==================== song_scheduler
### Wiring by layer, song_scheduler

Two of the layers only.
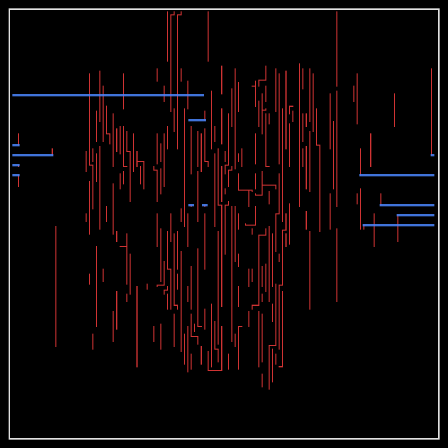
### Where the registers sit, song_scheduler

The bar under the picture is 20 um long.
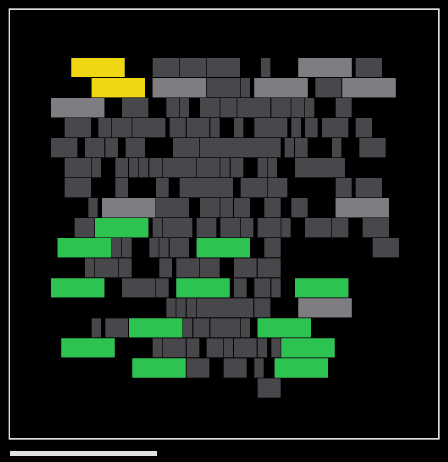
[src/rtl/song_scheduler.sv]
// song_scheduler: sequences song loads for a shift/load note engine.
// It issues a one-cycle ld_song command and waits for the engine's finish edge.
// In loop mode it then inserts a gap and advances to the next song.
// A WAIT that sees no finish edge for TIMEOUT cycles is abandoned and flagged.
//
// Ports:
//   clk         - rising-edge clock
//   rst         - synchronous active-high reset
//   start       - request to play song_sel (accepted only in IDLE)
//   song_sel    - requested song, 1..3 valid, 0 ignored
//   loop_all    - sampled at each finish: 1 = continue with the next song
//   abort       - return to IDLE immediately from any active state
//   ld_finish   - finish level from the note engine (rising edge = finish)
//   ld_song     - song command, nonzero for exactly one cycle per load
//   busy        - high in every state except IDLE
//   cur_song    - song currently playing, 0 when none
//   song_done   - one-cycle pulse per completed song
//   timeout_err - sticky hang flag, cleared by rst or an accepted start
module song_scheduler #(
  parameter int unsigned GAP_CYCLES = 16,
  parameter int unsigned TIMEOUT    = 4096
) (
  input  logic       clk,
  input  logic       rst,
  input  logic       start,
  input  logic [1:0] song_sel,
  input  logic       loop_all,
  input  logic       abort,
  input  logic       ld_finish,
  output logic [1:0] ld_song,
  output logic       busy,
  output logic [1:0] cur_song,
  output logic       song_done,
  output logic       timeout_err
);

  // One counter is shared by WAIT and GAP, so it is sized for the larger limit.
  localparam int unsigned CNT_MAX = ((TIMEOUT - 1) > GAP_CYCLES) ? (TIMEOUT - 1) : GAP_CYCLES;
  localparam int unsigned CNT_W   = $clog2(CNT_MAX + 1);
  localparam logic [CNT_W-1:0] WAIT_LAST = CNT_W'(TIMEOUT - 1);
  localparam logic [CNT_W-1:0] GAP_LAST  = CNT_W'(GAP_CYCLES);

  typedef enum logic [1:0] {
    S_IDLE = 2'd0,
    S_LOAD = 2'd1,
    S_WAIT = 2'd2,
    S_GAP  = 2'd3
  } state_e;

  state_e           state_q;
  logic [CNT_W-1:0] cnt_q;
  logic             fin_prev_q;
  logic [1:0]       ld_song_q;
  logic             busy_q;
  logic [1:0]       cur_song_q;
  logic             song_done_q;
  logic             timeout_err_q;

  // A held-high finish level counts once: only its rising edge is an event.
  logic finish_evt;
  assign finish_evt = ld_finish & ~fin_prev_q;

  // Successor song in loop mode: 1 -> 2 -> 3 -> 1, never 0.
  logic [1:0] next_song;
  always_comb begin
    next_song = 2'd1;
    case (cur_song_q)
      2'd1:    next_song = 2'd2;
      2'd2:    next_song = 2'd3;
      default: next_song = 2'd1;
    endcase
  end

  // State machine with registered outputs; counter cleared on every state entry.
  always_ff @(posedge clk) begin
    if (rst) begin
      state_q       <= S_IDLE;
      cnt_q         <= '0;
      fin_prev_q    <= 1'b0;
      ld_song_q     <= 2'd0;
      busy_q        <= 1'b0;
      cur_song_q    <= 2'd0;
      song_done_q   <= 1'b0;
      timeout_err_q <= 1'b0;
    end else begin
      fin_prev_q  <= ld_finish;
      ld_song_q   <= 2'd0;
      song_done_q <= 1'b0;
      cnt_q       <= cnt_q + CNT_W'(1);

      case (state_q)
        S_IDLE: begin
          cnt_q <= '0;
          // abort alongside start keeps the block idle
          if (start && (song_sel != 2'd0) && !abort) begin
            state_q       <= S_LOAD;
            cur_song_q    <= song_sel;
            ld_song_q     <= song_sel;
            busy_q        <= 1'b1;
            timeout_err_q <= 1'b0;
          end
        end

        S_LOAD: begin
          cnt_q <= '0;
          if (abort) begin
            state_q    <= S_IDLE;
            busy_q     <= 1'b0;
            cur_song_q <= 2'd0;
          end else begin
            state_q <= S_WAIT;
          end
        end

        S_WAIT: begin
          if (abort) begin
            state_q    <= S_IDLE;
            cnt_q      <= '0;
            busy_q     <= 1'b0;
            cur_song_q <= 2'd0;
          end else if (finish_evt) begin
            cnt_q       <= '0;
            song_done_q <= 1'b1;
            if (loop_all) begin
              state_q    <= S_GAP;
              cur_song_q <= next_song;
            end else begin
              state_q    <= S_IDLE;
              busy_q     <= 1'b0;
              cur_song_q <= 2'd0;
            end
          end else if (cnt_q == WAIT_LAST) begin
            state_q       <= S_IDLE;
            cnt_q         <= '0;
            busy_q        <= 1'b0;
            cur_song_q    <= 2'd0;
            timeout_err_q <= 1'b1;
          end
        end

        S_GAP: begin
          // The song_done cycle is followed by GAP_CYCLES idle cycles before LOAD.
          if (abort) begin
            state_q    <= S_IDLE;
            cnt_q      <= '0;
            busy_q     <= 1'b0;
            cur_song_q <= 2'd0;
          end else if (cnt_q == GAP_LAST) begin
            state_q   <= S_LOAD;
            cnt_q     <= '0;
            ld_song_q <= cur_song_q;
          end
        end

        default: begin
          state_q    <= S_IDLE;
          cnt_q      <= '0;
          busy_q     <= 1'b0;
          cur_song_q <= 2'd0;
        end
      endcase
    end
  end

  assign ld_song     = ld_song_q;
  assign busy        = busy_q;
  assign cur_song    = cur_song_q;
  assign song_done   = song_done_q;
  assign timeout_err = timeout_err_q;

endmodule
[config.mk]
export PLATFORM = sky130hd
export DESIGN_NAME = song_scheduler
export DESIGN_NICKNAME = d
export VERILOG_FILES = /design/src/rtl/song_scheduler.sv
export SDC_FILE = /design/constraint.sdc
export NUM_CORES = 1
export LEC_CHECK = 0
export CORE_MARGIN = 5
export CORE_UTILIZATION = 50
export DETAILED_ROUTE_END_ITERATION = 8
export PLACE_DENSITY = 0.73
export SLEW_MARGIN = 20
export SYNTH_ARGS = -nofsm -noshare
export SYNTH_HDL_FRONTEND = slang
export SYNTH_SLANG_ARGS = --single-unit
[constraint.sdc]
create_clock -name clk -period 4.3 [get_ports clk]
set_input_delay 0.86 -clock clk [delete_from_list [all_inputs] [get_ports clk]]
set_output_delay 0.86 -clock clk [all_outputs]
set_load 0.01 [all_outputs]
==> run notes <==
Looking at the setup timing report, the critical path kind is input pin to flip-flop. Total die size: 0.00338 sq mm. The run gives 4 as the number of iterations in the first detailed-routing pass. The buffer_ports step reported a buffer count of 14.

In the synthesized netlist the async set-or-reset flop fraction comes to 0%. The register with the most flip-flops in the layout has 12 of them. After detailed routing, no signal wire sits above met4. After Yosys synthesis, XOR and XNOR cells account for 7.56% of the synthesized area. Per the skew report, the later register of the worst-skew pair sees a clock latency of 0.30 ns. With the via count of the first global-routing pass at 944, the largest net degree at the start of global routing is 15. The maximum net fanout on the critical path came out at 11. The run finished with clean final reports. The power report shows net switching accounting for 23.8% of the total. The tools report the startpoint of the worst setup timing path as abort.

The clock transition at the registers of the reported paths was 0.12 ns. The worst register-to-register path depth is 6. The number of instances resized during post-cts repair was 0. On the final layout, the worst hold slack is 0.493 ns.
About 'Wiring by layer' of song_scheduler:
- M2: red (wire length 1080 um)
- M3: blue (wire length 67.2 um)

About 'Where the registers sit' of song_scheduler:
- `ld_song`: yellow (placed flops 2)
- `cnt_q`: green (placed flops 12)
- not coloured: 8
fraction of area in registers: 32.1%
Sequential Area: 440 sq um
final standard cell utilization of the core: 62.0%
power in sequential cells: 218 uW


==================== preact_accumulator
### Signal metal coverage by tile, preact_accumulator

28 x 28 tiles, from dark purple (low) to yellow (high), scaled to the fullest tile. Values are wire area over tile area, all layers added.
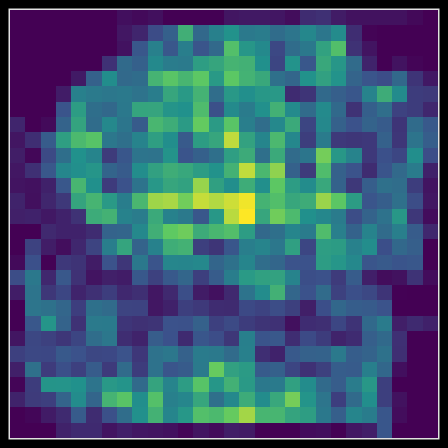
### Where the registers sit, preact_accumulator

The bar under the picture is 50 um long.
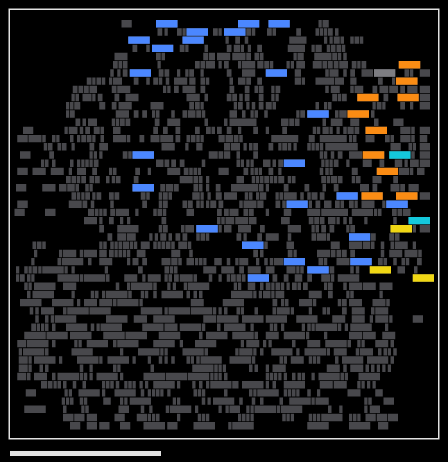
File: src/rtl/preact_accumulator.sv
// Multiply-accumulate stage feeding the PLA tanh unit. Sums N_TERMS signed
// operand products plus a bias at full precision, then rounds half-up and
// saturates to the signed fixed-point pre-activation word. The result is held
// until the downstream stage accepts it.
module preact_accumulator #(
  parameter int unsigned W_DATA  = 10,
  parameter int unsigned DATA_I  = 4,
  parameter int unsigned W_OUT   = 10,
  parameter int unsigned OUT_I   = 4,
  parameter int unsigned N_TERMS = 8,
  parameter int unsigned W_ACC   = 24
) (
  input  logic                     clock,
  input  logic                     reset,
  input  logic                     in_valid,
  output logic                     in_ready,
  input  logic signed [W_DATA-1:0] in_a,
  input  logic signed [W_DATA-1:0] in_b,
  input  logic signed [W_DATA-1:0] in_bias,
  output logic                     out_valid,
  input  logic                     out_ready,
  output logic signed [W_OUT-1:0]  out,
  output logic                     out_sat
);

  localparam int unsigned FD = W_DATA - DATA_I;
  localparam int unsigned FO = W_OUT - OUT_I;
  localparam int unsigned S  = 2 * FD - FO;
  localparam int unsigned CW = (N_TERMS > 1) ? $clog2(N_TERMS) : 1;
  localparam logic [CW-1:0] LAST = CW'(N_TERMS - 1);

  localparam longint OMAX = (longint'(1) << (W_OUT - 1)) - 1;
  localparam logic signed [W_ACC-1:0] OUT_MAX = W_ACC'(OMAX);
  localparam logic signed [W_ACC-1:0] OUT_MIN = ~OUT_MAX;

  // Reject configurations where the accumulator could wrap or rounding is ill-defined.
  if (W_ACC < 2 * W_DATA + $clog2(N_TERMS) + 1) begin : g_bad_acc
    $error("preact_accumulator: W_ACC too narrow");
  end
  if (FO > 2 * FD) begin : g_bad_fo
    $error("preact_accumulator: FO must not exceed 2*FD");
  end
  if (N_TERMS < 1) begin : g_bad_terms
    $error("preact_accumulator: N_TERMS must be at least 1");
  end

  typedef enum logic [1:0] {StAcc, StRound, StHold} state_e;

  state_e                   r_state, w_state_nxt;
  logic signed [W_ACC-1:0]  r_acc, w_acc_nxt;
  logic [CW-1:0]            r_count, w_count_nxt;
  logic signed [W_OUT-1:0]  r_out, w_out_nxt;
  logic                     r_sat, w_sat_nxt;

  logic signed [2*W_DATA-1:0] w_prod;
  logic signed [W_ACC-1:0]    w_prod_ext;
  logic signed [W_ACC-1:0]    w_bias_ext;
  logic signed [W_ACC-1:0]    w_rnd;

  assign w_prod     = in_a * in_b;
  assign w_prod_ext = W_ACC'(w_prod);
  // Bias is in operand format; align it to the product's 2*FD fraction bits.
  assign w_bias_ext = W_ACC'(in_bias) <<< FD;

  // Round half up to FO fraction bits (arithmetic shift keeps the sign).
  if (S == 0) begin : g_no_round
    assign w_rnd = r_acc;
  end else begin : g_round
    assign w_rnd = (r_acc + (W_ACC'(1) <<< (S - 1))) >>> S;
  end

  // Next-state, datapath and handshake outputs.
  always_comb begin
    w_state_nxt = r_state;
    w_acc_nxt   = r_acc;
    w_count_nxt = r_count;
    w_out_nxt   = r_out;
    w_sat_nxt   = r_sat;
    in_ready    = 1'b0;
    out_valid   = 1'b0;
    case (r_state)
      StAcc: begin
        in_ready = 1'b1;
        if (in_valid) begin
          // First term of a frame restarts from the bias, so no residue carries over.
          w_acc_nxt   = (r_count == '0) ? (w_bias_ext + w_prod_ext) : (r_acc + w_prod_ext);
          w_count_nxt = r_count + 1'b1;
          if (r_count == LAST) begin
            w_state_nxt = StRound;
          end
        end
      end
      StRound: begin
        if (w_rnd > OUT_MAX) begin
          w_out_nxt = OUT_MAX[W_OUT-1:0];
          w_sat_nxt = 1'b1;
        end else if (w_rnd < OUT_MIN) begin
          w_out_nxt = OUT_MIN[W_OUT-1:0];
          w_sat_nxt = 1'b1;
        end else begin
          w_out_nxt = w_rnd[W_OUT-1:0];
          w_sat_nxt = 1'b0;
        end
        w_state_nxt = StHold;
      end
      StHold: begin
        out_valid = 1'b1;
        if (out_ready) begin
          w_acc_nxt   = '0;
          w_count_nxt = '0;
          w_state_nxt = StAcc;
        end
      end
      default: begin
        w_state_nxt = StAcc;
      end
    endcase
  end

  // State and datapath registers with synchronous reset.
  always_ff @(posedge clock) begin
    if (reset) begin
      r_state <= StAcc;
      r_acc   <= '0;
      r_count <= '0;
      r_out   <= '0;
      r_sat   <= 1'b0;
    end else begin
      r_state <= w_state_nxt;
      r_acc   <= w_acc_nxt;
      r_count <= w_count_nxt;
      r_out   <= w_out_nxt;
      r_sat   <= w_sat_nxt;
    end
  end

  assign out     = r_out;
  assign out_sat = r_sat;

endmodule

File: config.mk
export PLATFORM = sky130hd
export DESIGN_NAME = preact_accumulator
export DESIGN_NICKNAME = d
export VERILOG_FILES = /design/src/rtl/preact_accumulator.sv
export SDC_FILE = /design/constraint.sdc
export NUM_CORES = 1
export LEC_CHECK = 0
export ABC_AREA = 1
export CORE_UTILIZATION = 43
export DETAILED_ROUTE_END_ITERATION = 16
export SLEW_MARGIN = 40
export SYNTH_ARGS = -nofsm -noshare
export SYNTH_HDL_FRONTEND = slang
export SYNTH_SLANG_ARGS = --single-unit
File: constraint.sdc
create_clock -name clock -period 9.6 [get_ports clock]
set_input_delay 1.92 -clock clock [delete_from_list [all_inputs] [get_ports clock]]
set_output_delay 1.92 -clock clock [all_outputs]
set_load 0.01 [all_outputs]
==> run notes <==
The run finished with clean final reports. The logs give 17.9 mm for the total half-perimeter wirelength after legalization and detailed placement and 0.768 ns for the least setup slack across all paths after layout. Measured on the final layout, the clock distribution area share stands at 1.85%.

The count of buffers inserted at the top-level ports is 46, and the area fraction in full adders, half adders and majority gates is 35.6%. The critical path crosses 29 cells after its start point. The most common cell in the synthesized netlist is sky130_fd_sc_hd__nand2_1.

Non-clock inverters in the final layout number 264. With the number of antenna violations at the first check in global routing at 0, the post-synthesis share of cell area spent on and-or and or-and gates is 12.9%. Row generation in the floorplan step produced 50 rows. According to the cell report, the number of logic gates is 896. Clock skew on the completed layout was measured at 0.0118 ns.

With the delay of the slowest critical-path stage at 0.55 ns, the share of the core filled by cells before placement is 44.4%. Once the clock tree was built, the resizer swapped 0 gates to a different size. The number of setup buffers added after CTS is 0.

The hold violation count in the final report is 0. The die is 142 um wide. The kind of cell with the highest combined delay along the critical path is adder cells. The async set or reset register ratio after synthesis came out at 0%.

Per the synthesis report, the XOR/XNOR share of the synthesized area is 3.94%. The synthesized netlist has a Yosys-reported chip area of 0.00842 sq mm. The logs give 0 for the final setup violation count and 1937 for the number of filler instances in the final layout. Across the whole layout, storage elements make up 8.64% of the cell area. The region available for standard cell placement spans 0.0190 sq mm.
## Picture notes: 'Signal metal coverage by tile' of preact_accumulator
- densest ninth of the die: middle
- nearly empty tiles: 12%
- tiles over half the peak: 21%
- fullest tile: 0.54

## Picture notes: 'Where the registers sit' of preact_accumulator
- `r_state`: cyan (placed flops 2)
- `out`: orange (placed flops 10; where top right)
- `r_acc`: blue (placed flops 24)
- `r_count`: yellow (placed flops 3)


==================== jk_d_counter_flat
### Clock wiring as the flow saved it, jk_d_counter_flat

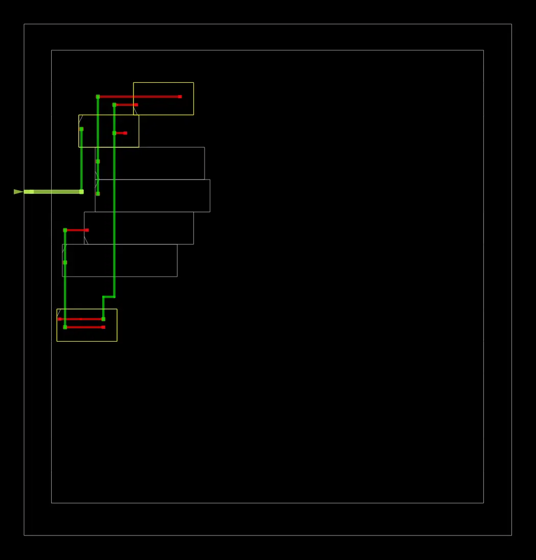
### Wiring by layer, jk_d_counter_flat

Two of the layers only.
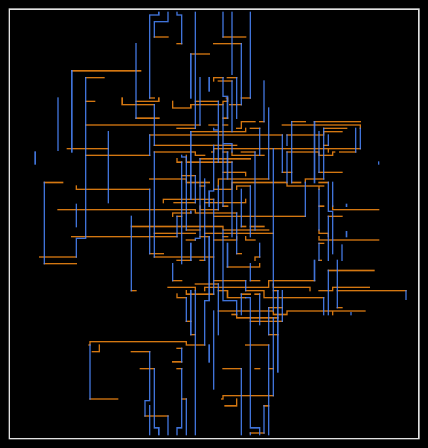
### src/rtl/jk_d_counter.sv
// jk_d_counter: WIDTH-bit register of JK flip-flops, each built from a D flop
// with D = (J & ~Q) | (~K & Q). A mode decoder turns hold / count / load /
// raw-JK requests into per-bit J/K vectors; nothing bypasses the JK cells.
//
// Build option: define JK_CNT_MODN_EN to make mode 01 count modulo MODULUS
// (and clamp out-of-range loads to 0). Without it MODULUS is only range-checked
// and the counter wraps at 2^WIDTH.
package jk_d_counter_pkg;
    typedef enum logic [1:0] {
        MODE_HOLD  = 2'b00,
        MODE_COUNT = 2'b01,
        MODE_LOAD  = 2'b10,
        MODE_RAW   = 2'b11
    } mode_e;
endpackage

module jk_d_counter
    import jk_d_counter_pkg::*;
#(
    parameter int WIDTH   = 4,
    parameter int MODULUS = 10
) (
    input logic           clk,
    input logic           rst,
    jk_d_counter_if.slave bus
);

    // Catch an illegal modulus at elaboration rather than in silicon.
    if (MODULUS < 2 || MODULUS > (1 << WIDTH)) begin : g_bad_modulus
        $error("jk_d_counter: MODULUS out of range 2..2^WIDTH");
    end

`ifdef JK_CNT_MODN_EN
    localparam logic [WIDTH:0]   MOD_EXT = (WIDTH+1)'(MODULUS);
    localparam logic [WIDTH-1:0] TC_UP   = WIDTH'(MODULUS - 1);
`else
    localparam logic [WIDTH-1:0] TC_UP   = '1;
`endif

    mode_e            mode;
    logic [WIDTH-1:0] q_r;
    logic [WIDTH-1:0] j_vec;
    logic [WIDTH-1:0] k_vec;
    logic [WIDTH-1:0] d_vec;
    logic             tc_c;
`ifdef JK_CNT_MODN_EN
    logic [WIDTH-1:0] n_vec;
`else
    logic             chain;
`endif

    assign mode = mode_e'(bus.mode);

    // Mode decoder: every operation is expressed purely as J/K vectors.
    always_comb begin
        // NOTE: every combinational output gets a default first so no path
        // through the case leaves it unassigned (which would infer a latch).
        j_vec = '0;
        k_vec = '0;
`ifdef JK_CNT_MODN_EN
        n_vec = '0;
`else
        chain = 1'b1;
`endif
        unique case (mode)
            MODE_HOLD: begin
                j_vec = '0;
                k_vec = '0;
            end
            MODE_COUNT: begin
`ifdef JK_CNT_MODN_EN
                // Compute the target state, then force each cell to it.
                if (bus.up_dn) begin
                    n_vec = ({1'b0, q_r} >= MOD_EXT - 1'b1) ? '0 : q_r + WIDTH'(1);
                end else begin
                    n_vec = (q_r == '0) ? TC_UP : q_r - WIDTH'(1);
                end
                j_vec = n_vec;
                k_vec = ~n_vec;
`else
                // Bit i toggles when all lower bits are 1 (up) or 0 (down).
                for (int i = 0; i < WIDTH; i++) begin
                    j_vec[i] = chain;
                    k_vec[i] = chain;
                    chain    = chain & (bus.up_dn ? q_r[i] : ~q_r[i]);
                end
`endif
            end
            MODE_LOAD: begin
`ifdef JK_CNT_MODN_EN
                n_vec = ({1'b0, bus.load_val} >= MOD_EXT) ? '0 : bus.load_val;
                j_vec = n_vec;
                k_vec = ~n_vec;
`else
                j_vec = bus.load_val;
                k_vec = ~bus.load_val;
`endif
            end
            MODE_RAW: begin
                j_vec = bus.j_in;
                k_vec = bus.k_in;
            end
            default: begin
                j_vec = '0;
                k_vec = '0;
            end
        endcase
    end

    // JK-to-D conversion: 00 hold, 01 clear, 10 set, 11 toggle.
    assign d_vec = (j_vec & ~q_r) | (~k_vec & q_r);

    // D flops holding the register state; cleared asynchronously.
    always_ff @(posedge clk or negedge rst) begin
        // NOTE: state updates use non-blocking assignments so every flop
        // samples pre-edge values, independent of statement order.
        if (!rst) begin
            q_r <= '0;
        end else begin
            q_r <= d_vec;
        end
    end

    // Terminal count: only meaningful while counting, one cycle before wrap.
    always_comb begin
        tc_c = 1'b0;
        if (mode == MODE_COUNT) begin
            tc_c = bus.up_dn ? (q_r == TC_UP) : (q_r == '0);
        end
    end

    assign bus.q  = q_r;
    assign bus.qb = ~q_r;
    assign bus.tc = tc_c;

endmodule
### src/rtl/jk_d_counter_if.sv
// jk_d_counter_if: control/status bundle of the JK-style counter.
// The master side drives mode, direction, load value and raw J/K vectors;
// the slave side (the counter) returns q, qb and the terminal-count flag.
// WIDTH must match the WIDTH of the jk_d_counter instance it is bound to.
interface jk_d_counter_if #(
    parameter int WIDTH = 4
);
    logic [1:0]       mode;
    logic             up_dn;
    logic [WIDTH-1:0] load_val;
    logic [WIDTH-1:0] j_in;
    logic [WIDTH-1:0] k_in;
    logic [WIDTH-1:0] q;
    logic [WIDTH-1:0] qb;
    logic             tc;

    modport master (
        output mode, up_dn, load_val, j_in, k_in,
        input  q, qb, tc
    );

    modport slave (
        input  mode, up_dn, load_val, j_in, k_in,
        output q, qb, tc
    );
endinterface

### src/flat_wrapper.sv
// flat-port wrapper written by rule: the top's interface ports become plain ports
module jk_d_counter_flat import jk_d_counter_pkg::*;
#(
    parameter int WIDTH   = 4,
    parameter int MODULUS = 10
)
  (clk, rst, bus_mode, bus_up_dn, bus_load_val, bus_j_in, bus_k_in, bus_q, bus_qb, bus_tc);
  jk_d_counter_if #(.WIDTH(WIDTH)) bus_i ();
  input logic clk;
  input logic rst;
  input wire logic [$bits(bus_i.mode)-1:0] bus_mode;
  input wire logic [$bits(bus_i.up_dn)-1:0] bus_up_dn;
  input wire logic [$bits(bus_i.load_val)-1:0] bus_load_val;
  input wire logic [$bits(bus_i.j_in)-1:0] bus_j_in;
  input wire logic [$bits(bus_i.k_in)-1:0] bus_k_in;
  output wire logic [$bits(bus_i.q)-1:0] bus_q;
  output wire logic [$bits(bus_i.qb)-1:0] bus_qb;
  output wire logic [$bits(bus_i.tc)-1:0] bus_tc;
  assign bus_i.mode = bus_mode;
  assign bus_i.up_dn = bus_up_dn;
  assign bus_i.load_val = bus_load_val;
  assign bus_i.j_in = bus_j_in;
  assign bus_i.k_in = bus_k_in;
  assign bus_q = bus_i.q;
  assign bus_qb = bus_i.qb;
  assign bus_tc = bus_i.tc;
  jk_d_counter #(.WIDTH(WIDTH), .MODULUS(MODULUS)) u_core (.clk(clk), .rst(rst), .bus(bus_i));
endmodule
### config.mk
export PLATFORM = sky130hd
export DESIGN_NAME = jk_d_counter_flat
export DESIGN_NICKNAME = d
export VERILOG_FILES = /design/src/rtl/jk_d_counter.sv /design/src/rtl/jk_d_counter_if.sv /design/src/flat_wrapper.sv
export SDC_FILE = /design/constraint.sdc
export NUM_CORES = 1
export LEC_CHECK = 0
export CORE_AREA = 2 2 39 41
export CTS_BUF_LIST = sky130_fd_sc_hd__clkbuf_8 sky130_fd_sc_hd__clkbuf_16
export DETAILED_ROUTE_END_ITERATION = 7
export DIE_AREA = 0 0 41 43
export GPL_TIMING_DRIVEN = 0
export MAX_ROUTING_LAYER = met4
export PLACE_DENSITY = 0.75
export SLEW_MARGIN = 20
export SYNTH_ARGS = -nofsm -noshare
export SYNTH_HDL_FRONTEND = slang
export SYNTH_SLANG_ARGS = --single-unit
### constraint.sdc
create_clock -name clk -period 1.9 [get_ports clk]
set_clock_uncertainty 0.05 [all_clocks]
set_input_delay 0.19 -clock clk [delete_from_list [all_inputs] [get_ports clk]]
set_output_delay 0.19 -clock clk [all_outputs]
set_load 0.01 [all_outputs]
==> run notes <==
The run finished with clean final reports. The run gives 0.32 ns as the setup slack of the worst register-to-register path. The share of final layout cell area taken by clock buffers and inverters is 5.73%, and the combined area of the multi-input logic cells is 278 sq um. The tool warning count for the run is 26.

Summing the areas of all and, or, nand and nor instances in the mapped netlist gives 31.3% of the synthesized area. After detailed routing, the met2 layer carries 548 um of wire. In this run the critical path is formed by buf_4 > and4_1 > mux2_2 > and3_1 > clkbuf_2. The routed layout reports a DRC error count of 0.

The global routing stage identified its most utilized layer as met2. Final setup violation count: 0. The least setup slack across all paths after layout is 0.148 ns, and the total of flip-flops plus latches after synthesis is 4. The area fraction in full adders, half adders and majority gates works out to 0%. The mean number of vias per cell works out to 5.07. The cell type with the largest total area is sky130_fd_sc_hd__dfrtp_1. Maximum resistive drop on vdd: 0.479 mV. Per the synthesis report, the XOR/XNOR share of the synthesized area is 2.17%. The netlist uses 25 different library cells.

TritonCTS built the clock tree. The instance count of the mapped netlist is 49. The power per standard cell area was 787 mW/mm^2. The register with the most flip-flops in the layout has 4 of them.
About 'Clock wiring as the flow saved it' of jk_d_counter_flat:
FFs & Latches: 4
number of buffers inserted during clock tree synthesis: 3
clock group total power: 172 uW

About 'Wiring by layer' of jk_d_counter_flat:
- M2: blue (wire length 549 um)
- M1: orange (wire length 470 um)


==================== fetch_pc_unit_flat
`src/rtl/fetch_pc_unit_if.sv`:
```
// Instruction-memory fetch port: req/ready request channel plus rvalid response channel.
// One request outstanding; requests held until ready, responses never backpressured.
interface fetch_pc_unit_if #(
  parameter int WIDTH_PC   = 32,
  parameter int WIDTH_INST = 32
);
  logic                  imem_req;
  logic [WIDTH_PC-1:0]   imem_addr;
  logic                  imem_ready;
  logic                  imem_rvalid;
  logic [WIDTH_INST-1:0] imem_rdata;

  modport master (
    output imem_req, imem_addr,
    input  imem_ready, imem_rvalid, imem_rdata
  );

  modport slave (
    input  imem_req, imem_addr,
    output imem_ready, imem_rvalid, imem_rdata
  );
endinterface

```
`src/rtl/fetch_pc_unit.sv`:
```
// IF stage: owns fetch PC, one-outstanding imem fetch, IF/ID register with flush and stall skid.
// 2 cycles per instruction (request + response); stall parks one response in a skid and blocks requests.
module fetch_pc_unit #(
  parameter int                  WIDTH_PC   = 32,
  parameter int                  WIDTH_INST = 32,
  parameter logic [WIDTH_PC-1:0] RESET_PC   = '0
) (
  input  logic                  clk,
  input  logic                  rst,
  input  logic                  PCSel,
  input  logic [WIDTH_PC-1:0]   branchPC,
  input  logic                  stall,
  fetch_pc_unit_if.master       imem,
  output logic [WIDTH_PC-1:0]   pc_ID,
  output logic [WIDTH_INST-1:0] inst_ID,
  output logic                  valid_ID,
  output logic                  misalign
);

  localparam logic [WIDTH_PC-1:0]   PC_LSB = WIDTH_PC'(1);
  localparam logic [WIDTH_PC-1:0]   PC_INC = WIDTH_PC'(4);
  localparam logic [WIDTH_INST-1:0] NOP    = WIDTH_INST'(32'h0000_0013);

  typedef enum logic [1:0] {S_REQ, S_WAIT, S_DROP} state_t;

  state_t                state, state_nxt;
  logic [WIDTH_PC-1:0]   pc_IF;
  logic                  skid_full;
  logic [WIDTH_PC-1:0]   skid_pc;
  logic [WIDTH_INST-1:0] skid_inst;

  logic                  take;
  logic [WIDTH_PC-1:0]   target;
  logic                  handshake;
  logic                  deliver;

  // ID operands may be stale under a stall, so a redirect is only honoured when not stalled.
  assign take      = PCSel & ~stall;
  assign target    = branchPC & ~PC_LSB;
  assign handshake = imem.imem_req & imem.imem_ready;
  assign deliver   = (state == S_WAIT) & imem.imem_rvalid & ~take;

  always_ff @(posedge clk) begin
    if (rst) state <= S_REQ;
    else     state <= state_nxt;
  end

  always_comb begin
    state_nxt = state;
    case (state)
      S_REQ:   if (handshake) state_nxt = take ? S_DROP : S_WAIT;
      S_WAIT: begin
        if (take)                  state_nxt = imem.imem_rvalid ? S_REQ : S_DROP;
        else if (imem.imem_rvalid) state_nxt = S_REQ;
      end
      S_DROP:  if (imem.imem_rvalid) state_nxt = S_REQ;
      default: state_nxt = S_REQ;
    endcase
  end

  always_comb begin
    imem.imem_req  = (state == S_REQ) & ~skid_full & ~rst;
    imem.imem_addr = pc_IF;
  end

  always_ff @(posedge clk) begin
    if (rst) begin
      pc_IF    <= RESET_PC;
      misalign <= 1'b0;
    end else begin
      misalign <= take & branchPC[1];
      if (take)         pc_IF <= target;
      else if (deliver) pc_IF <= pc_IF + PC_INC;
    end
  end

  // IF/ID register and its one-entry skid; a flush wins over everything but reset.
  always_ff @(posedge clk) begin
    if (rst) begin
      valid_ID  <= 1'b0;
      pc_ID     <= '0;
      inst_ID   <= NOP;
      skid_full <= 1'b0;
      skid_pc   <= '0;
      skid_inst <= NOP;
    end else if (take) begin
      valid_ID  <= 1'b0;
      skid_full <= 1'b0;
    end else if (stall) begin
      if (deliver) begin
        skid_full <= 1'b1;
        skid_pc   <= pc_IF;
        skid_inst <= imem.imem_rdata;
      end
    end else if (skid_full) begin
      valid_ID  <= 1'b1;
      pc_ID     <= skid_pc;
      inst_ID   <= skid_inst;
      skid_full <= 1'b0;
    end else if (deliver) begin
      valid_ID  <= 1'b1;
      pc_ID     <= pc_IF;
      inst_ID   <= imem.imem_rdata;
    end else begin
      valid_ID  <= 1'b0;
    end
  end

endmodule
```
`src/flat_wrapper.sv`:
```
// flat-port wrapper written by rule: the top's interface ports become plain ports
module fetch_pc_unit_flat 
#(
  parameter int                  WIDTH_PC   = 32,
  parameter int                  WIDTH_INST = 32,
  parameter logic [WIDTH_PC-1:0] RESET_PC   = '0
)
  (clk, rst, PCSel, branchPC, stall, pc_ID, inst_ID, valid_ID, misalign, imem_imem_req, imem_imem_addr, imem_imem_ready, imem_imem_rvalid, imem_imem_rdata);
  fetch_pc_unit_if #(.WIDTH_PC(WIDTH_PC), .WIDTH_INST(WIDTH_INST)) imem_i ();
  input  logic clk;
  input  logic rst;
  input  logic PCSel;
  input  logic [WIDTH_PC-1:0] branchPC;
  input  logic stall;
  output logic [WIDTH_PC-1:0] pc_ID;
  output logic [WIDTH_INST-1:0] inst_ID;
  output logic valid_ID;
  output logic misalign;
  output wire logic [$bits(imem_i.imem_req)-1:0] imem_imem_req;
  output wire logic [$bits(imem_i.imem_addr)-1:0] imem_imem_addr;
  input wire logic [$bits(imem_i.imem_ready)-1:0] imem_imem_ready;
  input wire logic [$bits(imem_i.imem_rvalid)-1:0] imem_imem_rvalid;
  input wire logic [$bits(imem_i.imem_rdata)-1:0] imem_imem_rdata;
  assign imem_imem_req = imem_i.imem_req;
  assign imem_imem_addr = imem_i.imem_addr;
  assign imem_i.imem_ready = imem_imem_ready;
  assign imem_i.imem_rvalid = imem_imem_rvalid;
  assign imem_i.imem_rdata = imem_imem_rdata;
  fetch_pc_unit #(.WIDTH_PC(WIDTH_PC), .WIDTH_INST(WIDTH_INST), .RESET_PC(RESET_PC)) u_core (.clk(clk), .rst(rst), .PCSel(PCSel), .branchPC(branchPC), .stall(stall), .imem(imem_i), .pc_ID(pc_ID), .inst_ID(inst_ID), .valid_ID(valid_ID), .misalign(misalign));
endmodule
```
`config.mk`:
```
export PLATFORM = sky130hd
export DESIGN_NAME = fetch_pc_unit_flat
export DESIGN_NICKNAME = d
export VERILOG_FILES = /design/src/rtl/fetch_pc_unit_if.sv /design/src/rtl/fetch_pc_unit.sv /design/src/flat_wrapper.sv
export SDC_FILE = /design/constraint.sdc
export NUM_CORES = 1
export LEC_CHECK = 0
export ABC_AREA = 1
export CORE_MARGIN = 2
export CORE_UTILIZATION = 55
export CTS_BUF_LIST = sky130_fd_sc_hd__clkbuf_8
export DETAILED_ROUTE_END_ITERATION = 8
export PLACE_DENSITY = 0.95
export SYNTH_ARGS = -nofsm -noshare
export SYNTH_HDL_FRONTEND = slang
export SYNTH_SLANG_ARGS = --single-unit
```
`constraint.sdc`:
```
create_clock -name clk -period 2.59 [get_ports clk]
set_input_delay 0.6475 -clock clk [delete_from_list [all_inputs] [get_ports clk]]
set_output_delay 0.6475 -clock clk [all_outputs]
set_load 0.05 [all_outputs]
```
### Signal metal coverage by tile, fetch_pc_unit_flat

24 x 24 tiles, from dark purple (low) to yellow (high), scaled to the fullest tile. Values are wire area over tile area, all layers added.
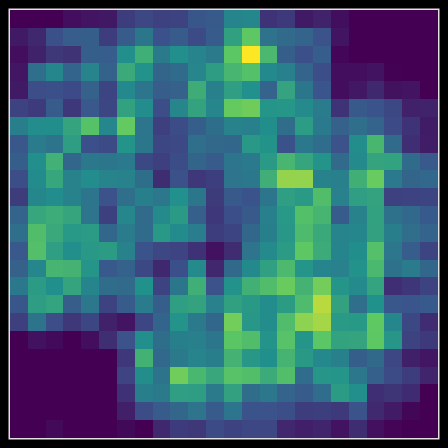
- emptiest ninth of the die: bottom left
- tiles over half the peak: 24%
- fullest tile: 0.72
- mean over tiles: 0.25
- nearly empty tiles: 11%

### Wiring by layer, fetch_pc_unit_flat

Two of the layers only.
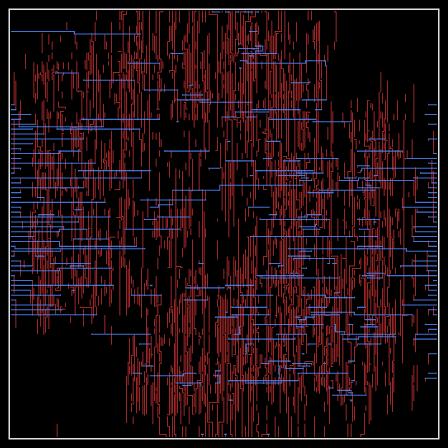
- M2: red (wire length 9740 um)
- M3: blue (wire length 1920 um)

==> run notes <==
The flow ran to the end, and the final reports show no timing, DRC or antenna violations. The non-clock buffer total of the final layout works out to 183. The count of buffers inserted at the top-level ports was 165; the met1 capacity usage during global routing was 34.7%.

The end-of-flow timing check tallies setup violations at 0. The tap cell count is 176. Cell kind with the greatest summed area: logic gates. Per the OpenROAD power report, switching power amounts to 1.37 mW. The logs give 1.94 ns for the required time at the worst-slack endpoint and 44.4% for the sequential fraction of the synthesis area. The run gives 2.61 mW for the power attributed to sequential cells. The worst setup path is launched from a flip-flop.

The sequential standard cell area is 0.00324 sq mm, and the length of routed met2 wiring is 9.74 mm. The cell at the slowest stage of the critical path was sky130_fd_sc_hd__clkdlybuf4s50_1. The tools report the setup TNS as 0 ns.

The number of antenna violations at the first check in global routing is 0, and the clock share of power is 40.9%. Listed in order, past its start point the critical path passes clkdlybuf4s50_1. Per the synthesis report, the adder-cell share of the synthesized area is 0.171%.

The run gives 20.6 mm as the wire length reported by the detailed router. OpenSTA, run right after detailed placement, puts the worst setup slack at 0.00192 ns.

==================== memory_stage
### Where the registers sit, memory_stage

The bar under the picture is 20 um long.
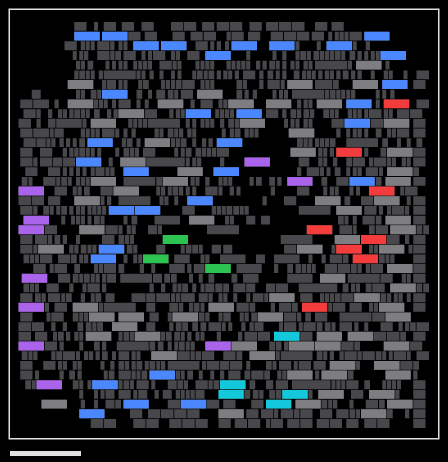
### Clock wiring as the flow saved it, memory_stage

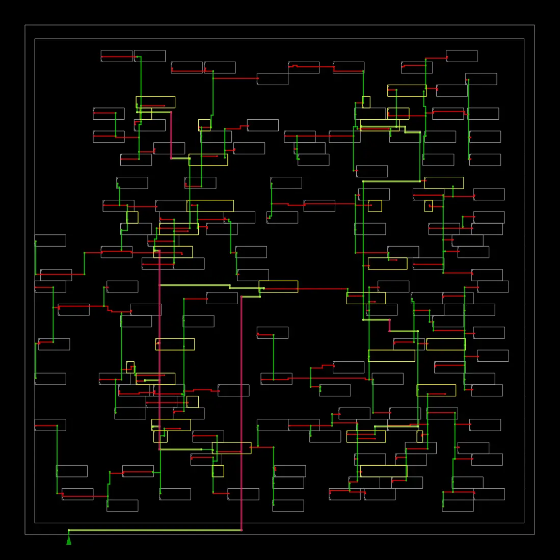
<file path="config.mk">
export PLATFORM = sky130hd
export DESIGN_NAME = memory_stage
export DESIGN_NICKNAME = d
export VERILOG_FILES = /design/src/rtl/memory_stage.sv
export SDC_FILE = /design/constraint.sdc
export NUM_CORES = 1
export LEC_CHECK = 0
export ABC_AREA = 1
export CAP_MARGIN = 20
export CORE_MARGIN = 2
export CORE_UTILIZATION = 45
export DETAILED_ROUTE_END_ITERATION = 8
export PLACE_DENSITY = 0.81
export SLEW_MARGIN = 20
export SYNTH_ARGS = -nofsm -noshare
export SYNTH_HDL_FRONTEND = slang
export SYNTH_SLANG_ARGS = --single-unit
</file>
<file path="constraint.sdc">
create_clock -name CLK -period 2.15 [get_ports CLK]
set_clock_uncertainty 0.15 [all_clocks]
set_input_delay 0.43 -clock CLK [delete_from_list [all_inputs] [get_ports CLK]]
set_output_delay 0.43 -clock CLK [all_outputs]
set_load 0.03 [all_outputs]
</file>
<file path="src/rtl/memory_stage.sv">
// Memory/IO stage: issues data-memory loads and stores, UART receive and transmit,
// and produces a single registered writeback pulse per accepted instruction.
module memory_stage #(
  parameter int unsigned DATA_MEM_WIDTH = 10,
  parameter int unsigned MEM_LATENCY    = 2
) (
  input  logic                      CLK,
  input  logic                      reset,
  input  logic                      valid_in,
  input  logic                      RegWrite,
  input  logic [1:0]                MemtoReg,
  input  logic                      MemWrite,
  input  logic                      MemRead,
  input  logic                      UARTtoReg,
  input  logic                      RegtoUART,
  input  logic [31:0]               result,
  input  logic [31:0]               register_data,
  input  logic [4:0]                rdist,
  input  logic [DATA_MEM_WIDTH-1:0] link,
  output logic                      stall,
  output logic [DATA_MEM_WIDTH-1:0] mem_addr,
  output logic [31:0]               mem_wdata,
  output logic                      mem_we,
  output logic                      mem_re,
  input  logic [31:0]               mem_rdata,
  input  logic [7:0]                uart_rx_data,
  input  logic                      uart_rx_valid,
  output logic                      uart_rx_ready,
  output logic [7:0]                uart_tx_data,
  output logic                      uart_tx_valid,
  input  logic                      uart_tx_ready,
  output logic                      wb_valid,
  output logic                      RegWrite_wb,
  output logic [4:0]                rdist_wb,
  output logic [31:0]               wb_data
);

  localparam int unsigned CNT_W = 3;

  typedef enum logic [1:0] {IDLE, MEM_WAIT, RX_WAIT, TX_WAIT} state_e;

  state_e                    state_q;
  logic                      stall_q;
  logic [DATA_MEM_WIDTH-1:0] mem_addr_q;
  logic [31:0]               mem_wdata_q;
  logic                      mem_we_q;
  logic                      mem_re_q;
  logic                      rx_ready_q;
  logic [7:0]                tx_data_q;
  logic                      tx_valid_q;
  logic                      wb_valid_q;
  logic                      regwrite_wb_q;
  logic [4:0]                rdist_wb_q;
  logic [31:0]               wb_data_q;
  logic [31:0]               pend_data_q;
  logic [CNT_W-1:0]          cnt_q;

  logic                      accept_c;
  logic [31:0]               sel_data_d;

  assign accept_c = valid_in & ~stall_q;

  // Immediate writeback value; the memory select reflects the live read bus.
  always_comb begin
    sel_data_d = result;
    case (MemtoReg)
      2'b01:   sel_data_d = mem_rdata;
      2'b10:   sel_data_d = 32'(link);
      default: sel_data_d = result;
    endcase
  end

  always_ff @(posedge CLK) begin
    if (reset) begin
      state_q       <= IDLE;
      stall_q       <= 1'b0;
      mem_addr_q    <= '0;
      mem_wdata_q   <= '0;
      mem_we_q      <= 1'b0;
      mem_re_q      <= 1'b0;
      rx_ready_q    <= 1'b0;
      tx_data_q     <= '0;
      tx_valid_q    <= 1'b0;
      wb_valid_q    <= 1'b0;
      regwrite_wb_q <= 1'b0;
      rdist_wb_q    <= '0;
      wb_data_q     <= '0;
      pend_data_q   <= '0;
      cnt_q         <= '0;
    end else begin
      wb_valid_q <= 1'b0;
      mem_we_q   <= 1'b0;
      mem_re_q   <= 1'b0;
      case (state_q)
        IDLE: begin
          if (accept_c) begin
            rdist_wb_q    <= rdist;
            regwrite_wb_q <= RegWrite & (rdist != 5'd0);
            if (MemRead) begin
              mem_addr_q <= result[DATA_MEM_WIDTH+1:2];
              mem_re_q   <= 1'b1;
              cnt_q      <= '0;
              stall_q    <= 1'b1;
              state_q    <= MEM_WAIT;
            end else if (UARTtoReg) begin
              rx_ready_q <= 1'b1;
              stall_q    <= 1'b1;
              state_q    <= RX_WAIT;
            end else if (RegtoUART) begin
              tx_data_q   <= register_data[7:0];
              tx_valid_q  <= 1'b1;
              pend_data_q <= sel_data_d;
              stall_q     <= 1'b1;
              state_q     <= TX_WAIT;
            end else if (MemWrite) begin
              mem_addr_q  <= result[DATA_MEM_WIDTH+1:2];
              mem_wdata_q <= register_data;
              mem_we_q    <= 1'b1;
              wb_valid_q  <= 1'b1;
              wb_data_q   <= sel_data_d;
            end else begin
              wb_valid_q <= 1'b1;
              wb_data_q  <= sel_data_d;
            end
          end
        end
        // Counter starts at zero in the mem_re cycle; read data is valid when it hits the latency.
        MEM_WAIT: begin
          if (cnt_q == CNT_W'(MEM_LATENCY)) begin
            wb_data_q  <= mem_rdata;
            wb_valid_q <= 1'b1;
            stall_q    <= 1'b0;
            state_q    <= IDLE;
          end else begin
            cnt_q <= cnt_q + CNT_W'(1);
          end
        end
        RX_WAIT: begin
          if (uart_rx_valid) begin
            wb_data_q  <= {24'b0, uart_rx_data};
            wb_valid_q <= 1'b1;
            rx_ready_q <= 1'b0;
            stall_q    <= 1'b0;
            state_q    <= IDLE;
          end
        end
        TX_WAIT: begin
          if (uart_tx_ready) begin
            wb_data_q  <= pend_data_q;
            wb_valid_q <= 1'b1;
            tx_valid_q <= 1'b0;
            stall_q    <= 1'b0;
            state_q    <= IDLE;
          end
        end
        default: begin
          stall_q <= 1'b0;
          state_q <= IDLE;
        end
      endcase
    end
  end

  assign stall         = stall_q;
  assign mem_addr      = mem_addr_q;
  assign mem_wdata     = mem_wdata_q;
  assign mem_we        = mem_we_q;
  assign mem_re        = mem_re_q;
  assign uart_rx_ready = rx_ready_q;
  assign uart_tx_data  = tx_data_q;
  assign uart_tx_valid = tx_valid_q;
  assign wb_valid      = wb_valid_q;
  assign RegWrite_wb   = regwrite_wb_q;
  assign rdist_wb      = rdist_wb_q;
  assign wb_data       = wb_data_q;

endmodule

</file>
==> run notes <==
The power report attributes to the combinational group a share of 42.5%. The tools report the cell area after layout as 0.00918 sq mm. Warnings reported by Yosys during synthesis add up to 0.

After Yosys synthesis, and, or, nand and nor cells account for 39.1% of the synthesized area. For the length of routed met2 wiring, the log shows 8.88 mm. In this run, power in combinational logic comes to 4.49 mW. Of the total standard cell area in the layout, the sequential portion is 28.6%. The number of multi-input combinational cells in the layout is 714. Clock tree synthesis selected as its root buffer the cell sky130_fd_sc_hd__clkbuf_16. The internal power of the cells totals 6.49 mW. The worst setup path is launched from a flip-flop.

The flow ran to the end, and the final reports show no timing, DRC or antenna violations. For this block, wires on met1 add up to 8.02 mm. The final timing report lists a hold violation count of 0. Top layer reached by signal wires: met4.

The synthesized area per cell is 6.38 sq um, and the required time at the worst-slack endpoint is 1.57 ns. Non-clock buffers in the final layout number 251. The biggest slice of the total power is consumed by combinational logic. The worst reg2reg path depth is 7.

The fraction of cell area in multi-input combinational cells is reported as 32.9%. The cell type with the largest total area is sky130_fd_sc_hd__dfxtp_1. The number of gates resized after CTS was 0. The detail route stage leaves a number of antenna-violating nets equal to 0.

The last timing report of the flow puts the setup violation total at 0. The OpenROAD report gives the critical path a data arrival time of 1.51 ns. In the hold report, the worst path ends at uart_rx_ready.
## Picture notes: 'Where the registers sit' of memory_stage
- `uart_tx_data`: red (placed flops 8; where right middle)
- `cnt_q`: green (placed flops 3)
- `rdist_wb`: cyan (placed flops 5)
- `mem_addr`: purple (placed flops 10)
- `wb_data`: blue (placed flops 32; where spread over the die)
Sequential Area: 0.00262 sq mm
final standard cell utilization of the core: 69.6%

## Picture notes: 'Clock wiring as the flow saved it' of memory_stage
clock group total power: 2.93 mW
clock insertion delay at the later pin of the skew report: 0.41 ns
count of clock buffers in the final design: 19
number of buffers inserted during clock tree synthesis: 17


==================== egg_countdown
===== config.mk =====
export PLATFORM = sky130hd
export DESIGN_NAME = egg_countdown
export DESIGN_NICKNAME = d
export VERILOG_FILES = /design/src/rtl/egg_countdown.sv
export SDC_FILE = /design/constraint.sdc
export NUM_CORES = 1
export LEC_CHECK = 0
export ABC_AREA = 1
export CORE_ASPECT_RATIO = 0.5
export CORE_MARGIN = 5
export CORE_UTILIZATION = 50
export DETAILED_ROUTE_END_ITERATION = 7
export PLACE_DENSITY = 0.74
export SYNTH_ARGS = -nofsm -noshare
export SYNTH_HDL_FRONTEND = slang
export SYNTH_SLANG_ARGS = --single-unit

===== constraint.sdc =====
create_clock -name CLOCK_50 -period 2.1 [get_ports CLOCK_50]
set_clock_uncertainty 0.05 [all_clocks]
set_input_delay 0.525 -clock CLOCK_50 [delete_from_list [all_inputs] [get_ports CLOCK_50]]
set_output_delay 0.525 -clock CLOCK_50 [all_outputs]
set_load 0.01 [all_outputs]

===== src/rtl/egg_countdown.sv =====
// egg_countdown: loads a sanitised MM:SS BCD value, counts it down at 1 Hz,
// supports pause/resume, and flashes on expiry until cleared or reloaded.
module egg_countdown #(
    parameter int unsigned TICKS_PER_SEC = 50_000_000,
    parameter int unsigned FLASH_TICKS   = 25_000_000
) (
    input  logic       CLOCK_50,
    input  logic       RESET_N,
    input  logic       load,
    input  logic [7:0] min_in,
    input  logic [7:0] sec_in,
    input  logic       start,
    input  logic       clear,
    output logic [7:0] min_q,
    output logic [7:0] sec_q,
    output logic [2:0] state_q,
    output logic       running,
    output logic       tick,
    output logic       done,
    output logic       flash_on
);

    localparam int unsigned PW = $clog2(TICKS_PER_SEC + 1);
    localparam int unsigned FW = $clog2(FLASH_TICKS + 1);

    typedef enum logic [2:0] {
        IDLE  = 3'b000,
        READY = 3'b011,
        RUN   = 3'b010,
        PAUSE = 3'b110,
        FLASH = 3'b100
    } state_t;

    state_t          state, state_d;
    logic [7:0]      min_d, sec_d;
    logic [PW-1:0]   presc, presc_d;
    logic [FW-1:0]   fcnt, fcnt_d;
    logic            tick_d, done_d, flash_d, running_d;
    logic [15:0]     dec_val;
    logic [7:0]      min_san, sec_san;

    // Clamp a BCD digit to an upper limit.
    function automatic logic [3:0] clamp_digit(input logic [3:0] d, input logic [3:0] lim);
        return (d > lim) ? lim : d;
    endfunction

    // BCD MM:SS minus one second; only used on a non-zero value.
    function automatic logic [15:0] bcd_dec(input logic [7:0] m, input logic [7:0] s);
        logic [7:0] mn;
        logic [7:0] sn;
        mn = m;
        sn = s;
        if (s[3:0] != 4'd0) begin
            sn[3:0] = s[3:0] - 4'd1;
        end else if (s[7:4] != 4'd0) begin
            sn[7:4] = s[7:4] - 4'd1;
            sn[3:0] = 4'd9;
        end else begin
            sn = 8'h59;
            if (m[3:0] != 4'd0) begin
                mn[3:0] = m[3:0] - 4'd1;
            end else begin
                mn[7:4] = m[7:4] - 4'd1;
                mn[3:0] = 4'd9;
            end
        end
        return {mn, sn};
    endfunction

    assign min_san = {clamp_digit(min_in[7:4], 4'd9), clamp_digit(min_in[3:0], 4'd9)};
    assign sec_san = {clamp_digit(sec_in[7:4], 4'd5), clamp_digit(sec_in[3:0], 4'd9)};
    assign dec_val = bcd_dec(min_q, sec_q);
    assign state_q = state;

    // Next-state, datapath and pulse logic; clear beats load beats start.
    always_comb begin
        state_d = state;
        min_d   = min_q;
        sec_d   = sec_q;
        presc_d = presc;
        fcnt_d  = fcnt;
        tick_d  = 1'b0;
        done_d  = 1'b0;
        flash_d = flash_on;
        if (clear) begin
            state_d = IDLE;
            min_d   = 8'h00;
            sec_d   = 8'h00;
            presc_d = '0;
            fcnt_d  = '0;
            flash_d = 1'b0;
        end else begin
            case (state)
                IDLE: begin
                    if (load) begin
                        min_d   = min_san;
                        sec_d   = sec_san;
                        state_d = READY;
                    end
                end
                READY: begin
                    if (load) begin
                        min_d = min_san;
                        sec_d = sec_san;
                    end else if (start && ({min_q, sec_q} != 16'h0000)) begin
                        state_d = RUN;
                        presc_d = '0;
                    end
                end
                RUN: begin
                    if (presc == PW'(TICKS_PER_SEC - 1)) begin
                        presc_d = '0;
                        min_d   = dec_val[15:8];
                        sec_d   = dec_val[7:0];
                        tick_d  = 1'b1;
                        if (dec_val == 16'h0000) begin
                            state_d = FLASH;
                            done_d  = 1'b1;
                            fcnt_d  = '0;
                            flash_d = 1'b1;
                        end
                    end else begin
                        presc_d = presc + PW'(1);
                    end
                    // Expiry takes precedence over a pause request on the same edge.
                    if (start && (state_d == RUN)) begin
                        state_d = PAUSE;
                    end
                end
                PAUSE: begin
                    if (start) begin
                        state_d = RUN;
                    end
                end
                FLASH: begin
                    if (load) begin
                        min_d   = min_san;
                        sec_d   = sec_san;
                        state_d = READY;
                        fcnt_d  = '0;
                        flash_d = 1'b0;
                    end else if (fcnt == FW'(FLASH_TICKS - 1)) begin
                        fcnt_d  = '0;
                        flash_d = ~flash_on;
                    end else begin
                        fcnt_d = fcnt + FW'(1);
                    end
                end
                default: begin
                    state_d = IDLE;
                    min_d   = 8'h00;
                    sec_d   = 8'h00;
                    presc_d = '0;
                    fcnt_d  = '0;
                    flash_d = 1'b0;
                end
            endcase
        end
        running_d = (state_d == RUN);
    end

    // State and output registers with synchronous active-low reset.
    always_ff @(posedge CLOCK_50) begin
        if (!RESET_N) begin
            state    <= IDLE;
            min_q    <= 8'h00;
            sec_q    <= 8'h00;
            presc    <= '0;
            fcnt     <= '0;
            running  <= 1'b0;
            tick     <= 1'b0;
            done     <= 1'b0;
            flash_on <= 1'b0;
        end else begin
            state    <= state_d;
            min_q    <= min_d;
            sec_q    <= sec_d;
            presc    <= presc_d;
            fcnt     <= fcnt_d;
            running  <= running_d;
            tick     <= tick_d;
            done     <= done_d;
            flash_on <= flash_d;
        end
    end

endmodule


### Wiring by layer, egg_countdown

Two of the layers only.
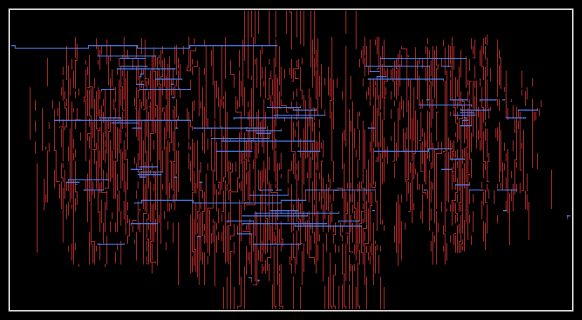
- M2: red (wire length 7040 um)
- M3: blue (wire length 742 um)
count of vias placed by the detailed router: 5284
wirelength, routed: 13.9 mm
WL per Instance: 14.1 um
global-route total usage across every layer: 23.3%

==> run notes <==
The run finished with clean final reports. Routed signal wires occupy layers up through met4. The fraction of area in registers works out to 23.2%. TritonCTS built the clock tree. For the final standard cell count with taps included and fillers excluded, the log shows 991. The clock H-tree reported by CTS has 3 levels. In the per-layer breakdown of the detailed-route log, met1 shows 5.87 mm.

Routing resource usage on met2 recorded by global route was 42.7%. Across the whole layout, storage elements account for 0.00149 sq mm. The maximum clock frequency came out at 484 MHz. The share of total power in sequential cells is 38.7%.

The largest register by flop count is presc. Yosys reports a chip area of 0.00478 sq mm. The final worst-path cycle share was 98.5%; the tap cell count was 121.

The total of flip-flops plus latches after synthesis is 74.
### Cell area per tile, egg_countdown

The bar under the picture is 50 um long. 15 x 8 tiles, from dark purple (low) to yellow (high), 0 to 100% covered.
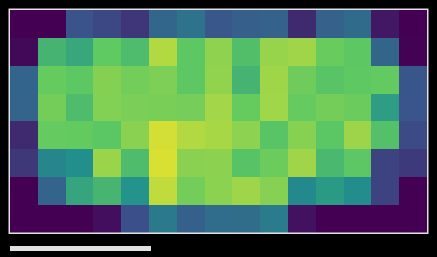
- densest ninth of the die: middle
- nearly empty tiles: 11%
- fullest tile: 94%
- mean over tiles: 53%
- tiles over 75% full: 38%
area of the core region: 0.00938 sq mm
final standard cell utilization of the core: 68.1%


==================== driver_power_arbiter
--- src/rtl/driver_power_arbiter.sv ---
// Round-robin power budget arbiter for H-bridge channels; grant is one clock after request.
// A request refused because MAX_ACTIVE channels are already on is held off and reported on throttled.
module driver_power_arbiter #(
  parameter int NUM_OF_DRIVERS = 16,
  parameter int MAX_ACTIVE     = 4,
  parameter int CNT_WIDTH      = 8
) (
  input  logic                      clock,
  input  logic                      reset_n,
  input  logic                      arb_enable,
  input  logic [NUM_OF_DRIVERS-1:0] request,
  input  logic [CNT_WIDTH-1:0]      min_on_cycles,
  input  logic [CNT_WIDTH-1:0]      dead_cycles,
  output logic [NUM_OF_DRIVERS-1:0] grant,
  output logic [5:0]                active_count,
  output logic                      throttled
);

  localparam int PTR_W = $clog2(NUM_OF_DRIVERS);

  typedef enum logic [1:0] {
    ST_OFF  = 2'd0,
    ST_ON   = 2'd1,
    ST_DEAD = 2'd2
  } ch_state_t;

  ch_state_t                 state_q [NUM_OF_DRIVERS];
  ch_state_t                 state_d [NUM_OF_DRIVERS];
  logic [CNT_WIDTH-1:0]      cnt_q   [NUM_OF_DRIVERS];
  logic [CNT_WIDTH-1:0]      cnt_d   [NUM_OF_DRIVERS];
  logic [PTR_W-1:0]          rr_ptr_q, rr_ptr_d;
  logic [5:0]                active_q, active_d;
  logic                      throttled_q, throttled_d;
  logic [NUM_OF_DRIVERS-1:0] eligible;
  logic                      win_vld;
  logic [PTR_W-1:0]          win_idx;
  logic [CNT_WIDTH-1:0]      hold_load;

  assign hold_load = (min_on_cycles == '0) ? CNT_WIDTH'(1) : min_on_cycles;

  // Budget is judged on the registered count, so a slot freed this edge is reusable next edge.
  always_comb begin
    int               idx;
    logic [PTR_W-1:0] idx_p;
    win_vld = 1'b0;
    win_idx = '0;
    idx     = 0;
    idx_p   = '0;
    for (int i = 0; i < NUM_OF_DRIVERS; i++) begin
      eligible[i] = (state_q[i] == ST_OFF) && request[i] && arb_enable;
    end
    if (active_q < 6'(MAX_ACTIVE)) begin
      for (int k = 0; k < NUM_OF_DRIVERS; k++) begin
        idx = int'(rr_ptr_q) + k;
        if (idx >= NUM_OF_DRIVERS) idx = idx - NUM_OF_DRIVERS;
        idx_p = PTR_W'(idx);
        if (!win_vld && eligible[idx_p]) begin
          win_vld = 1'b1;
          win_idx = idx_p;
        end
      end
    end
    throttled_d = (|eligible) && (active_q >= 6'(MAX_ACTIVE));
    if (!win_vld)                                rr_ptr_d = rr_ptr_q;
    else if (win_idx == PTR_W'(NUM_OF_DRIVERS-1)) rr_ptr_d = '0;
    else                                         rr_ptr_d = win_idx + PTR_W'(1);
  end

  // Per-channel next state; the hold count is checked at <=1 so grant lasts exactly the loaded value.
  always_comb begin
    active_d = '0;
    for (int i = 0; i < NUM_OF_DRIVERS; i++) begin
      state_d[i] = state_q[i];
      cnt_d[i]   = cnt_q[i];
      case (state_q[i])
        ST_OFF: begin
          if (win_vld && (win_idx == PTR_W'(i))) begin
            state_d[i] = ST_ON;
            cnt_d[i]   = hold_load;
          end
        end
        ST_ON: begin
          if (!arb_enable || ((cnt_q[i] <= CNT_WIDTH'(1)) && !request[i])) begin
            state_d[i] = ST_DEAD;
            cnt_d[i]   = dead_cycles;
          end else if (cnt_q[i] != '0) begin
            cnt_d[i] = cnt_q[i] - CNT_WIDTH'(1);
          end
        end
        ST_DEAD: begin
          if (cnt_q[i] == '0) state_d[i] = ST_OFF;
          else                cnt_d[i]   = cnt_q[i] - CNT_WIDTH'(1);
        end
        default: begin
          state_d[i] = ST_OFF;
          cnt_d[i]   = '0;
        end
      endcase
      active_d = active_d + {5'b0, (state_d[i] == ST_ON)};
    end
  end

  always_ff @(posedge clock or negedge reset_n) begin
    if (!reset_n) begin
      for (int i = 0; i < NUM_OF_DRIVERS; i++) begin
        state_q[i] <= ST_OFF;
        cnt_q[i]   <= '0;
      end
      rr_ptr_q    <= '0;
      active_q    <= '0;
      throttled_q <= 1'b0;
    end else begin
      for (int i = 0; i < NUM_OF_DRIVERS; i++) begin
        state_q[i] <= state_d[i];
        cnt_q[i]   <= cnt_d[i];
      end
      rr_ptr_q    <= rr_ptr_d;
      active_q    <= active_d;
      throttled_q <= throttled_d;
    end
  end

  always_comb begin
    for (int i = 0; i < NUM_OF_DRIVERS; i++) begin
      grant[i] = (state_q[i] == ST_ON);
    end
    active_count = active_q;
    throttled    = throttled_q;
  end

endmodule

--- config.mk ---
export PLATFORM = sky130hd
export DESIGN_NAME = driver_power_arbiter
export DESIGN_NICKNAME = d
export VERILOG_FILES = /design/src/rtl/driver_power_arbiter.sv
export SDC_FILE = /design/constraint.sdc
export NUM_CORES = 1
export LEC_CHECK = 0
export CAP_MARGIN = 5
export CORE_MARGIN = 4
export CORE_UTILIZATION = 29
export DETAILED_ROUTE_END_ITERATION = 12
export DONT_BUFFER_PORTS = 1
export PLACE_DENSITY = 0.49
export SLEW_MARGIN = 20
export SYNTH_ARGS = -nofsm -noshare
export SYNTH_HDL_FRONTEND = slang
export SYNTH_SLANG_ARGS = --single-unit
--- constraint.sdc ---
create_clock -name clock -period 10.55 [get_ports clock]
set_input_delay 2.11 -clock clock [delete_from_list [all_inputs] [get_ports clock]]
set_output_delay 2.11 -clock clock [all_outputs]
set_load 0.02 [all_outputs]
### Clock wiring as the flow saved it, driver_power_arbiter

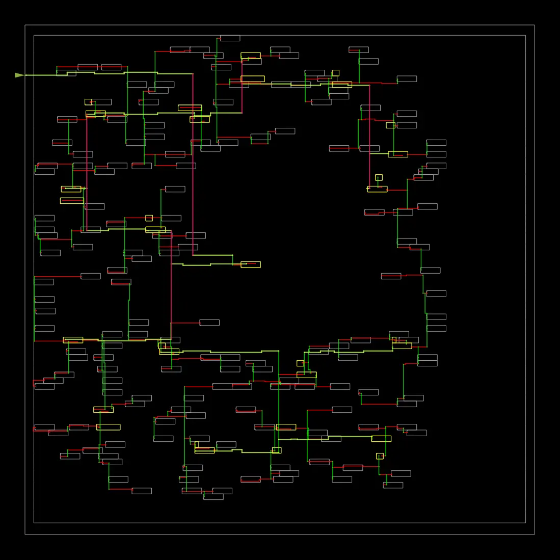
count of clock buffers in the final design: 17
number of clock sinks seen by CTS: 170

==> run notes <==
The instance count of the mapped netlist was 2003. The clock passes through at most 2 buffers. The H-tree generated during clock tree synthesis spans 4 levels.

The number of instances resized during post-cts repair is 0. The largest net degree at the start of global routing came out at 171. The most common flop cell mapped by yosys was sky130_fd_sc_hd__dfrtp_1. Length of routed met2 wiring: 27.0 mm.

The final setup violation count is 0. For the number of inserted diodes, the log shows 1. The relative slew slack is 24.7%. The run finished with clean final reports. After layout, the worst path uses 88.6% of the clock period. The run gives 1833 for the number of DRC violations after detailed-routing iteration 0.

==================== branch_predict_ctrl
### Signal metal coverage by tile, branch_predict_ctrl

19 x 31 tiles, from dark purple (low) to yellow (high), scaled to the fullest tile. Values are wire area over tile area, all layers added.
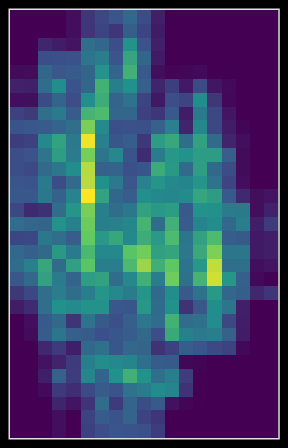
### Wiring by layer, branch_predict_ctrl

Two of the layers only.
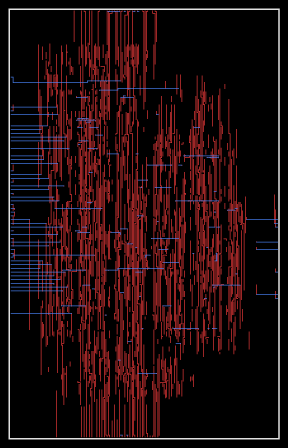
### Cell area per tile, branch_predict_ctrl

The bar under the picture is 20 um long. 10 x 16 tiles, from dark purple (low) to yellow (high), 0 to 100% covered.
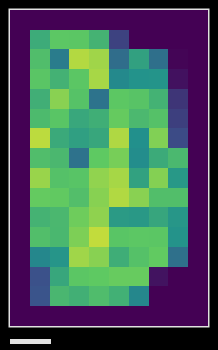
===== config.mk =====
export PLATFORM = sky130hd
export DESIGN_NAME = branch_predict_ctrl
export DESIGN_NICKNAME = d
export VERILOG_FILES = /design/src/rtl/branch_predict_ctrl.sv
export SDC_FILE = /design/constraint.sdc
export NUM_CORES = 1
export LEC_CHECK = 0
export ABC_AREA = 1
export ABC_CLOCK_PERIOD_IN_PS = 2310
export CAP_MARGIN = 25
export CORE_ASPECT_RATIO = 1.75
export CORE_MARGIN = 10
export CORE_UTILIZATION = 43
export CTS_CLUSTER_SIZE = 28
export DETAILED_ROUTE_END_ITERATION = 6
export HOLD_SLACK_MARGIN = 0.08
export PLACE_DENSITY = 0.8
export SLEW_MARGIN = 30
export SYNTH_ARGS = -nofsm -noshare
export SYNTH_HDL_FRONTEND = slang
export SYNTH_SLANG_ARGS = --single-unit

===== constraint.sdc =====
create_clock -name clk_i -period 2.31 [get_ports clk_i]
set_input_delay 0.462 -clock clk_i [delete_from_list [all_inputs] [get_ports clk_i]]
set_output_delay 0.462 -clock clk_i [all_outputs]
set_load 0.05 [all_outputs]

===== src/rtl/branch_predict_ctrl.sv =====
// Branch predictor and mispredict redirect/flush sequencer between IF and EX.
// Optional BRANCH_PERF_EN adds resolve and mispredict event counters.
module branch_predict_ctrl #(
  parameter int PC_WIDTH     = 32,
  parameter int BHT_ENTRIES  = 16,
  parameter int FLUSH_CYCLES = 2
) (
  input  logic                clk_i,
  input  logic                rst_ni,
  input  logic [PC_WIDTH-1:0] if_pc_i,
  output logic                pred_taken_o,
  input  logic                ex_branch_i,
  input  logic [PC_WIDTH-1:0] ex_pc_i,
  input  logic                ex_pred_taken_i,
  input  logic                ex_taken_i,
  input  logic [PC_WIDTH-1:0] ex_target_i,
  input  logic                stall_i,
  output logic                redirect_valid_o,
  output logic [PC_WIDTH-1:0] redirect_pc_o,
  output logic                flush_o,
`ifdef BRANCH_PERF_EN
  output logic [31:0]         branch_cnt_o,
  output logic [31:0]         mispredict_cnt_o,
`endif
  output logic                busy_o
);

  localparam int IW = $clog2(BHT_ENTRIES);
  localparam logic [2:0] FC_INIT = 3'(FLUSH_CYCLES - 1);

  typedef enum logic {
    IDLE,
    FLUSH
  } state_e;

  state_e              state_q, state_d;
  logic [2:0]          fcnt_q, fcnt_d;
  logic                rv_q, rv_d;
  logic [PC_WIDTH-1:0] rpc_q, rpc_d;
  logic [1:0]          bht_q [BHT_ENTRIES];
  logic [1:0]          bht_d [BHT_ENTRIES];

  logic [IW-1:0] if_idx;
  logic [IW-1:0] ex_idx;
  logic          resolve;
  logic          mispredict;

  assign if_idx = if_pc_i[IW+1:2];
  assign ex_idx = ex_pc_i[IW+1:2];

  // Lookup reads the registered table: no same-cycle bypass.
  assign pred_taken_o = bht_q[if_idx][1];

  assign resolve    = ex_branch_i & ~stall_i & (state_q == IDLE);
  assign mispredict = resolve & (ex_pred_taken_i != ex_taken_i);

  always_comb begin
    bht_d = bht_q;
    if (resolve) begin
      if (ex_taken_i) begin
        if (bht_q[ex_idx] != 2'b11)
          bht_d[ex_idx] = bht_q[ex_idx] + 2'd1;
      end else begin
        if (bht_q[ex_idx] != 2'b00)
          bht_d[ex_idx] = bht_q[ex_idx] - 2'd1;
      end
    end
  end

  always_ff @(posedge clk_i or negedge rst_ni) begin
    if (!rst_ni) begin
      for (int i = 0; i < BHT_ENTRIES; i++)
        bht_q[i] <= 2'b01;
    end else begin
      bht_q <= bht_d;
    end
  end

  always_ff @(posedge clk_i or negedge rst_ni) begin
    if (!rst_ni) begin
      state_q <= IDLE;
      fcnt_q  <= 3'd0;
      rv_q    <= 1'b0;
      rpc_q   <= '0;
    end else begin
      state_q <= state_d;
      fcnt_q  <= fcnt_d;
      rv_q    <= rv_d;
      rpc_q   <= rpc_d;
    end
  end

  always_comb begin
    state_d = state_q;
    fcnt_d  = fcnt_q;
    rv_d    = 1'b0;
    rpc_d   = rpc_q;
    unique case (state_q)
      IDLE: begin
        if (mispredict) begin
          state_d = FLUSH;
          fcnt_d  = FC_INIT;
          rv_d    = 1'b1;
          rpc_d   = ex_taken_i ? ex_target_i
                               : ex_pc_i + PC_WIDTH'(4);
        end
      end
      FLUSH: begin
        if (fcnt_q == 3'd0) begin
          state_d = IDLE;
        end else begin
          fcnt_d = fcnt_q - 3'd1;
        end
      end
      default: state_d = IDLE;
    endcase
  end

  always_comb begin
    flush_o          = (state_q == FLUSH);
    busy_o           = (state_q != IDLE);
    redirect_valid_o = rv_q;
    redirect_pc_o    = rpc_q;
  end

`ifdef BRANCH_PERF_EN
  logic [31:0] bcnt_q, bcnt_d;
  logic [31:0] mcnt_q, mcnt_d;

  always_comb begin
    bcnt_d = bcnt_q + (resolve ? 32'd1 : 32'd0);
    mcnt_d = mcnt_q + (mispredict ? 32'd1 : 32'd0);
  end

  always_ff @(posedge clk_i or negedge rst_ni) begin
    if (!rst_ni) begin
      bcnt_q <= 32'd0;
      mcnt_q <= 32'd0;
    end else begin
      bcnt_q <= bcnt_d;
      mcnt_q <= mcnt_d;
    end
  end

  assign branch_cnt_o     = bcnt_q;
  assign mispredict_cnt_o = mcnt_q;
`endif

endmodule


==> run notes <==
After routing, the total negative slack on setup checks comes to 0 ns. For the number of inserted diodes, the log shows 0. According to the floorplan report, the die height is 155 um.

Looking at the clock tree report, the H-tree level count equals 3. The run gives 158 for the non-clock buffer total of the final layout. After routing the design area is 0.00646 sq mm.

The most common logic cells in the final layout are sky130_fd_sc_hd__nand2_1 (230), sky130_fd_sc_hd__clkdlybuf4s50_1 (101), sky130_fd_sc_hd__nor2_1 (95). The worst setup path is captured at a flip-flop. With the worst reg2reg path depth at 16, the share of total power in sequential cells is 31.4%.

With the count of flip-flops with a built-in enable after synthesis at 0, the post-CTS repair timing setup buffer count is 0. On the final layout, the worst clock skew is 0.00639 ns. The largest net degree at the start of global routing was 70. In the setup report, the worst path falls into the class input pin to flip-flop.

The layout report lists the multi-input gate area as 0.00252 sq mm. The via count of the first global-routing pass came out at 5283. The run finished with clean final reports. Per the detail_route log, the uppermost layer with routed signals is met4.

The worst VDD IR drop from the latest analysis is 0.849 mV. Measured on the final layout, buffering overhead outside the clock network stands at 23.3%. The power group with the highest consumption was combinational logic. The overall die size recorded for this design is 0.0151 sq mm. The run gives 0 as the aggregate global routing overflow.
About 'Signal metal coverage by tile' of branch_predict_ctrl:
- tiles over half the peak: 14%
- fullest tile: 0.67
- densest ninth of the die: middle
- emptiest ninth of the die: top right
- nearly empty tiles: 24%

About 'Wiring by layer' of branch_predict_ctrl:
- M3: blue (wire length 911 um)
- M2: red (wire length 8670 um)
global-route total usage across every layer: 20.2%
count of vias placed by the detailed router: 4949

About 'Cell area per tile' of branch_predict_ctrl:
- tiles over 75% full: 18%
- mean over tiles: 42%
- densest ninth of the die: middle
- nearly empty tiles: 34%
- emptiest ninth of the die: top right
final standard cell utilization of the core: 63.1%
area of the core region: 0.0102 sq mm
starting utilization of the core area: 43.9%


==================== rx_controller_ear_flat
==> config.mk <==
export PLATFORM = sky130hd
export DESIGN_NAME = rx_controller_ear_flat
export DESIGN_NICKNAME = d
export VERILOG_FILES = /design/src/rtl/rx_controller_ear_pkg.sv /design/src/rtl/rx_controller_ear_if.sv /design/src/rtl/rx_controller_ear_crc8.sv /design/src/rtl/rx_controller_ear.sv /design/src/flat_wrapper.sv
export SDC_FILE = /design/constraint.sdc
export NUM_CORES = 1
export LEC_CHECK = 0
export ABC_AREA = 1
export CELL_PAD_IN_SITES_DETAIL_PLACEMENT = 2
export CELL_PAD_IN_SITES_GLOBAL_PLACEMENT = 2
export CORE_ASPECT_RATIO = 1.2
export CORE_MARGIN = 4
export CORE_UTILIZATION = 31
export DETAILED_ROUTE_END_ITERATION = 10
export PLACE_DENSITY_LB_ADDON = 0.1
export RECOVER_POWER = 100
export SLEW_MARGIN = 20
export SYNTH_ARGS = -nofsm -noshare
export SYNTH_HDL_FRONTEND = slang
export SYNTH_SLANG_ARGS = --single-unit
export TNS_END_PERCENT = 30
==> constraint.sdc <==
create_clock -name clk -period 1.5 [get_ports clk]
set_input_delay 0.45 -clock clk [delete_from_list [all_inputs] [get_ports clk]]
set_output_delay 0.45 -clock clk [all_outputs]
set_load 0.01 [all_outputs]
==> src/rtl/rx_controller_ear_pkg.sv <==
// Shared network package: frame constants, field widths, receiver state encoding
// and the CRC-8 polynomial used by both transmitter and receiver.
package rx_controller_ear_pkg;

  localparam logic [7:0]  PREAMBLE_TAIL = 8'hAA;
  localparam logic [7:0]  SFD           = 8'hAB;
  localparam int unsigned HDR_BITS      = 8;
  localparam int unsigned CRC_BITS      = 8;
  localparam int unsigned ID_W          = 2;
  localparam int unsigned LEN_W         = 4;
  localparam int unsigned DATA_W        = 128;
  localparam logic [7:0]  CRC_POLY      = 8'h07;

  typedef enum logic [2:0] {
    S_HUNT,
    S_HEADER,
    S_DATA,
    S_CRC,
    S_DONE
  } rx_state_t;

  // Index of the final payload bit for a frame of len bytes (len >= 1).
  function automatic logic [7:0] data_bits_last(input logic [LEN_W-1:0] len);
    return {1'b0, len, 3'b000} - 8'd1;
  endfunction

endpackage

==> src/rtl/rx_controller_ear_if.sv <==
// Receive-side result bus of rx_controller_ear: frame fields, valid pulse and busy flag.
interface rx_controller_ear_if;
  import rx_controller_ear_pkg::*;

  logic              rx_valid;
  logic [DATA_W-1:0] rx_data;
  logic [LEN_W-1:0]  rx_len;
  logic [ID_W-1:0]   rx_src_id;
  logic [ID_W-1:0]   rx_dest_id;
  logic              rx_crc_err;
  logic              rx_busy;

  modport master (
    output rx_valid, rx_data, rx_len, rx_src_id, rx_dest_id, rx_crc_err, rx_busy
  );

  modport slave (
    input  rx_valid, rx_data, rx_len, rx_src_id, rx_dest_id, rx_crc_err, rx_busy
  );

endinterface

==> src/rtl/rx_controller_ear_crc8.sv <==
// crc8_serial: bit-serial CRC-8 (poly 0x07, init 0x00, MSB first), shared with the transmitter.
module crc8_serial
  import rx_controller_ear_pkg::*;
(
  input  logic       clk,
  input  logic       rst_n,
  input  logic       clear,
  input  logic       enable,
  input  logic       data_in,
  output logic [7:0] crc_out
);

  logic feedback;
  assign feedback = crc_out[7] ^ data_in;

  always_ff @(posedge clk or negedge rst_n) begin
    if (!rst_n) begin
      crc_out <= '0;
    end else if (clear) begin
      crc_out <= '0;
    end else if (enable) begin
      crc_out <= {crc_out[6:0], 1'b0} ^ (feedback ? CRC_POLY : 8'h00);
    end
  end

endmodule

==> src/rtl/rx_controller_ear.sv <==
// Serial frame receiver: preamble/SFD hunt, header, payload, CRC check, result delivery.
// Optional build macro RX_ADDR_FILTER_EN drops frames whose dest differs from my_id.
module rx_controller_ear
  import rx_controller_ear_pkg::*;
(
  input  logic            clk,
  input  logic            rst_n,
  input  logic            rx_line,
  input  logic [ID_W-1:0] my_id,
  rx_controller_ear_if.master rx
);

  rx_state_t         state, state_nxt;
  logic [15:0]       history;
  logic [7:0]        cnt;
  logic [7:0]        hdr_q;
  logic [7:0]        hdr_full;
  logic [DATA_W-1:0] payload;
  logic [7:0]        crc_rx;
  logic [7:0]        crc_calc;
  logic [6:0]        pidx;
  logic              bit_in;
  logic              sfd_hit;
  logic              crc_clear;
  logic              crc_en;
  logic              deliver;

  // Frame bits are consumed one cycle late from history[0], keeping hunt and capture aligned.
  assign bit_in   = history[0];
  assign sfd_hit  = (history == {PREAMBLE_TAIL, SFD});
  assign hdr_full = {hdr_q[6:0], bit_in};
  assign pidx     = 7'd127 - cnt[6:0];

`ifdef RX_ADDR_FILTER_EN
  logic [ID_W-1:0] my_id_q;
  always_ff @(posedge clk or negedge rst_n) begin
    if (!rst_n)                                 my_id_q <= '0;
    else if (state == S_HEADER && cnt == 8'd7)  my_id_q <= my_id;
  end
  assign deliver = (hdr_q[7:6] == my_id_q);
`else
  logic my_id_unused;
  assign my_id_unused = ^my_id;
  assign deliver      = 1'b1;
`endif

  crc8_serial u_crc (
    .clk     (clk),
    .rst_n   (rst_n),
    .clear   (crc_clear),
    .enable  (crc_en),
    .data_in (bit_in),
    .crc_out (crc_calc)
  );

  always_ff @(posedge clk or negedge rst_n) begin
    if (!rst_n) state <= S_HUNT;
    else        state <= state_nxt;
  end

  always_comb begin
    state_nxt = state;
    crc_clear = 1'b0;
    crc_en    = 1'b0;
    unique case (state)
      S_HUNT: begin
        if (sfd_hit) begin
          state_nxt = S_HEADER;
          crc_clear = 1'b1;
        end
      end
      S_HEADER: begin
        if (cnt == 8'd7) state_nxt = (hdr_full[3:0] == '0) ? S_HUNT : S_DATA;
      end
      S_DATA: begin
        crc_en = 1'b1;
        if (cnt == data_bits_last(hdr_q[3:0])) state_nxt = S_CRC;
      end
      S_CRC: begin
        if (cnt == 8'd7) state_nxt = S_DONE;
      end
      S_DONE:  state_nxt = S_HUNT;
      default: state_nxt = S_HUNT;
    endcase
  end

  assign rx.rx_busy = (state != S_HUNT);

  always_ff @(posedge clk or negedge rst_n) begin
    if (!rst_n) begin
      history       <= '0;
      cnt           <= '0;
      hdr_q         <= '0;
      payload       <= '0;
      crc_rx        <= '0;
      rx.rx_valid   <= 1'b0;
      rx.rx_data    <= '0;
      rx.rx_len     <= '0;
      rx.rx_src_id  <= '0;
      rx.rx_dest_id <= '0;
      rx.rx_crc_err <= 1'b0;
    end else begin
      history     <= {history[14:0], rx_line};
      cnt         <= (state == S_HUNT || state_nxt != state) ? 8'd0 : cnt + 8'd1;
      rx.rx_valid <= 1'b0;
      if (state == S_HEADER) begin
        hdr_q <= hdr_full;
        if (cnt == 8'd7) payload <= '0;
      end
      if (state == S_DATA) payload[pidx] <= bit_in;
      if (state == S_CRC)  crc_rx <= {crc_rx[6:0], bit_in};
      if (state == S_DONE && deliver) begin
        rx.rx_valid   <= 1'b1;
        rx.rx_data    <= payload;
        rx.rx_len     <= hdr_q[3:0];
        rx.rx_src_id  <= hdr_q[5:4];
        rx.rx_dest_id <= hdr_q[7:6];
        rx.rx_crc_err <= (crc_rx != crc_calc);
      end
    end
  end

endmodule

==> src/flat_wrapper.sv <==
// flat-port wrapper written by rule: the top's interface ports become plain ports
module rx_controller_ear_flat import rx_controller_ear_pkg::*;
  (clk, rst_n, rx_line, my_id, rx_rx_valid, rx_rx_data, rx_rx_len, rx_rx_src_id, rx_rx_dest_id, rx_rx_crc_err, rx_rx_busy);
  rx_controller_ear_if rx_i ();
  input  logic clk;
  input  logic rst_n;
  input  logic rx_line;
  input  logic [ID_W-1:0] my_id;
  output wire logic [$bits(rx_i.rx_valid)-1:0] rx_rx_valid;
  output wire logic [$bits(rx_i.rx_data)-1:0] rx_rx_data;
  output wire logic [$bits(rx_i.rx_len)-1:0] rx_rx_len;
  output wire logic [$bits(rx_i.rx_src_id)-1:0] rx_rx_src_id;
  output wire logic [$bits(rx_i.rx_dest_id)-1:0] rx_rx_dest_id;
  output wire logic [$bits(rx_i.rx_crc_err)-1:0] rx_rx_crc_err;
  output wire logic [$bits(rx_i.rx_busy)-1:0] rx_rx_busy;
  assign rx_rx_valid = rx_i.rx_valid;
  assign rx_rx_data = rx_i.rx_data;
  assign rx_rx_len = rx_i.rx_len;
  assign rx_rx_src_id = rx_i.rx_src_id;
  assign rx_rx_dest_id = rx_i.rx_dest_id;
  assign rx_rx_crc_err = rx_i.rx_crc_err;
  assign rx_rx_busy = rx_i.rx_busy;
  rx_controller_ear u_core (.clk(clk), .rst_n(rst_n), .rx_line(rx_line), .my_id(my_id), .rx(rx_i));
endmodule
### Clock wiring as the flow saved it, rx_controller_ear_flat

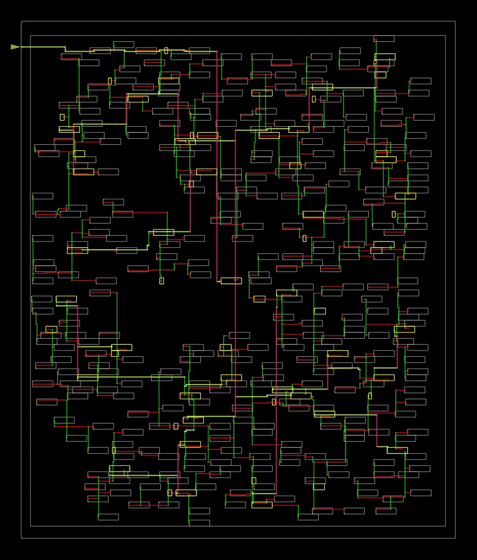
number of clock sinks seen by CTS: 317
FFs & Latches: 317
count of clock buffers in the final design: 56
clock insertion delay at the later pin of the skew report: 0.53 ns

### Cell area per tile, rx_controller_ear_flat

The bar under the picture is 50 um long. 19 x 23 tiles, from dark purple (low) to yellow (high), 0 to 100% covered.
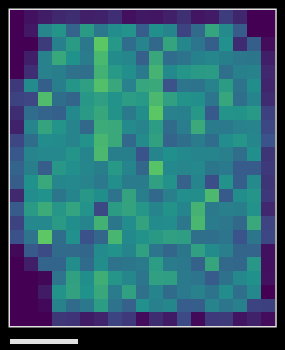
- emptiest ninth of the die: bottom left
- nearly empty tiles: 5.0%
- fullest tile: 74%
area of the core region: 0.0410 sq mm
starting utilization of the core area: 31.6%
final standard cell utilization of the core: 43.4%

==> run notes <==
The die span in y came out at 232 um. The maximum resistive drop on vdd was 0.673 mV; the post-place setup slack was -0.469 ns. The class occupying the most area after layout is reported as sequential cells.

In this run the biggest area consumer among cell types represents 61.1% of the synthesized area. The internal power of the cells totals 13.7 mW. Of all flip-flops after synthesis, the portion carrying an async set or reset was 100%.

The number of vias in the routed layout came out at 11200. Setup repair after global routing could not meet its margin everywhere. The run finished, with violations left. Net switching is 22.1% of the power.

Counting both buffers and inverters, the worst setup path holds a total of 5. In the final layout, flip-flops and latches take up 44.6% of the cell area. The final reports fail on negative setup slack. The max-slew check reports its worst relative slack as 55.0%. After floorplanning, the core was divided into 81 placement rows. In this run the tool buffered the top-level ports with 141 buffer cells. The logs give 411 for the final setup violation count and 120 for the largest net degree at the start of global routing. The run gives 1740 for the net count of the finished layout. The run gives -0.456 ns as the least setup slack across all paths after layout.

==================== spike_event_processor
## config.mk

```make
export PLATFORM = sky130hd
export DESIGN_NAME = spike_event_processor
export DESIGN_NICKNAME = d
export VERILOG_FILES = /design/src/rtl/spike_pkg.sv /design/src/rtl/event_fifo.sv /design/src/rtl/spike_event_processor.sv
export SDC_FILE = /design/constraint.sdc
export NUM_CORES = 1
export LEC_CHECK = 0
export CAP_MARGIN = 20
export CORE_ASPECT_RATIO = 1.1
export CORE_MARGIN = 1.5
export CORE_UTILIZATION = 55
export CTS_BUF_LIST = sky130_fd_sc_hd__clkbuf_4
export DETAILED_ROUTE_END_ITERATION = 10
export PLACE_DENSITY = 0.85
export RECOVER_POWER = 25
export SYNTH_ARGS = -nofsm -noshare
export SYNTH_HDL_FRONTEND = slang
export SYNTH_SLANG_ARGS = --single-unit
```

## constraint.sdc

```tcl
create_clock -name clk -period 8.1 [get_ports clk]
set_clock_uncertainty 0.1 [all_clocks]
set_input_delay 1.62 -clock clk [delete_from_list [all_inputs] [get_ports clk]]
set_output_delay 1.62 -clock clk [all_outputs]
set_load 0.02 [all_outputs]
```

## src/rtl/spike_pkg.sv

```systemverilog
// Shared definitions for the spike event processor: class codes and the event FIFO entry layout.
package spike_pkg;

    localparam logic [1:0] CLS_NONE = 2'b00;
    localparam logic [1:0] CLS_A    = 2'b01;
    localparam logic [1:0] CLS_B    = 2'b10;

    // Entry fields are sized for the widest supported configuration; unused upper bits stay zero.
    localparam int unsigned EVT_TS_MAX_W = 32;
    localparam int unsigned EVT_CH_MAX_W = 8;

    typedef struct packed {
        logic [EVT_TS_MAX_W-1:0] timestamp;
        logic [EVT_CH_MAX_W-1:0] channel;
        logic [1:0]              cls;
    } event_t;

endpackage

```

## src/rtl/event_fifo.sv

```systemverilog
// Synchronous first-word-fall-through FIFO; writes while full and reads while empty are ignored.
module event_fifo #(
    parameter int unsigned WIDTH = 8,
    parameter int unsigned DEPTH = 8
) (
    input  logic             clk,
    input  logic             rst_n,
    input  logic             push,
    input  logic [WIDTH-1:0] wdata,
    input  logic             pop,
    output logic [WIDTH-1:0] rdata,
    output logic             full,
    output logic             empty
);

    localparam int unsigned AW = $clog2(DEPTH);

    logic [WIDTH-1:0] mem_q [DEPTH];
    logic [AW:0]      wr_ptr_q, rd_ptr_q;
    logic             wr_en, rd_en;

    // Extra pointer bit distinguishes full from empty when the indices match.
    assign empty = (wr_ptr_q == rd_ptr_q);
    assign full  = (wr_ptr_q[AW] != rd_ptr_q[AW]) && (wr_ptr_q[AW-1:0] == rd_ptr_q[AW-1:0]);
    assign wr_en = push && !full;
    assign rd_en = pop && !empty;
    assign rdata = mem_q[rd_ptr_q[AW-1:0]];

    always_ff @(posedge clk or negedge rst_n) begin
        if (!rst_n) begin
            wr_ptr_q <= '0;
            rd_ptr_q <= '0;
            for (int i = 0; i < DEPTH; i++) begin
                mem_q[i] <= '0;
            end
        end else begin
            if (wr_en) begin
                mem_q[wr_ptr_q[AW-1:0]] <= wdata;
                wr_ptr_q                <= wr_ptr_q + 1'b1;
            end
            if (rd_en) begin
                rd_ptr_q <= rd_ptr_q + 1'b1;
            end
        end
    end

endmodule

```

## src/rtl/spike_event_processor.sv

```systemverilog
// Per-channel derivative spike detector over an interleaved sample stream, with refractory
// timeout and a timestamped event FIFO drained through a valid/ready port.
module spike_event_processor
    import spike_pkg::*;
#(
    parameter int unsigned NUM_CHANNELS = 4,
    parameter int unsigned SAMPLE_W     = 8,
    parameter int unsigned TIMEOUT_W    = 16,
    parameter int unsigned TS_W         = 16,
    parameter int unsigned FIFO_DEPTH   = 8
) (
    input  logic                            clk,
    input  logic                            rst_n,
    input  logic [SAMPLE_W-1:0]             sample_in,
    input  logic                            sample_valid,
    input  logic                            frame_start,
    input  logic [SAMPLE_W-1:0]             class_a_thresh_in,
    input  logic [SAMPLE_W-1:0]             class_b_thresh_in,
    input  logic [TIMEOUT_W-1:0]            timeout_period_in,
    output logic [NUM_CHANNELS-1:0]         spike_detection_array,
    output logic [2*NUM_CHANNELS-1:0]       event_out_array,
    output logic                            event_valid,
    input  logic                            event_ready,
    output logic [$clog2(NUM_CHANNELS)-1:0] event_channel,
    output logic [1:0]                      event_class,
    output logic [TS_W-1:0]                 event_timestamp,
    output logic                            fifo_overflow
);

    localparam int unsigned     CH_W    = $clog2(NUM_CHANNELS);
    localparam int unsigned     EVT_W   = $bits(event_t);
    localparam logic [CH_W-1:0] LAST_CH = CH_W'(NUM_CHANNELS - 1);

    logic [CH_W-1:0]      ch_q, ch_d, cur_ch;
    logic [TS_W-1:0]      ts_q;
    logic [SAMPLE_W-1:0]  prev_q [NUM_CHANNELS];
    logic [NUM_CHANNELS-1:0] prev_valid_q;
    logic [TIMEOUT_W-1:0] refr_q [NUM_CHANNELS];

    logic [SAMPLE_W-1:0]  prev_cur, diff;
    logic [TIMEOUT_W-1:0] refr_cur, refr_d;
    logic [1:0]           cls_d;

    // Classification result of the previous cycle's sample, applied to outputs and FIFO.
    logic                 pend_valid_q;
    logic [CH_W-1:0]      pend_ch_q;
    logic [1:0]           pend_cls_q;
    logic [TS_W-1:0]      pend_ts_q;

    logic [NUM_CHANNELS-1:0]   det_q;
    logic [2*NUM_CHANNELS-1:0] evt_q;
    logic                      overflow_q;

    logic       push, fifo_full, fifo_empty;
    event_t     push_evt, head_evt;
    logic       unused_head;

    always_comb begin
        cur_ch   = frame_start ? '0 : ch_q;
        ch_d     = (cur_ch == LAST_CH) ? '0 : cur_ch + 1'b1;
        prev_cur = prev_q[cur_ch];
        refr_cur = refr_q[cur_ch];
        diff     = (sample_in >= prev_cur) ? sample_in - prev_cur : prev_cur - sample_in;
        cls_d    = CLS_NONE;
        refr_d   = refr_cur;
        if (!prev_valid_q[cur_ch]) begin
            cls_d = CLS_NONE;
        end else if (refr_cur != '0) begin
            refr_d = refr_cur - 1'b1;
        end else if (diff >= class_b_thresh_in) begin
            cls_d  = CLS_B;
            refr_d = timeout_period_in;
        end else if (diff >= class_a_thresh_in) begin
            cls_d  = CLS_A;
            refr_d = timeout_period_in;
        end
    end

    always_ff @(posedge clk or negedge rst_n) begin
        if (!rst_n) begin
            ch_q         <= '0;
            ts_q         <= '0;
            prev_valid_q <= '0;
            for (int i = 0; i < NUM_CHANNELS; i++) begin
                prev_q[i] <= '0;
                refr_q[i] <= '0;
            end
            pend_valid_q <= 1'b0;
            pend_ch_q    <= '0;
            pend_cls_q   <= CLS_NONE;
            pend_ts_q    <= '0;
        end else begin
            pend_valid_q <= sample_valid;
            if (sample_valid) begin
                ch_q <= ch_d;
                if (cur_ch == LAST_CH) begin
                    ts_q <= ts_q + 1'b1;
                end
                prev_q[cur_ch]       <= sample_in;
                prev_valid_q[cur_ch] <= 1'b1;
                refr_q[cur_ch]       <= refr_d;
                pend_ch_q            <= cur_ch;
                pend_cls_q           <= cls_d;
                pend_ts_q            <= ts_q;
            end
        end
    end

    assign push = pend_valid_q && (pend_cls_q != CLS_NONE);

    always_ff @(posedge clk or negedge rst_n) begin
        if (!rst_n) begin
            det_q      <= '0;
            evt_q      <= '0;
            overflow_q <= 1'b0;
        end else begin
            if (pend_valid_q) begin
                det_q[pend_ch_q]               <= (pend_cls_q != CLS_NONE);
                evt_q[{pend_ch_q, 1'b0} +: 2] <= pend_cls_q;
            end
            // A dropped event is flagged even if the consumer frees a slot on the same edge.
            if (push && fifo_full) begin
                overflow_q <= 1'b1;
            end
        end
    end

    always_comb begin
        push_evt           = '0;
        push_evt.timestamp = EVT_TS_MAX_W'(pend_ts_q);
        push_evt.channel   = EVT_CH_MAX_W'(pend_ch_q);
        push_evt.cls       = pend_cls_q;
    end

    event_fifo #(
        .WIDTH (EVT_W),
        .DEPTH (FIFO_DEPTH)
    ) u_event_fifo (
        .clk   (clk),
        .rst_n (rst_n),
        .push  (push),
        .wdata (push_evt),
        .pop   (event_ready),
        .rdata (head_evt),
        .full  (fifo_full),
        .empty (fifo_empty)
    );

    assign unused_head           = ^head_evt;
    assign spike_detection_array = det_q;
    assign event_out_array       = evt_q;
    assign event_valid           = !fifo_empty;
    assign event_channel         = head_evt.channel[CH_W-1:0];
    assign event_class           = head_evt.cls;
    assign event_timestamp       = head_evt.timestamp[TS_W-1:0];
    assign fifo_overflow         = overflow_q;

endmodule

```

### Cell area per tile, spike_event_processor

The bar under the picture is 50 um long. 17 x 18 tiles, from dark purple (low) to yellow (high), 0 to 100% covered.
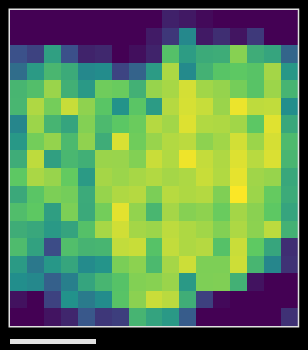
- fullest tile: 100%
- mean over tiles: 59%
- tiles over 75% full: 42%

==> run notes <==
The run finished, with violations left. The checks that failed: max-capacitance violations, max-slew violations. With the wire length per cell after detailed routing at 19.9 um, the fraction of area in registers is 43.2%. The cell at the slowest stage of the critical path is sky130_fd_sc_hd__clkbuf_1. Setup repair after global routing left no endpoint under its margin. The detailed router finished its first iteration with 1002 violations. The die span in y is 184 um. The initial utilization of the core area, before any placement, comes to 55.7%. The non-clock inverters instantiated in the layout total 47. The number of pins with negative max-slew slack in the final report is 113, and the cell count after placement is 1808. The TritonCTS buffer count is 81, and the cell-internal power is 3.12 mW. The run gives 3.60% for the area fraction in full adders, half adders and majority gates.

For reference, XOR and XNOR gates occupy 1.65% of the area reported after synthesis. Setup slack on the critical path of the routed design comes to 1.03 ns. The worst setup path is launched from a flip-flop. Once detail routing completed, the nets flagged for antenna violations numbered 0. After synthesis, the netlist uses 85 different library cells. The run gives 5.42% for the non-clock buffering overhead in the final layout.

The run gives 42.1% for the share of total power in sequential cells. The capture point of the critical path was event_timestamp[2]. The number of top-level pins was 79. For this run, the leading register cell type out of synthesis is sky130_fd_sc_hd__dfrtp_1. The tools report the fraction of the core area covered by cells at the end of the flow as 62.9%.

For the max-cap violation count, the log shows 3.

==================== clk_tick_gen
### Where the registers sit, clk_tick_gen

The bar under the picture is 50 um long.
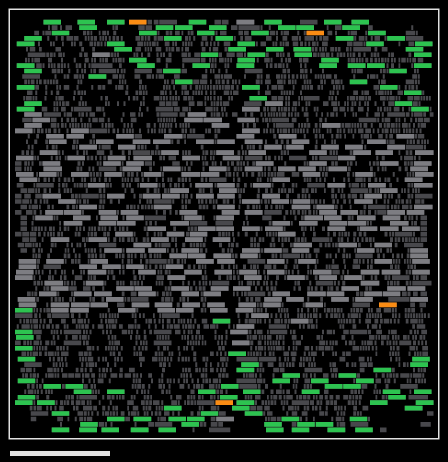
### Signal metal coverage by tile, clk_tick_gen

21 x 21 tiles, from dark purple (low) to yellow (high), scaled to the fullest tile. Values are wire area over tile area, all layers added.
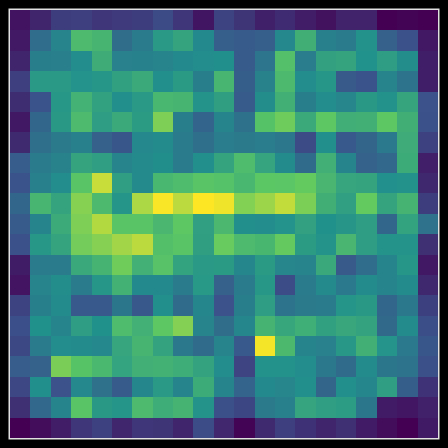
<file path="src/rtl/clkdiv_pkg.sv">
// clkdiv_pkg: shared defaults, channel operation codes and address-width helper
package clkdiv_pkg;

    localparam int unsigned DEF_RST_DIV = 100000;

    typedef enum logic [1:0] {
        OP_COUNT,
        OP_TERM,
        OP_IDLE,
        OP_SYNC
    } ch_op_e;

    function automatic int addr_w(input int n);
        return (n > 1) ? $clog2(n) : 1;
    endfunction

endpackage

</file>
<file path="src/rtl/tick_channel.sv">
// tick_channel: one programmable divider channel producing a tick pulse and a square wave
module tick_channel
    import clkdiv_pkg::*;
#(
    parameter int          CW      = 32,
    parameter int unsigned RST_DIV = DEF_RST_DIV
) (
    input  logic          clk,
    input  logic          clr_n,
    input  logic          i_en,
    input  logic          i_sync,
    input  logic          i_we,
    input  logic [CW-1:0] i_div,
    output logic          o_tick,
    output logic          o_sqw,
    output logic          o_pend
);

    localparam logic [CW-1:0] RST_VAL = CW'(RST_DIV);

    logic [CW-1:0] r_cnt, r_div, r_shd;
    logic          r_pend, r_tick, r_sqw;
    ch_op_e        w_op;
    logic          w_adopt;

    // a pending shadow is taken at every period boundary: sync, idle/parked or terminal count
    always_comb begin
        w_op    = i_sync ? OP_SYNC :
                  (!i_en || r_div == '0) ? OP_IDLE :
                  (r_cnt == r_div - 1'b1) ? OP_TERM : OP_COUNT;
        w_adopt = r_pend && (w_op != OP_COUNT);
    end

    always_ff @(posedge clk or negedge clr_n) begin
        if (!clr_n) begin
            r_cnt  <= '0;
            r_div  <= RST_VAL;
            r_shd  <= RST_VAL;
            r_pend <= 1'b0;
            r_tick <= 1'b0;
            r_sqw  <= 1'b0;
        end else begin
            r_cnt  <= (w_op == OP_COUNT) ? r_cnt + 1'b1 : '0;
            r_tick <= (w_op == OP_TERM);
            r_sqw  <= (w_op == OP_SYNC) ? 1'b0 : (w_op == OP_TERM) ? ~r_sqw : r_sqw;
            r_div  <= (i_we && i_sync) ? i_div : w_adopt ? r_shd : r_div;
            r_shd  <= i_we ? i_div : r_shd;
            r_pend <= i_we ? !i_sync : (w_adopt ? 1'b0 : r_pend);
        end
    end

    assign o_tick = r_tick;
    assign o_sqw  = r_sqw;
    assign o_pend = r_pend;

endmodule

</file>
<file path="src/rtl/clk_tick_gen.sv">
// clk_tick_gen: multi-channel programmable clock-enable tick and square-wave generator
module clk_tick_gen
    import clkdiv_pkg::*;
#(
    parameter int          NCH     = 4,
    parameter int          CW      = 32,
    parameter int unsigned RST_DIV = DEF_RST_DIV,
    localparam int         AW      = addr_w(NCH)
) (
    input  logic           clk,
    input  logic           clr_n,
    input  logic [NCH-1:0] ch_en,
    input  logic           sync,
    input  logic           cfg_we,
    input  logic [AW-1:0]  cfg_addr,
    input  logic [CW-1:0]  cfg_div,
    output logic [NCH-1:0] tick,
    output logic [NCH-1:0] sqw,
    output logic [NCH-1:0] pend
);

    logic [NCH-1:0] w_we;

    // out-of-range addresses match no channel, so such writes fall away
    for (genvar i = 0; i < NCH; i++) begin : g_ch
        assign w_we[i] = cfg_we && (cfg_addr == AW'(i));
        tick_channel #(
            .CW      (CW),
            .RST_DIV (RST_DIV)
        ) u_ch (
            .clk    (clk),
            .clr_n  (clr_n),
            .i_en   (ch_en[i]),
            .i_sync (sync),
            .i_we   (w_we[i]),
            .i_div  (cfg_div),
            .o_tick (tick[i]),
            .o_sqw  (sqw[i]),
            .o_pend (pend[i])
        );
    end

endmodule
</file>
<file path="config.mk">
export PLATFORM = sky130hd
export DESIGN_NAME = clk_tick_gen
export DESIGN_NICKNAME = d
export VERILOG_FILES = /design/src/rtl/clkdiv_pkg.sv /design/src/rtl/tick_channel.sv /design/src/rtl/clk_tick_gen.sv
export SDC_FILE = /design/constraint.sdc
export NUM_CORES = 1
export LEC_CHECK = 0
export ABC_AREA = 1
export CORE_MARGIN = 2
export CORE_UTILIZATION = 54
export CTS_CLUSTER_DIAMETER = 40
export DETAILED_ROUTE_END_ITERATION = 12
export GPL_TIMING_DRIVEN = 0
export PLACE_DENSITY = 0.71
export SLEW_MARGIN = 20
export SYNTH_ARGS = -nofsm -noshare
export SYNTH_HDL_FRONTEND = slang
export SYNTH_SLANG_ARGS = --single-unit
</file>
<file path="constraint.sdc">
create_clock -name clk -period 4.4 [get_ports clk]
set_input_delay 0.44 -clock clk [delete_from_list [all_inputs] [get_ports clk]]
set_output_delay 0.44 -clock clk [all_outputs]
set_load 0.01 [all_outputs]
</file>
==> run notes <==
The synthesized design contains 0 enable-type register cells. The share of total power dissipated in combinational logic is 24.4%. The most critical hold endpoint after final layout shows a slack of 0.356 ns. The layout stage reports a final design area of 0.0276 sq mm.

Per the timing report, the achievable frequency comes out to 307 MHz. The total routed wire length on the met1 layer was 31.1 mm. STA lists the endpoint of the worst register-to-register path as g_ch[2].u_ch.r_div[29]. The via count of the first global-routing pass is 22000, and the mean number of vias per cell is 5.44. The flow ran to the end, and the final reports show no timing, DRC or antenna violations. The most common logic cells in the final layout are sky130_fd_sc_hd__nand2_1 (1064), sky130_fd_sc_hd__nor2_1 (455), sky130_fd_sc_hd__dfrtp_1 (348). For the number of flip-flops and latches, the log shows 396. The main area contributors are sky130_fd_sc_hd__dfrtp_1 (37%), sky130_fd_sc_hd__nand2_1 (17%), sky130_fd_sc_hd__nor2_1 (7.2%), sky130_fd_sc_hd__o21ai_0 (5.9%), sky130_fd_sc_hd__nand3_1 (5.7%). The synthesized netlist occupies a cell area of 0.0238 sq mm. The cell repeated most along the worst path is sky130_fd_sc_hd__nand2_1. For this design the top-level I/O count stands at 54. For met1 alone, demand over resource in global routing was 41.8%. In the final layout, the registers with the most flip-flops are g_ch.u_ch.r_cnt (128), g_ch.u_ch.r_div (128), g_ch.u_ch.r_shd (128). The non-clock inverter instance count of the final layout is 316.

The number of nets with antenna violations after routing was 0; the switching part of the total power was 33.9%. The standard cell core area was 0.0434 sq mm; the maximum resistive drop on vdd was 0.445 mV. Die boundary width: 214 um. The most common flop cell mapped by yosys was sky130_fd_sc_hd__dfrtp_1. By instance count, the leading cell after synthesis is sky130_fd_sc_hd__nand2_1. The slew check shows that the tightest pin keeps a relative margin of 35.7%.
Notes on 'Where the registers sit' of clk_tick_gen above:
- `g_ch.u_ch.o_tick`: orange (placed flops 4)
- `g_ch.u_ch.r_cnt`: green (placed flops 128; where spread over the die)
final standard cell utilization of the core: 63.7%
Sequential Area: 0.00997 sq mm
power in sequential cells: 4.79 mW
fraction of area in registers: 36.1%

Notes on 'Signal metal coverage by tile' of clk_tick_gen above:
- tiles over half the peak: 42%
- fullest tile: 0.53
- densest ninth of the die: middle
- mean over tiles: 0.24
wirelength, routed: 68.1 mm
global-route total usage across every layer: 29.8%
count of vias placed by the detailed router: 22600
WL per Instance: 16.4 um


==================== qsys_host_mailbox
$ cat src/rtl/qsys_host_mailbox.sv
// Host mailbox: an Avalon-MM register slave with a host-to-fabric TX stream FIFO, a
// fabric-to-host RX stream FIFO, a scratch register and a masked level interrupt.
module qsys_host_mailbox #(
  parameter int unsigned FIFO_AW = 3
) (
  input  logic        csi_MCLK_clk,
  input  logic        rsi_MRST_reset_n,
  input  logic [2:0]  avs_S1_address,
  input  logic        avs_S1_read,
  input  logic        avs_S1_write,
  input  logic [31:0] avs_S1_writedata,
  input  logic [3:0]  avs_S1_byteenable,
  output logic [31:0] avs_S1_readdata,
  output logic        avs_S1_readdatavalid,
  output logic        avs_S1_waitrequest,
  output logic [31:0] aso_TX_data,
  output logic        aso_TX_valid,
  input  logic        aso_TX_ready,
  input  logic [31:0] asi_RX_data,
  input  logic        asi_RX_valid,
  output logic        asi_RX_ready,
  output logic        ins_IRQ_irq
);

  localparam int unsigned Depth = 1 << FIFO_AW;
  localparam int unsigned LW    = FIFO_AW + 1;

  localparam logic [2:0] AddrStatus  = 3'd0;
  localparam logic [2:0] AddrPend    = 3'd1;
  localparam logic [2:0] AddrMask    = 3'd2;
  localparam logic [2:0] AddrTxData  = 3'd3;
  localparam logic [2:0] AddrRxData  = 3'd4;
  localparam logic [2:0] AddrScratch = 3'd5;

  logic [31:0]        tx_mem [Depth];
  logic [FIFO_AW-1:0] tx_wptr_q, tx_rptr_q;
  logic [LW-1:0]      tx_level_q;
  logic [31:0]        rx_mem [Depth];
  logic [FIFO_AW-1:0] rx_wptr_q, rx_rptr_q;
  logic [LW-1:0]      rx_level_q;

  logic [2:0]  pend_q, mask_q, pend_d, pend_set, pend_clr;
  logic [31:0] scratch_q, readdata_q, rd_mux, be_mask;
  logic        rdv_q, irq_q, rx_rdy_q;

  logic tx_full, tx_empty, rx_full, rx_empty;
  logic tx_push, tx_pop, rx_push, rx_pop, rd_acc, rx_underflow;

  assign tx_full  = (tx_level_q == LW'(Depth));
  assign tx_empty = (tx_level_q == '0);
  assign rx_full  = (rx_level_q == LW'(Depth));
  assign rx_empty = (rx_level_q == '0);

  // Only a TX push into a full FIFO stalls; reads are never held off.
  assign avs_S1_waitrequest = avs_S1_write && (avs_S1_address == AddrTxData) && tx_full;

  assign rd_acc       = avs_S1_read && !avs_S1_waitrequest;
  assign tx_push      = avs_S1_write && (avs_S1_address == AddrTxData) && !tx_full &&
                        (|avs_S1_byteenable);
  assign tx_pop       = !tx_empty && aso_TX_ready;
  assign rx_push      = asi_RX_valid && asi_RX_ready;
  assign rx_pop       = rd_acc && (avs_S1_address == AddrRxData) && !rx_empty;
  assign rx_underflow = rd_acc && (avs_S1_address == AddrRxData) && rx_empty;

  assign aso_TX_valid         = !tx_empty;
  assign aso_TX_data          = tx_mem[tx_rptr_q];
  assign asi_RX_ready         = rx_rdy_q && !rx_full;
  assign avs_S1_readdata      = readdata_q;
  assign avs_S1_readdatavalid = rdv_q;
  assign ins_IRQ_irq          = irq_q;

  always_comb begin
    be_mask = '0;
    for (int i = 0; i < 4; i++) begin
      be_mask[8*i +: 8] = {8{avs_S1_byteenable[i]}};
    end
  end

  // Status uses pre-update levels, so a same-cycle push/pop is not visible yet.
  always_comb begin
    rd_mux = '0;
    unique case (avs_S1_address)
      AddrStatus:  rd_mux = {22'd0, tx_full, rx_empty, 4'(tx_level_q), 4'(rx_level_q)};
      AddrPend:    rd_mux = {29'd0, pend_q};
      AddrMask:    rd_mux = {29'd0, mask_q};
      AddrRxData:  rd_mux = rx_empty ? 32'd0 : rx_mem[rx_rptr_q];
      AddrScratch: rd_mux = scratch_q;
      default:     rd_mux = '0;
    endcase
  end

  // A set event in the same cycle as a W1C clear wins.
  always_comb begin
    pend_set = {rx_underflow,
                (tx_level_q == LW'(1)) && tx_pop && !tx_push,
                rx_empty && rx_push};
    pend_clr = (avs_S1_write && (avs_S1_address == AddrPend) && avs_S1_byteenable[0]) ?
               avs_S1_writedata[2:0] : 3'd0;
    pend_d   = (pend_q & ~pend_clr) | pend_set;
  end

  // Storage arrays carry no reset; pointers and levels define their contents.
  always_ff @(posedge csi_MCLK_clk) begin
    if (tx_push) tx_mem[tx_wptr_q] <= avs_S1_writedata & be_mask;
    if (rx_push) rx_mem[rx_wptr_q] <= asi_RX_data;
  end

  always_ff @(posedge csi_MCLK_clk or negedge rsi_MRST_reset_n) begin
    if (!rsi_MRST_reset_n) begin
      tx_wptr_q  <= '0;
      tx_rptr_q  <= '0;
      tx_level_q <= '0;
      rx_wptr_q  <= '0;
      rx_rptr_q  <= '0;
      rx_level_q <= '0;
      pend_q     <= '0;
      mask_q     <= '0;
      scratch_q  <= '0;
      readdata_q <= '0;
      rdv_q      <= 1'b0;
      irq_q      <= 1'b0;
      rx_rdy_q   <= 1'b0;
    end else begin
      rx_rdy_q <= 1'b1;
      if (tx_push) tx_wptr_q <= tx_wptr_q + 1'b1;
      if (tx_pop)  tx_rptr_q <= tx_rptr_q + 1'b1;
      tx_level_q <= tx_level_q + LW'(tx_push) - LW'(tx_pop);
      if (rx_push) rx_wptr_q <= rx_wptr_q + 1'b1;
      if (rx_pop)  rx_rptr_q <= rx_rptr_q + 1'b1;
      rx_level_q <= rx_level_q + LW'(rx_push) - LW'(rx_pop);

      pend_q <= pend_d;
      irq_q  <= |(pend_q & mask_q);

      if (avs_S1_write && (avs_S1_address == AddrMask) && avs_S1_byteenable[0]) begin
        mask_q <= avs_S1_writedata[2:0];
      end
      if (avs_S1_write && (avs_S1_address == AddrScratch)) begin
        scratch_q <= (scratch_q & ~be_mask) | (avs_S1_writedata & be_mask);
      end

      rdv_q <= rd_acc;
      if (rd_acc) readdata_q <= rd_mux;
    end
  end

endmodule

$ cat config.mk
export PLATFORM = sky130hd
export DESIGN_NAME = qsys_host_mailbox
export DESIGN_NICKNAME = d
export VERILOG_FILES = /design/src/rtl/qsys_host_mailbox.sv
export SDC_FILE = /design/constraint.sdc
export NUM_CORES = 1
export LEC_CHECK = 0
export CAP_MARGIN = 10
export CORE_MARGIN = 2
export CORE_UTILIZATION = 40
export CTS_CLUSTER_DIAMETER = 50
export CTS_CLUSTER_SIZE = 8
export DETAILED_ROUTE_END_ITERATION = 7
export PLACE_DENSITY = 0.54
export SLEW_MARGIN = 20
export SYNTH_ARGS = -nofsm -noshare
export SYNTH_HDL_FRONTEND = slang
export SYNTH_SLANG_ARGS = --single-unit
$ cat constraint.sdc
create_clock -name csi_MCLK_clk -period 7.2 [get_ports csi_MCLK_clk]
set_input_delay 1.44 -clock csi_MCLK_clk [delete_from_list [all_inputs] [get_ports csi_MCLK_clk]]
set_output_delay 1.44 -clock csi_MCLK_clk [all_outputs]
set_load 0.02 [all_outputs]
### Signal metal coverage by tile, qsys_host_mailbox

25 x 25 tiles, from dark purple (low) to yellow (high), scaled to the fullest tile. Values are wire area over tile area, all layers added.
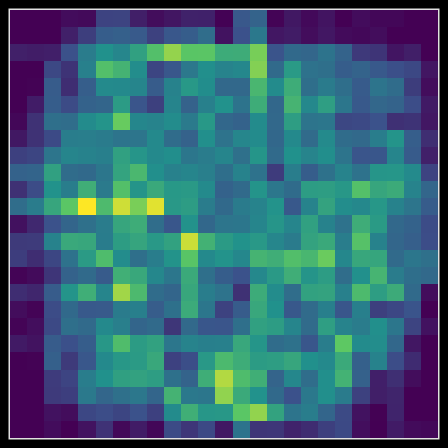
- fullest tile: 0.39
- tiles over half the peak: 24%
- nearly empty tiles: 7.7%
- mean over tiles: 0.14
count of vias placed by the detailed router: 11800
wirelength, routed: 54.4 mm
WL per Instance: 24.3 um

### Cell area per tile, qsys_host_mailbox

The bar under the picture is 50 um long. 25 x 25 tiles, from dark purple (low) to yellow (high), 0 to 100% covered.
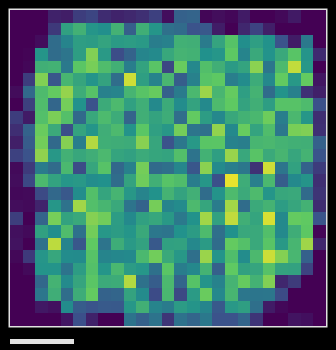
- mean over tiles: 45%
- nearly empty tiles: 9.0%
- fullest tile: 97%
- tiles over 75% full: 9.9%

==> run notes <==
The worst setup path is launched from a flip-flop. Routing layer with the top usage in global route: met2. STA shows the worst min-delay path finishing at avs_S1_readdata[17]. With the number of nets with antenna violations after routing at 0, the die boundary width is 248 um. The flow ran to the end, and the final reports show no timing, DRC or antenna violations.

Setup repair after global routing left no endpoint under its margin. The fraction of cell area in multi-input combinational cells is reported as 20.4%. The least setup slack across all paths after layout is 2.06 ns. In this run the count of I/O pins placed on the die edge is 146. The run gives 0.0239 sq mm as the cell area after technology mapping. The synthesized design devotes to its leading area cell type 64.4% of total area. The area share of xor/xnor cells in the synthesized design is 0.440%, and the number of instances resized during post-cts repair is 0. The power report lists the clock group at 3.79 mW.

The die is 248 um tall. Area fraction in full adders, half adders and majority gates: 1.01%. The clock buffer instance count of the final layout was 156.

The worst hold slack is 0.503 ns. The worst hold path belongs to the class flip-flop to flip-flop. Per STA, the startpoint of the critical path is tx_rptr_q[0].

The capture point of the worst register-to-register path is recorded as rx_level_q[2]. The chip occupies 0.0616 sq mm. The hold buffer count at CTS came out at 0.

==================== motion_accum
## config.mk

```make
export PLATFORM = sky130hd
export DESIGN_NAME = motion_accum
export DESIGN_NICKNAME = d
export VERILOG_FILES = /design/src/rtl/motion_pkg.sv /design/src/rtl/motion_accum_lane_hit_count.sv /design/src/rtl/motion_accum.sv
export SDC_FILE = /design/constraint.sdc
export NUM_CORES = 1
export LEC_CHECK = 0
export CAP_MARGIN = 20
export CORE_ASPECT_RATIO = 1.1
export CORE_MARGIN = 2
export CORE_UTILIZATION = 45
export CTS_CLUSTER_SIZE = 28
export DETAILED_ROUTE_END_ITERATION = 8
export MAX_ROUTING_LAYER = met4
export PLACE_DENSITY = 0.75
export SLEW_MARGIN = 5
export SYNTH_ARGS = -nofsm -noshare
export SYNTH_HDL_FRONTEND = slang
export SYNTH_SLANG_ARGS = --single-unit
```

## constraint.sdc

```tcl
create_clock -name clk -period 5.5 [get_ports clk]
set_input_delay 0.825 -clock clk [delete_from_list [all_inputs] [get_ports clk]]
set_output_delay 0.825 -clock clk [all_outputs]
set_load 0.05 [all_outputs]
```

## src/rtl/motion_pkg.sv

```systemverilog
// Shared constants and FSM state encoding for the frame motion accumulator.
// Lane count and popcount width must stay consistent with the differencing stage.
package motion_pkg;

  localparam int NUM_LANES = 4;
  localparam int POP_W     = 3;

  typedef enum logic [1:0] {
    IDLE   = 2'd0,
    ACCUM  = 2'd1,
    FLUSH  = 2'd2,
    REPORT = 2'd3
  } state_t;

endpackage

```

## src/rtl/motion_accum_lane_hit_count.sv

```systemverilog
// Combinational per-beat hit counter: counts lanes whose difference is
// strictly greater than the pixel threshold (unsigned compare).
module lane_hit_count
  import motion_pkg::*;
#(
  parameter int WIDTH = 4
) (
  input  logic [NUM_LANES*WIDTH-1:0] vec_diff,
  input  logic [WIDTH-1:0]           pix_thresh,
  output logic [POP_W-1:0]           pop_count
);

  always_comb begin
    pop_count = '0;
    for (int i = 0; i < NUM_LANES; i++) begin
      if (vec_diff[i*WIDTH +: WIDTH] > pix_thresh) begin
        pop_count = pop_count + POP_W'(1);
      end
    end
  end

endmodule

```

## src/rtl/motion_accum.sv

```systemverilog
// Frame motion accumulator: stage 1 registers the per-beat hit count, stage 2
// accumulates it with saturation and the FSM reports one result per frame.
module motion_accum
  import motion_pkg::*;
#(
  parameter int WIDTH = 4,
  parameter int CNT_W = 16
) (
  input  logic                       clk,
  input  logic                       reset,
  input  logic                       in_valid,
  output logic                       in_ready,
  input  logic                       in_last,
  input  logic [NUM_LANES*WIDTH-1:0] vec_diff,
  input  logic [WIDTH-1:0]           pix_thresh,
  input  logic [CNT_W-1:0]           count_thresh,
  output logic                       out_valid,
  input  logic                       out_ready,
  output logic [CNT_W-1:0]           motion_count,
  output logic                       motion_flag,
  output logic                       count_sat
);

  localparam int SUM_W = CNT_W + 1;

  state_t             r_state;
  logic               r_s1_valid;
  logic               r_s1_last;
  logic [POP_W-1:0]   r_s1_pop;
  logic [CNT_W-1:0]   r_acc;
  logic               r_count_sat;
  logic               r_out_valid;
  logic [CNT_W-1:0]   r_motion_count;
  logic               r_motion_flag;

  logic [POP_W-1:0]   w_pop;
  logic               w_accept;
  logic [SUM_W-1:0]   w_sum;
  logic               w_ovf;
  logic [CNT_W-1:0]   w_acc_next;

  lane_hit_count #(
    .WIDTH(WIDTH)
  ) u_lane_hit_count (
    .vec_diff  (vec_diff),
    .pix_thresh(pix_thresh),
    .pop_count (w_pop)
  );

  // in_ready is gated by reset directly so upstream never sees a grant while reset is held.
  assign in_ready = !reset && ((r_state == IDLE) || (r_state == ACCUM));
  assign w_accept = in_valid && in_ready;

  // The carry out of the widened sum marks an add that would pass the counter maximum.
  assign w_sum      = SUM_W'(r_acc) + SUM_W'(r_s1_pop);
  assign w_ovf      = w_sum[CNT_W];
  assign w_acc_next = w_ovf ? '1 : w_sum[CNT_W-1:0];

  always_ff @(posedge clk) begin
    if (reset) begin
      r_s1_valid <= 1'b0;
      r_s1_last  <= 1'b0;
      r_s1_pop   <= '0;
    end else begin
      r_s1_valid <= w_accept;
      r_s1_last  <= w_accept && in_last;
      r_s1_pop   <= w_accept ? w_pop : '0;
    end
  end

  // The report is built from the accumulator's next value so out_valid rises two cycles after the last beat.
  always_ff @(posedge clk) begin
    if (reset) begin
      r_state        <= IDLE;
      r_acc          <= '0;
      r_count_sat    <= 1'b0;
      r_out_valid    <= 1'b0;
      r_motion_count <= '0;
      r_motion_flag  <= 1'b0;
    end else begin
      if (r_s1_valid) begin
        r_acc <= w_acc_next;
        if (w_ovf) begin
          r_count_sat <= 1'b1;
        end
      end

      case (r_state)
        IDLE: begin
          if (w_accept) begin
            r_state <= in_last ? FLUSH : ACCUM;
          end
        end
        ACCUM: begin
          if (w_accept && in_last) begin
            r_state <= FLUSH;
          end
        end
        FLUSH: begin
          if (r_s1_valid && r_s1_last) begin
            r_motion_count <= w_acc_next;
            r_motion_flag  <= (w_acc_next >= count_thresh);
            r_out_valid    <= 1'b1;
            r_state        <= REPORT;
          end
        end
        REPORT: begin
          if (r_out_valid && out_ready) begin
            r_out_valid <= 1'b0;
            r_acc       <= '0;
            r_count_sat <= 1'b0;
            r_state     <= IDLE;
          end
        end
        default: begin
          r_state <= IDLE;
        end
      endcase
    end
  end

  assign out_valid    = r_out_valid;
  assign motion_count = r_motion_count;
  assign motion_flag  = r_motion_flag;
  assign count_sat    = r_count_sat;

endmodule

```

### Clock wiring as the flow saved it, motion_accum

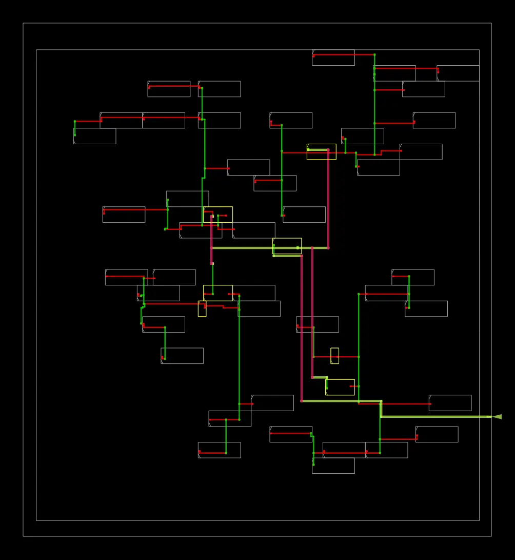
clock group total power: 190 uW
FFs & Latches: 42

==> run notes <==
After synthesis, the mean cell area works out to 8.27 sq um. Summed over all instances, the cell type with the most area after synthesis is sky130_fd_sc_hd__dfxtp_1. The run gives 2541 for the via count of the first global-routing pass. Registers represent a cell area share of 22.9%. Setup repair after global routing left no endpoint under its margin.

According to the finish report, the design has a final net count of 495. The run reported a max-capacitance violation count of 0. Per the layout report, the design carries 570 filler cells.

The family with the most delay on the worst path was buffers and inverters. The post-route utilization of the core is recorded as 58.5%. The number of inserted diodes was 0; the setup slack of the worst register-to-register path was 2.19 ns.

Power comes to 814 uW. CTS root buffer: sky130_fd_sc_hd__clkbuf_8. The measured slew at the worst slew-check pin works out to 0.907 ns. Number of DRC violations after detailed-routing iteration 0: 73. Measured on the final layout, buffering overhead outside the clock network stands at 16.4%. The run finished with clean final reports.

Leaving out fill and tap cells, the most frequent cells in the layout are sky130_fd_sc_hd__clkdlybuf4s50_1 (60), sky130_fd_sc_hd__ha_1 (42), sky130_fd_sc_hd__dfxtp_1 (42).
### Signal metal coverage by tile, motion_accum

16 x 18 tiles, from dark purple (low) to yellow (high), scaled to the fullest tile. Values are wire area over tile area, all layers added.
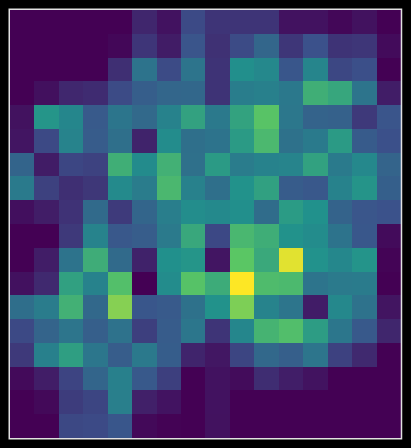
- emptiest ninth of the die: top left
- densest ninth of the die: middle
- fullest tile: 0.51
- nearly empty tiles: 17%
- mean over tiles: 0.14
global-route total usage across every layer: 20.0%
WL per Instance: 13.6 um
wirelength, routed: 6.67 mm
count of vias placed by the detailed router: 2654



==> screenshots <==
Where the registers sit.
panel A
The bar under the picture is 20 um long.
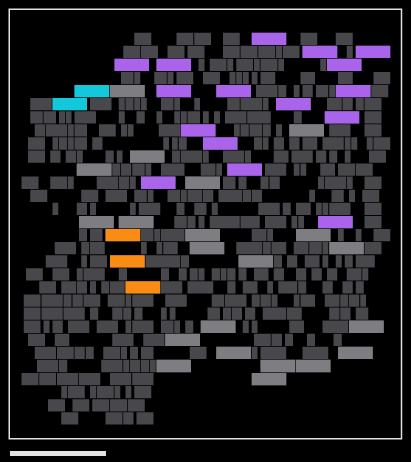
panel B
The bar under the picture is 50 um long.
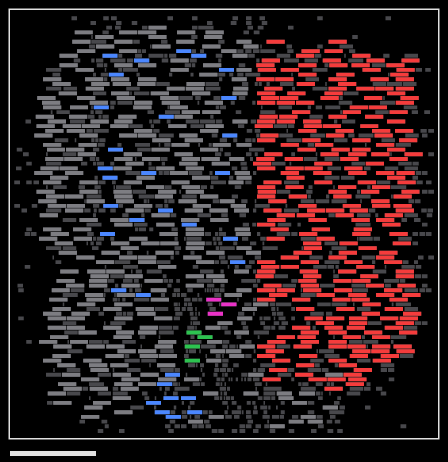
panel C
The bar under the picture is 50 um long.
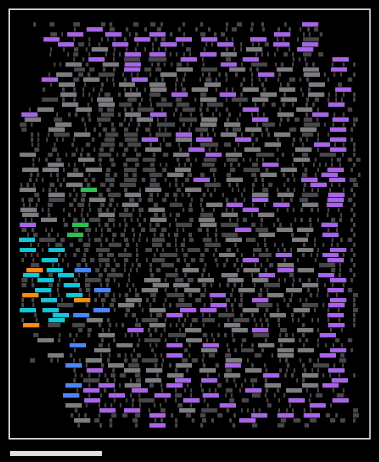
panel D
The bar under the picture is 50 um long.
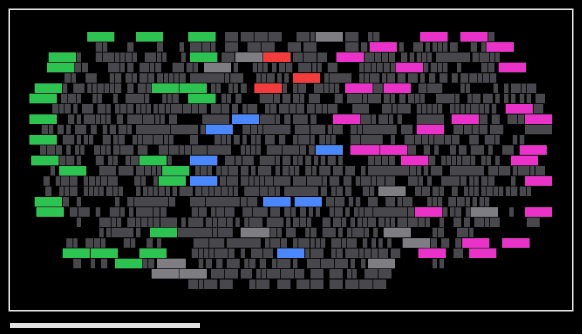
panel E
The bar under the picture is 20 um long.
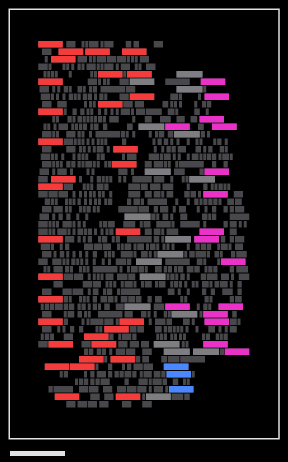
panel F
The bar under the picture is 50 um long.
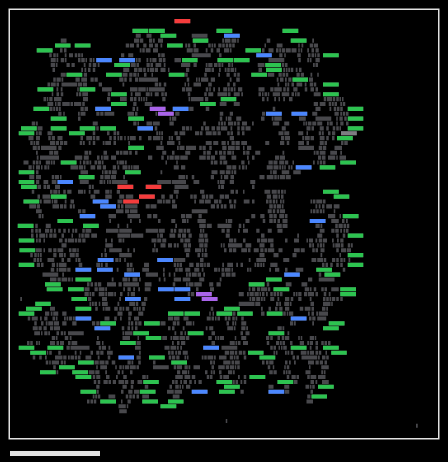
Panel F comes from driver_power_arbiter.
Panel C comes from rx_controller_ear_flat.
Panel A comes from motion_accum.
Panel E comes from branch_predict_ctrl.
Panel D comes from egg_countdown.
Panel B comes from qsys_host_mailbox.
The one with the fewest cells is panel A.
The one with the fewest sequential cells is panel A.

Key to panel C:
- `u_core.rx.rx_data`: purple (placed flops 128; where spread over the die)
- `u_core.hdr_q`: blue (placed flops 8; where bottom left)
- `u_core.state`: green (placed flops 3)
- `u_core.rx.rx_len`: orange (placed flops 4)
- `u_core.history`: cyan (placed flops 16)
- not coloured: 158


==> screenshots <==
Wiring by layer.
Two of the layers only.
picture 1
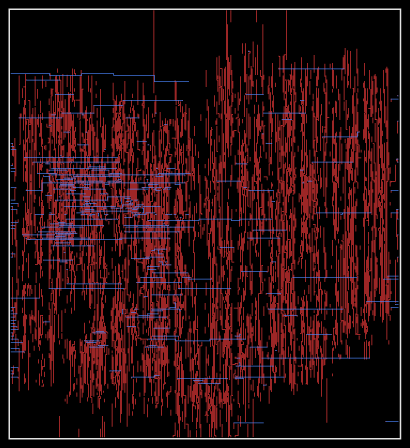
picture 2
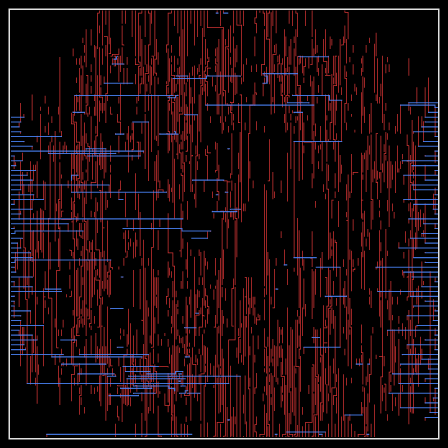
picture 3
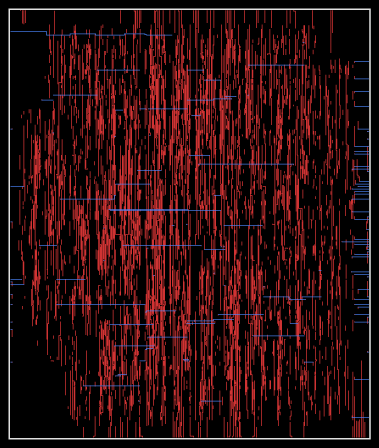
picture 4
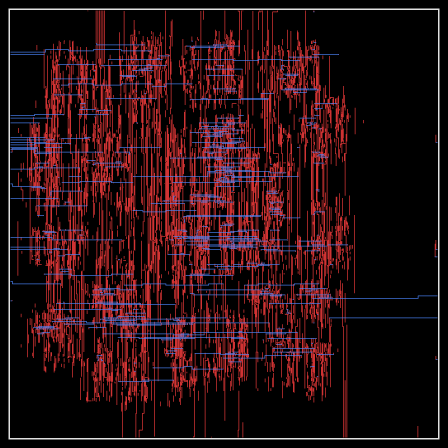
picture 5
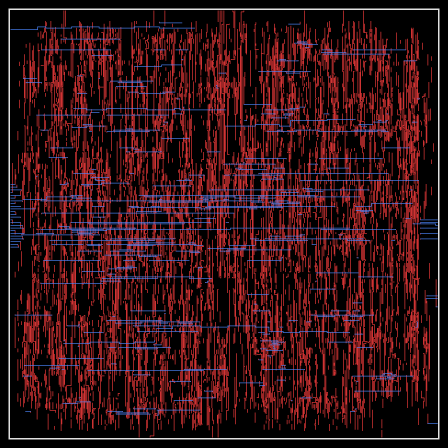
picture 6
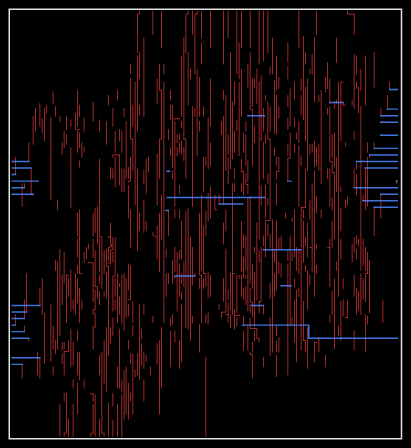
- least wire: picture 6
picture 1 -> spike_event_processor
picture 3 -> rx_controller_ear_flat
picture 6 -> motion_accum
picture 4 -> driver_power_arbiter
picture 2 -> memory_stage
picture 5 -> clk_tick_gen

Power is estimated from default activity; no workload was simulated.
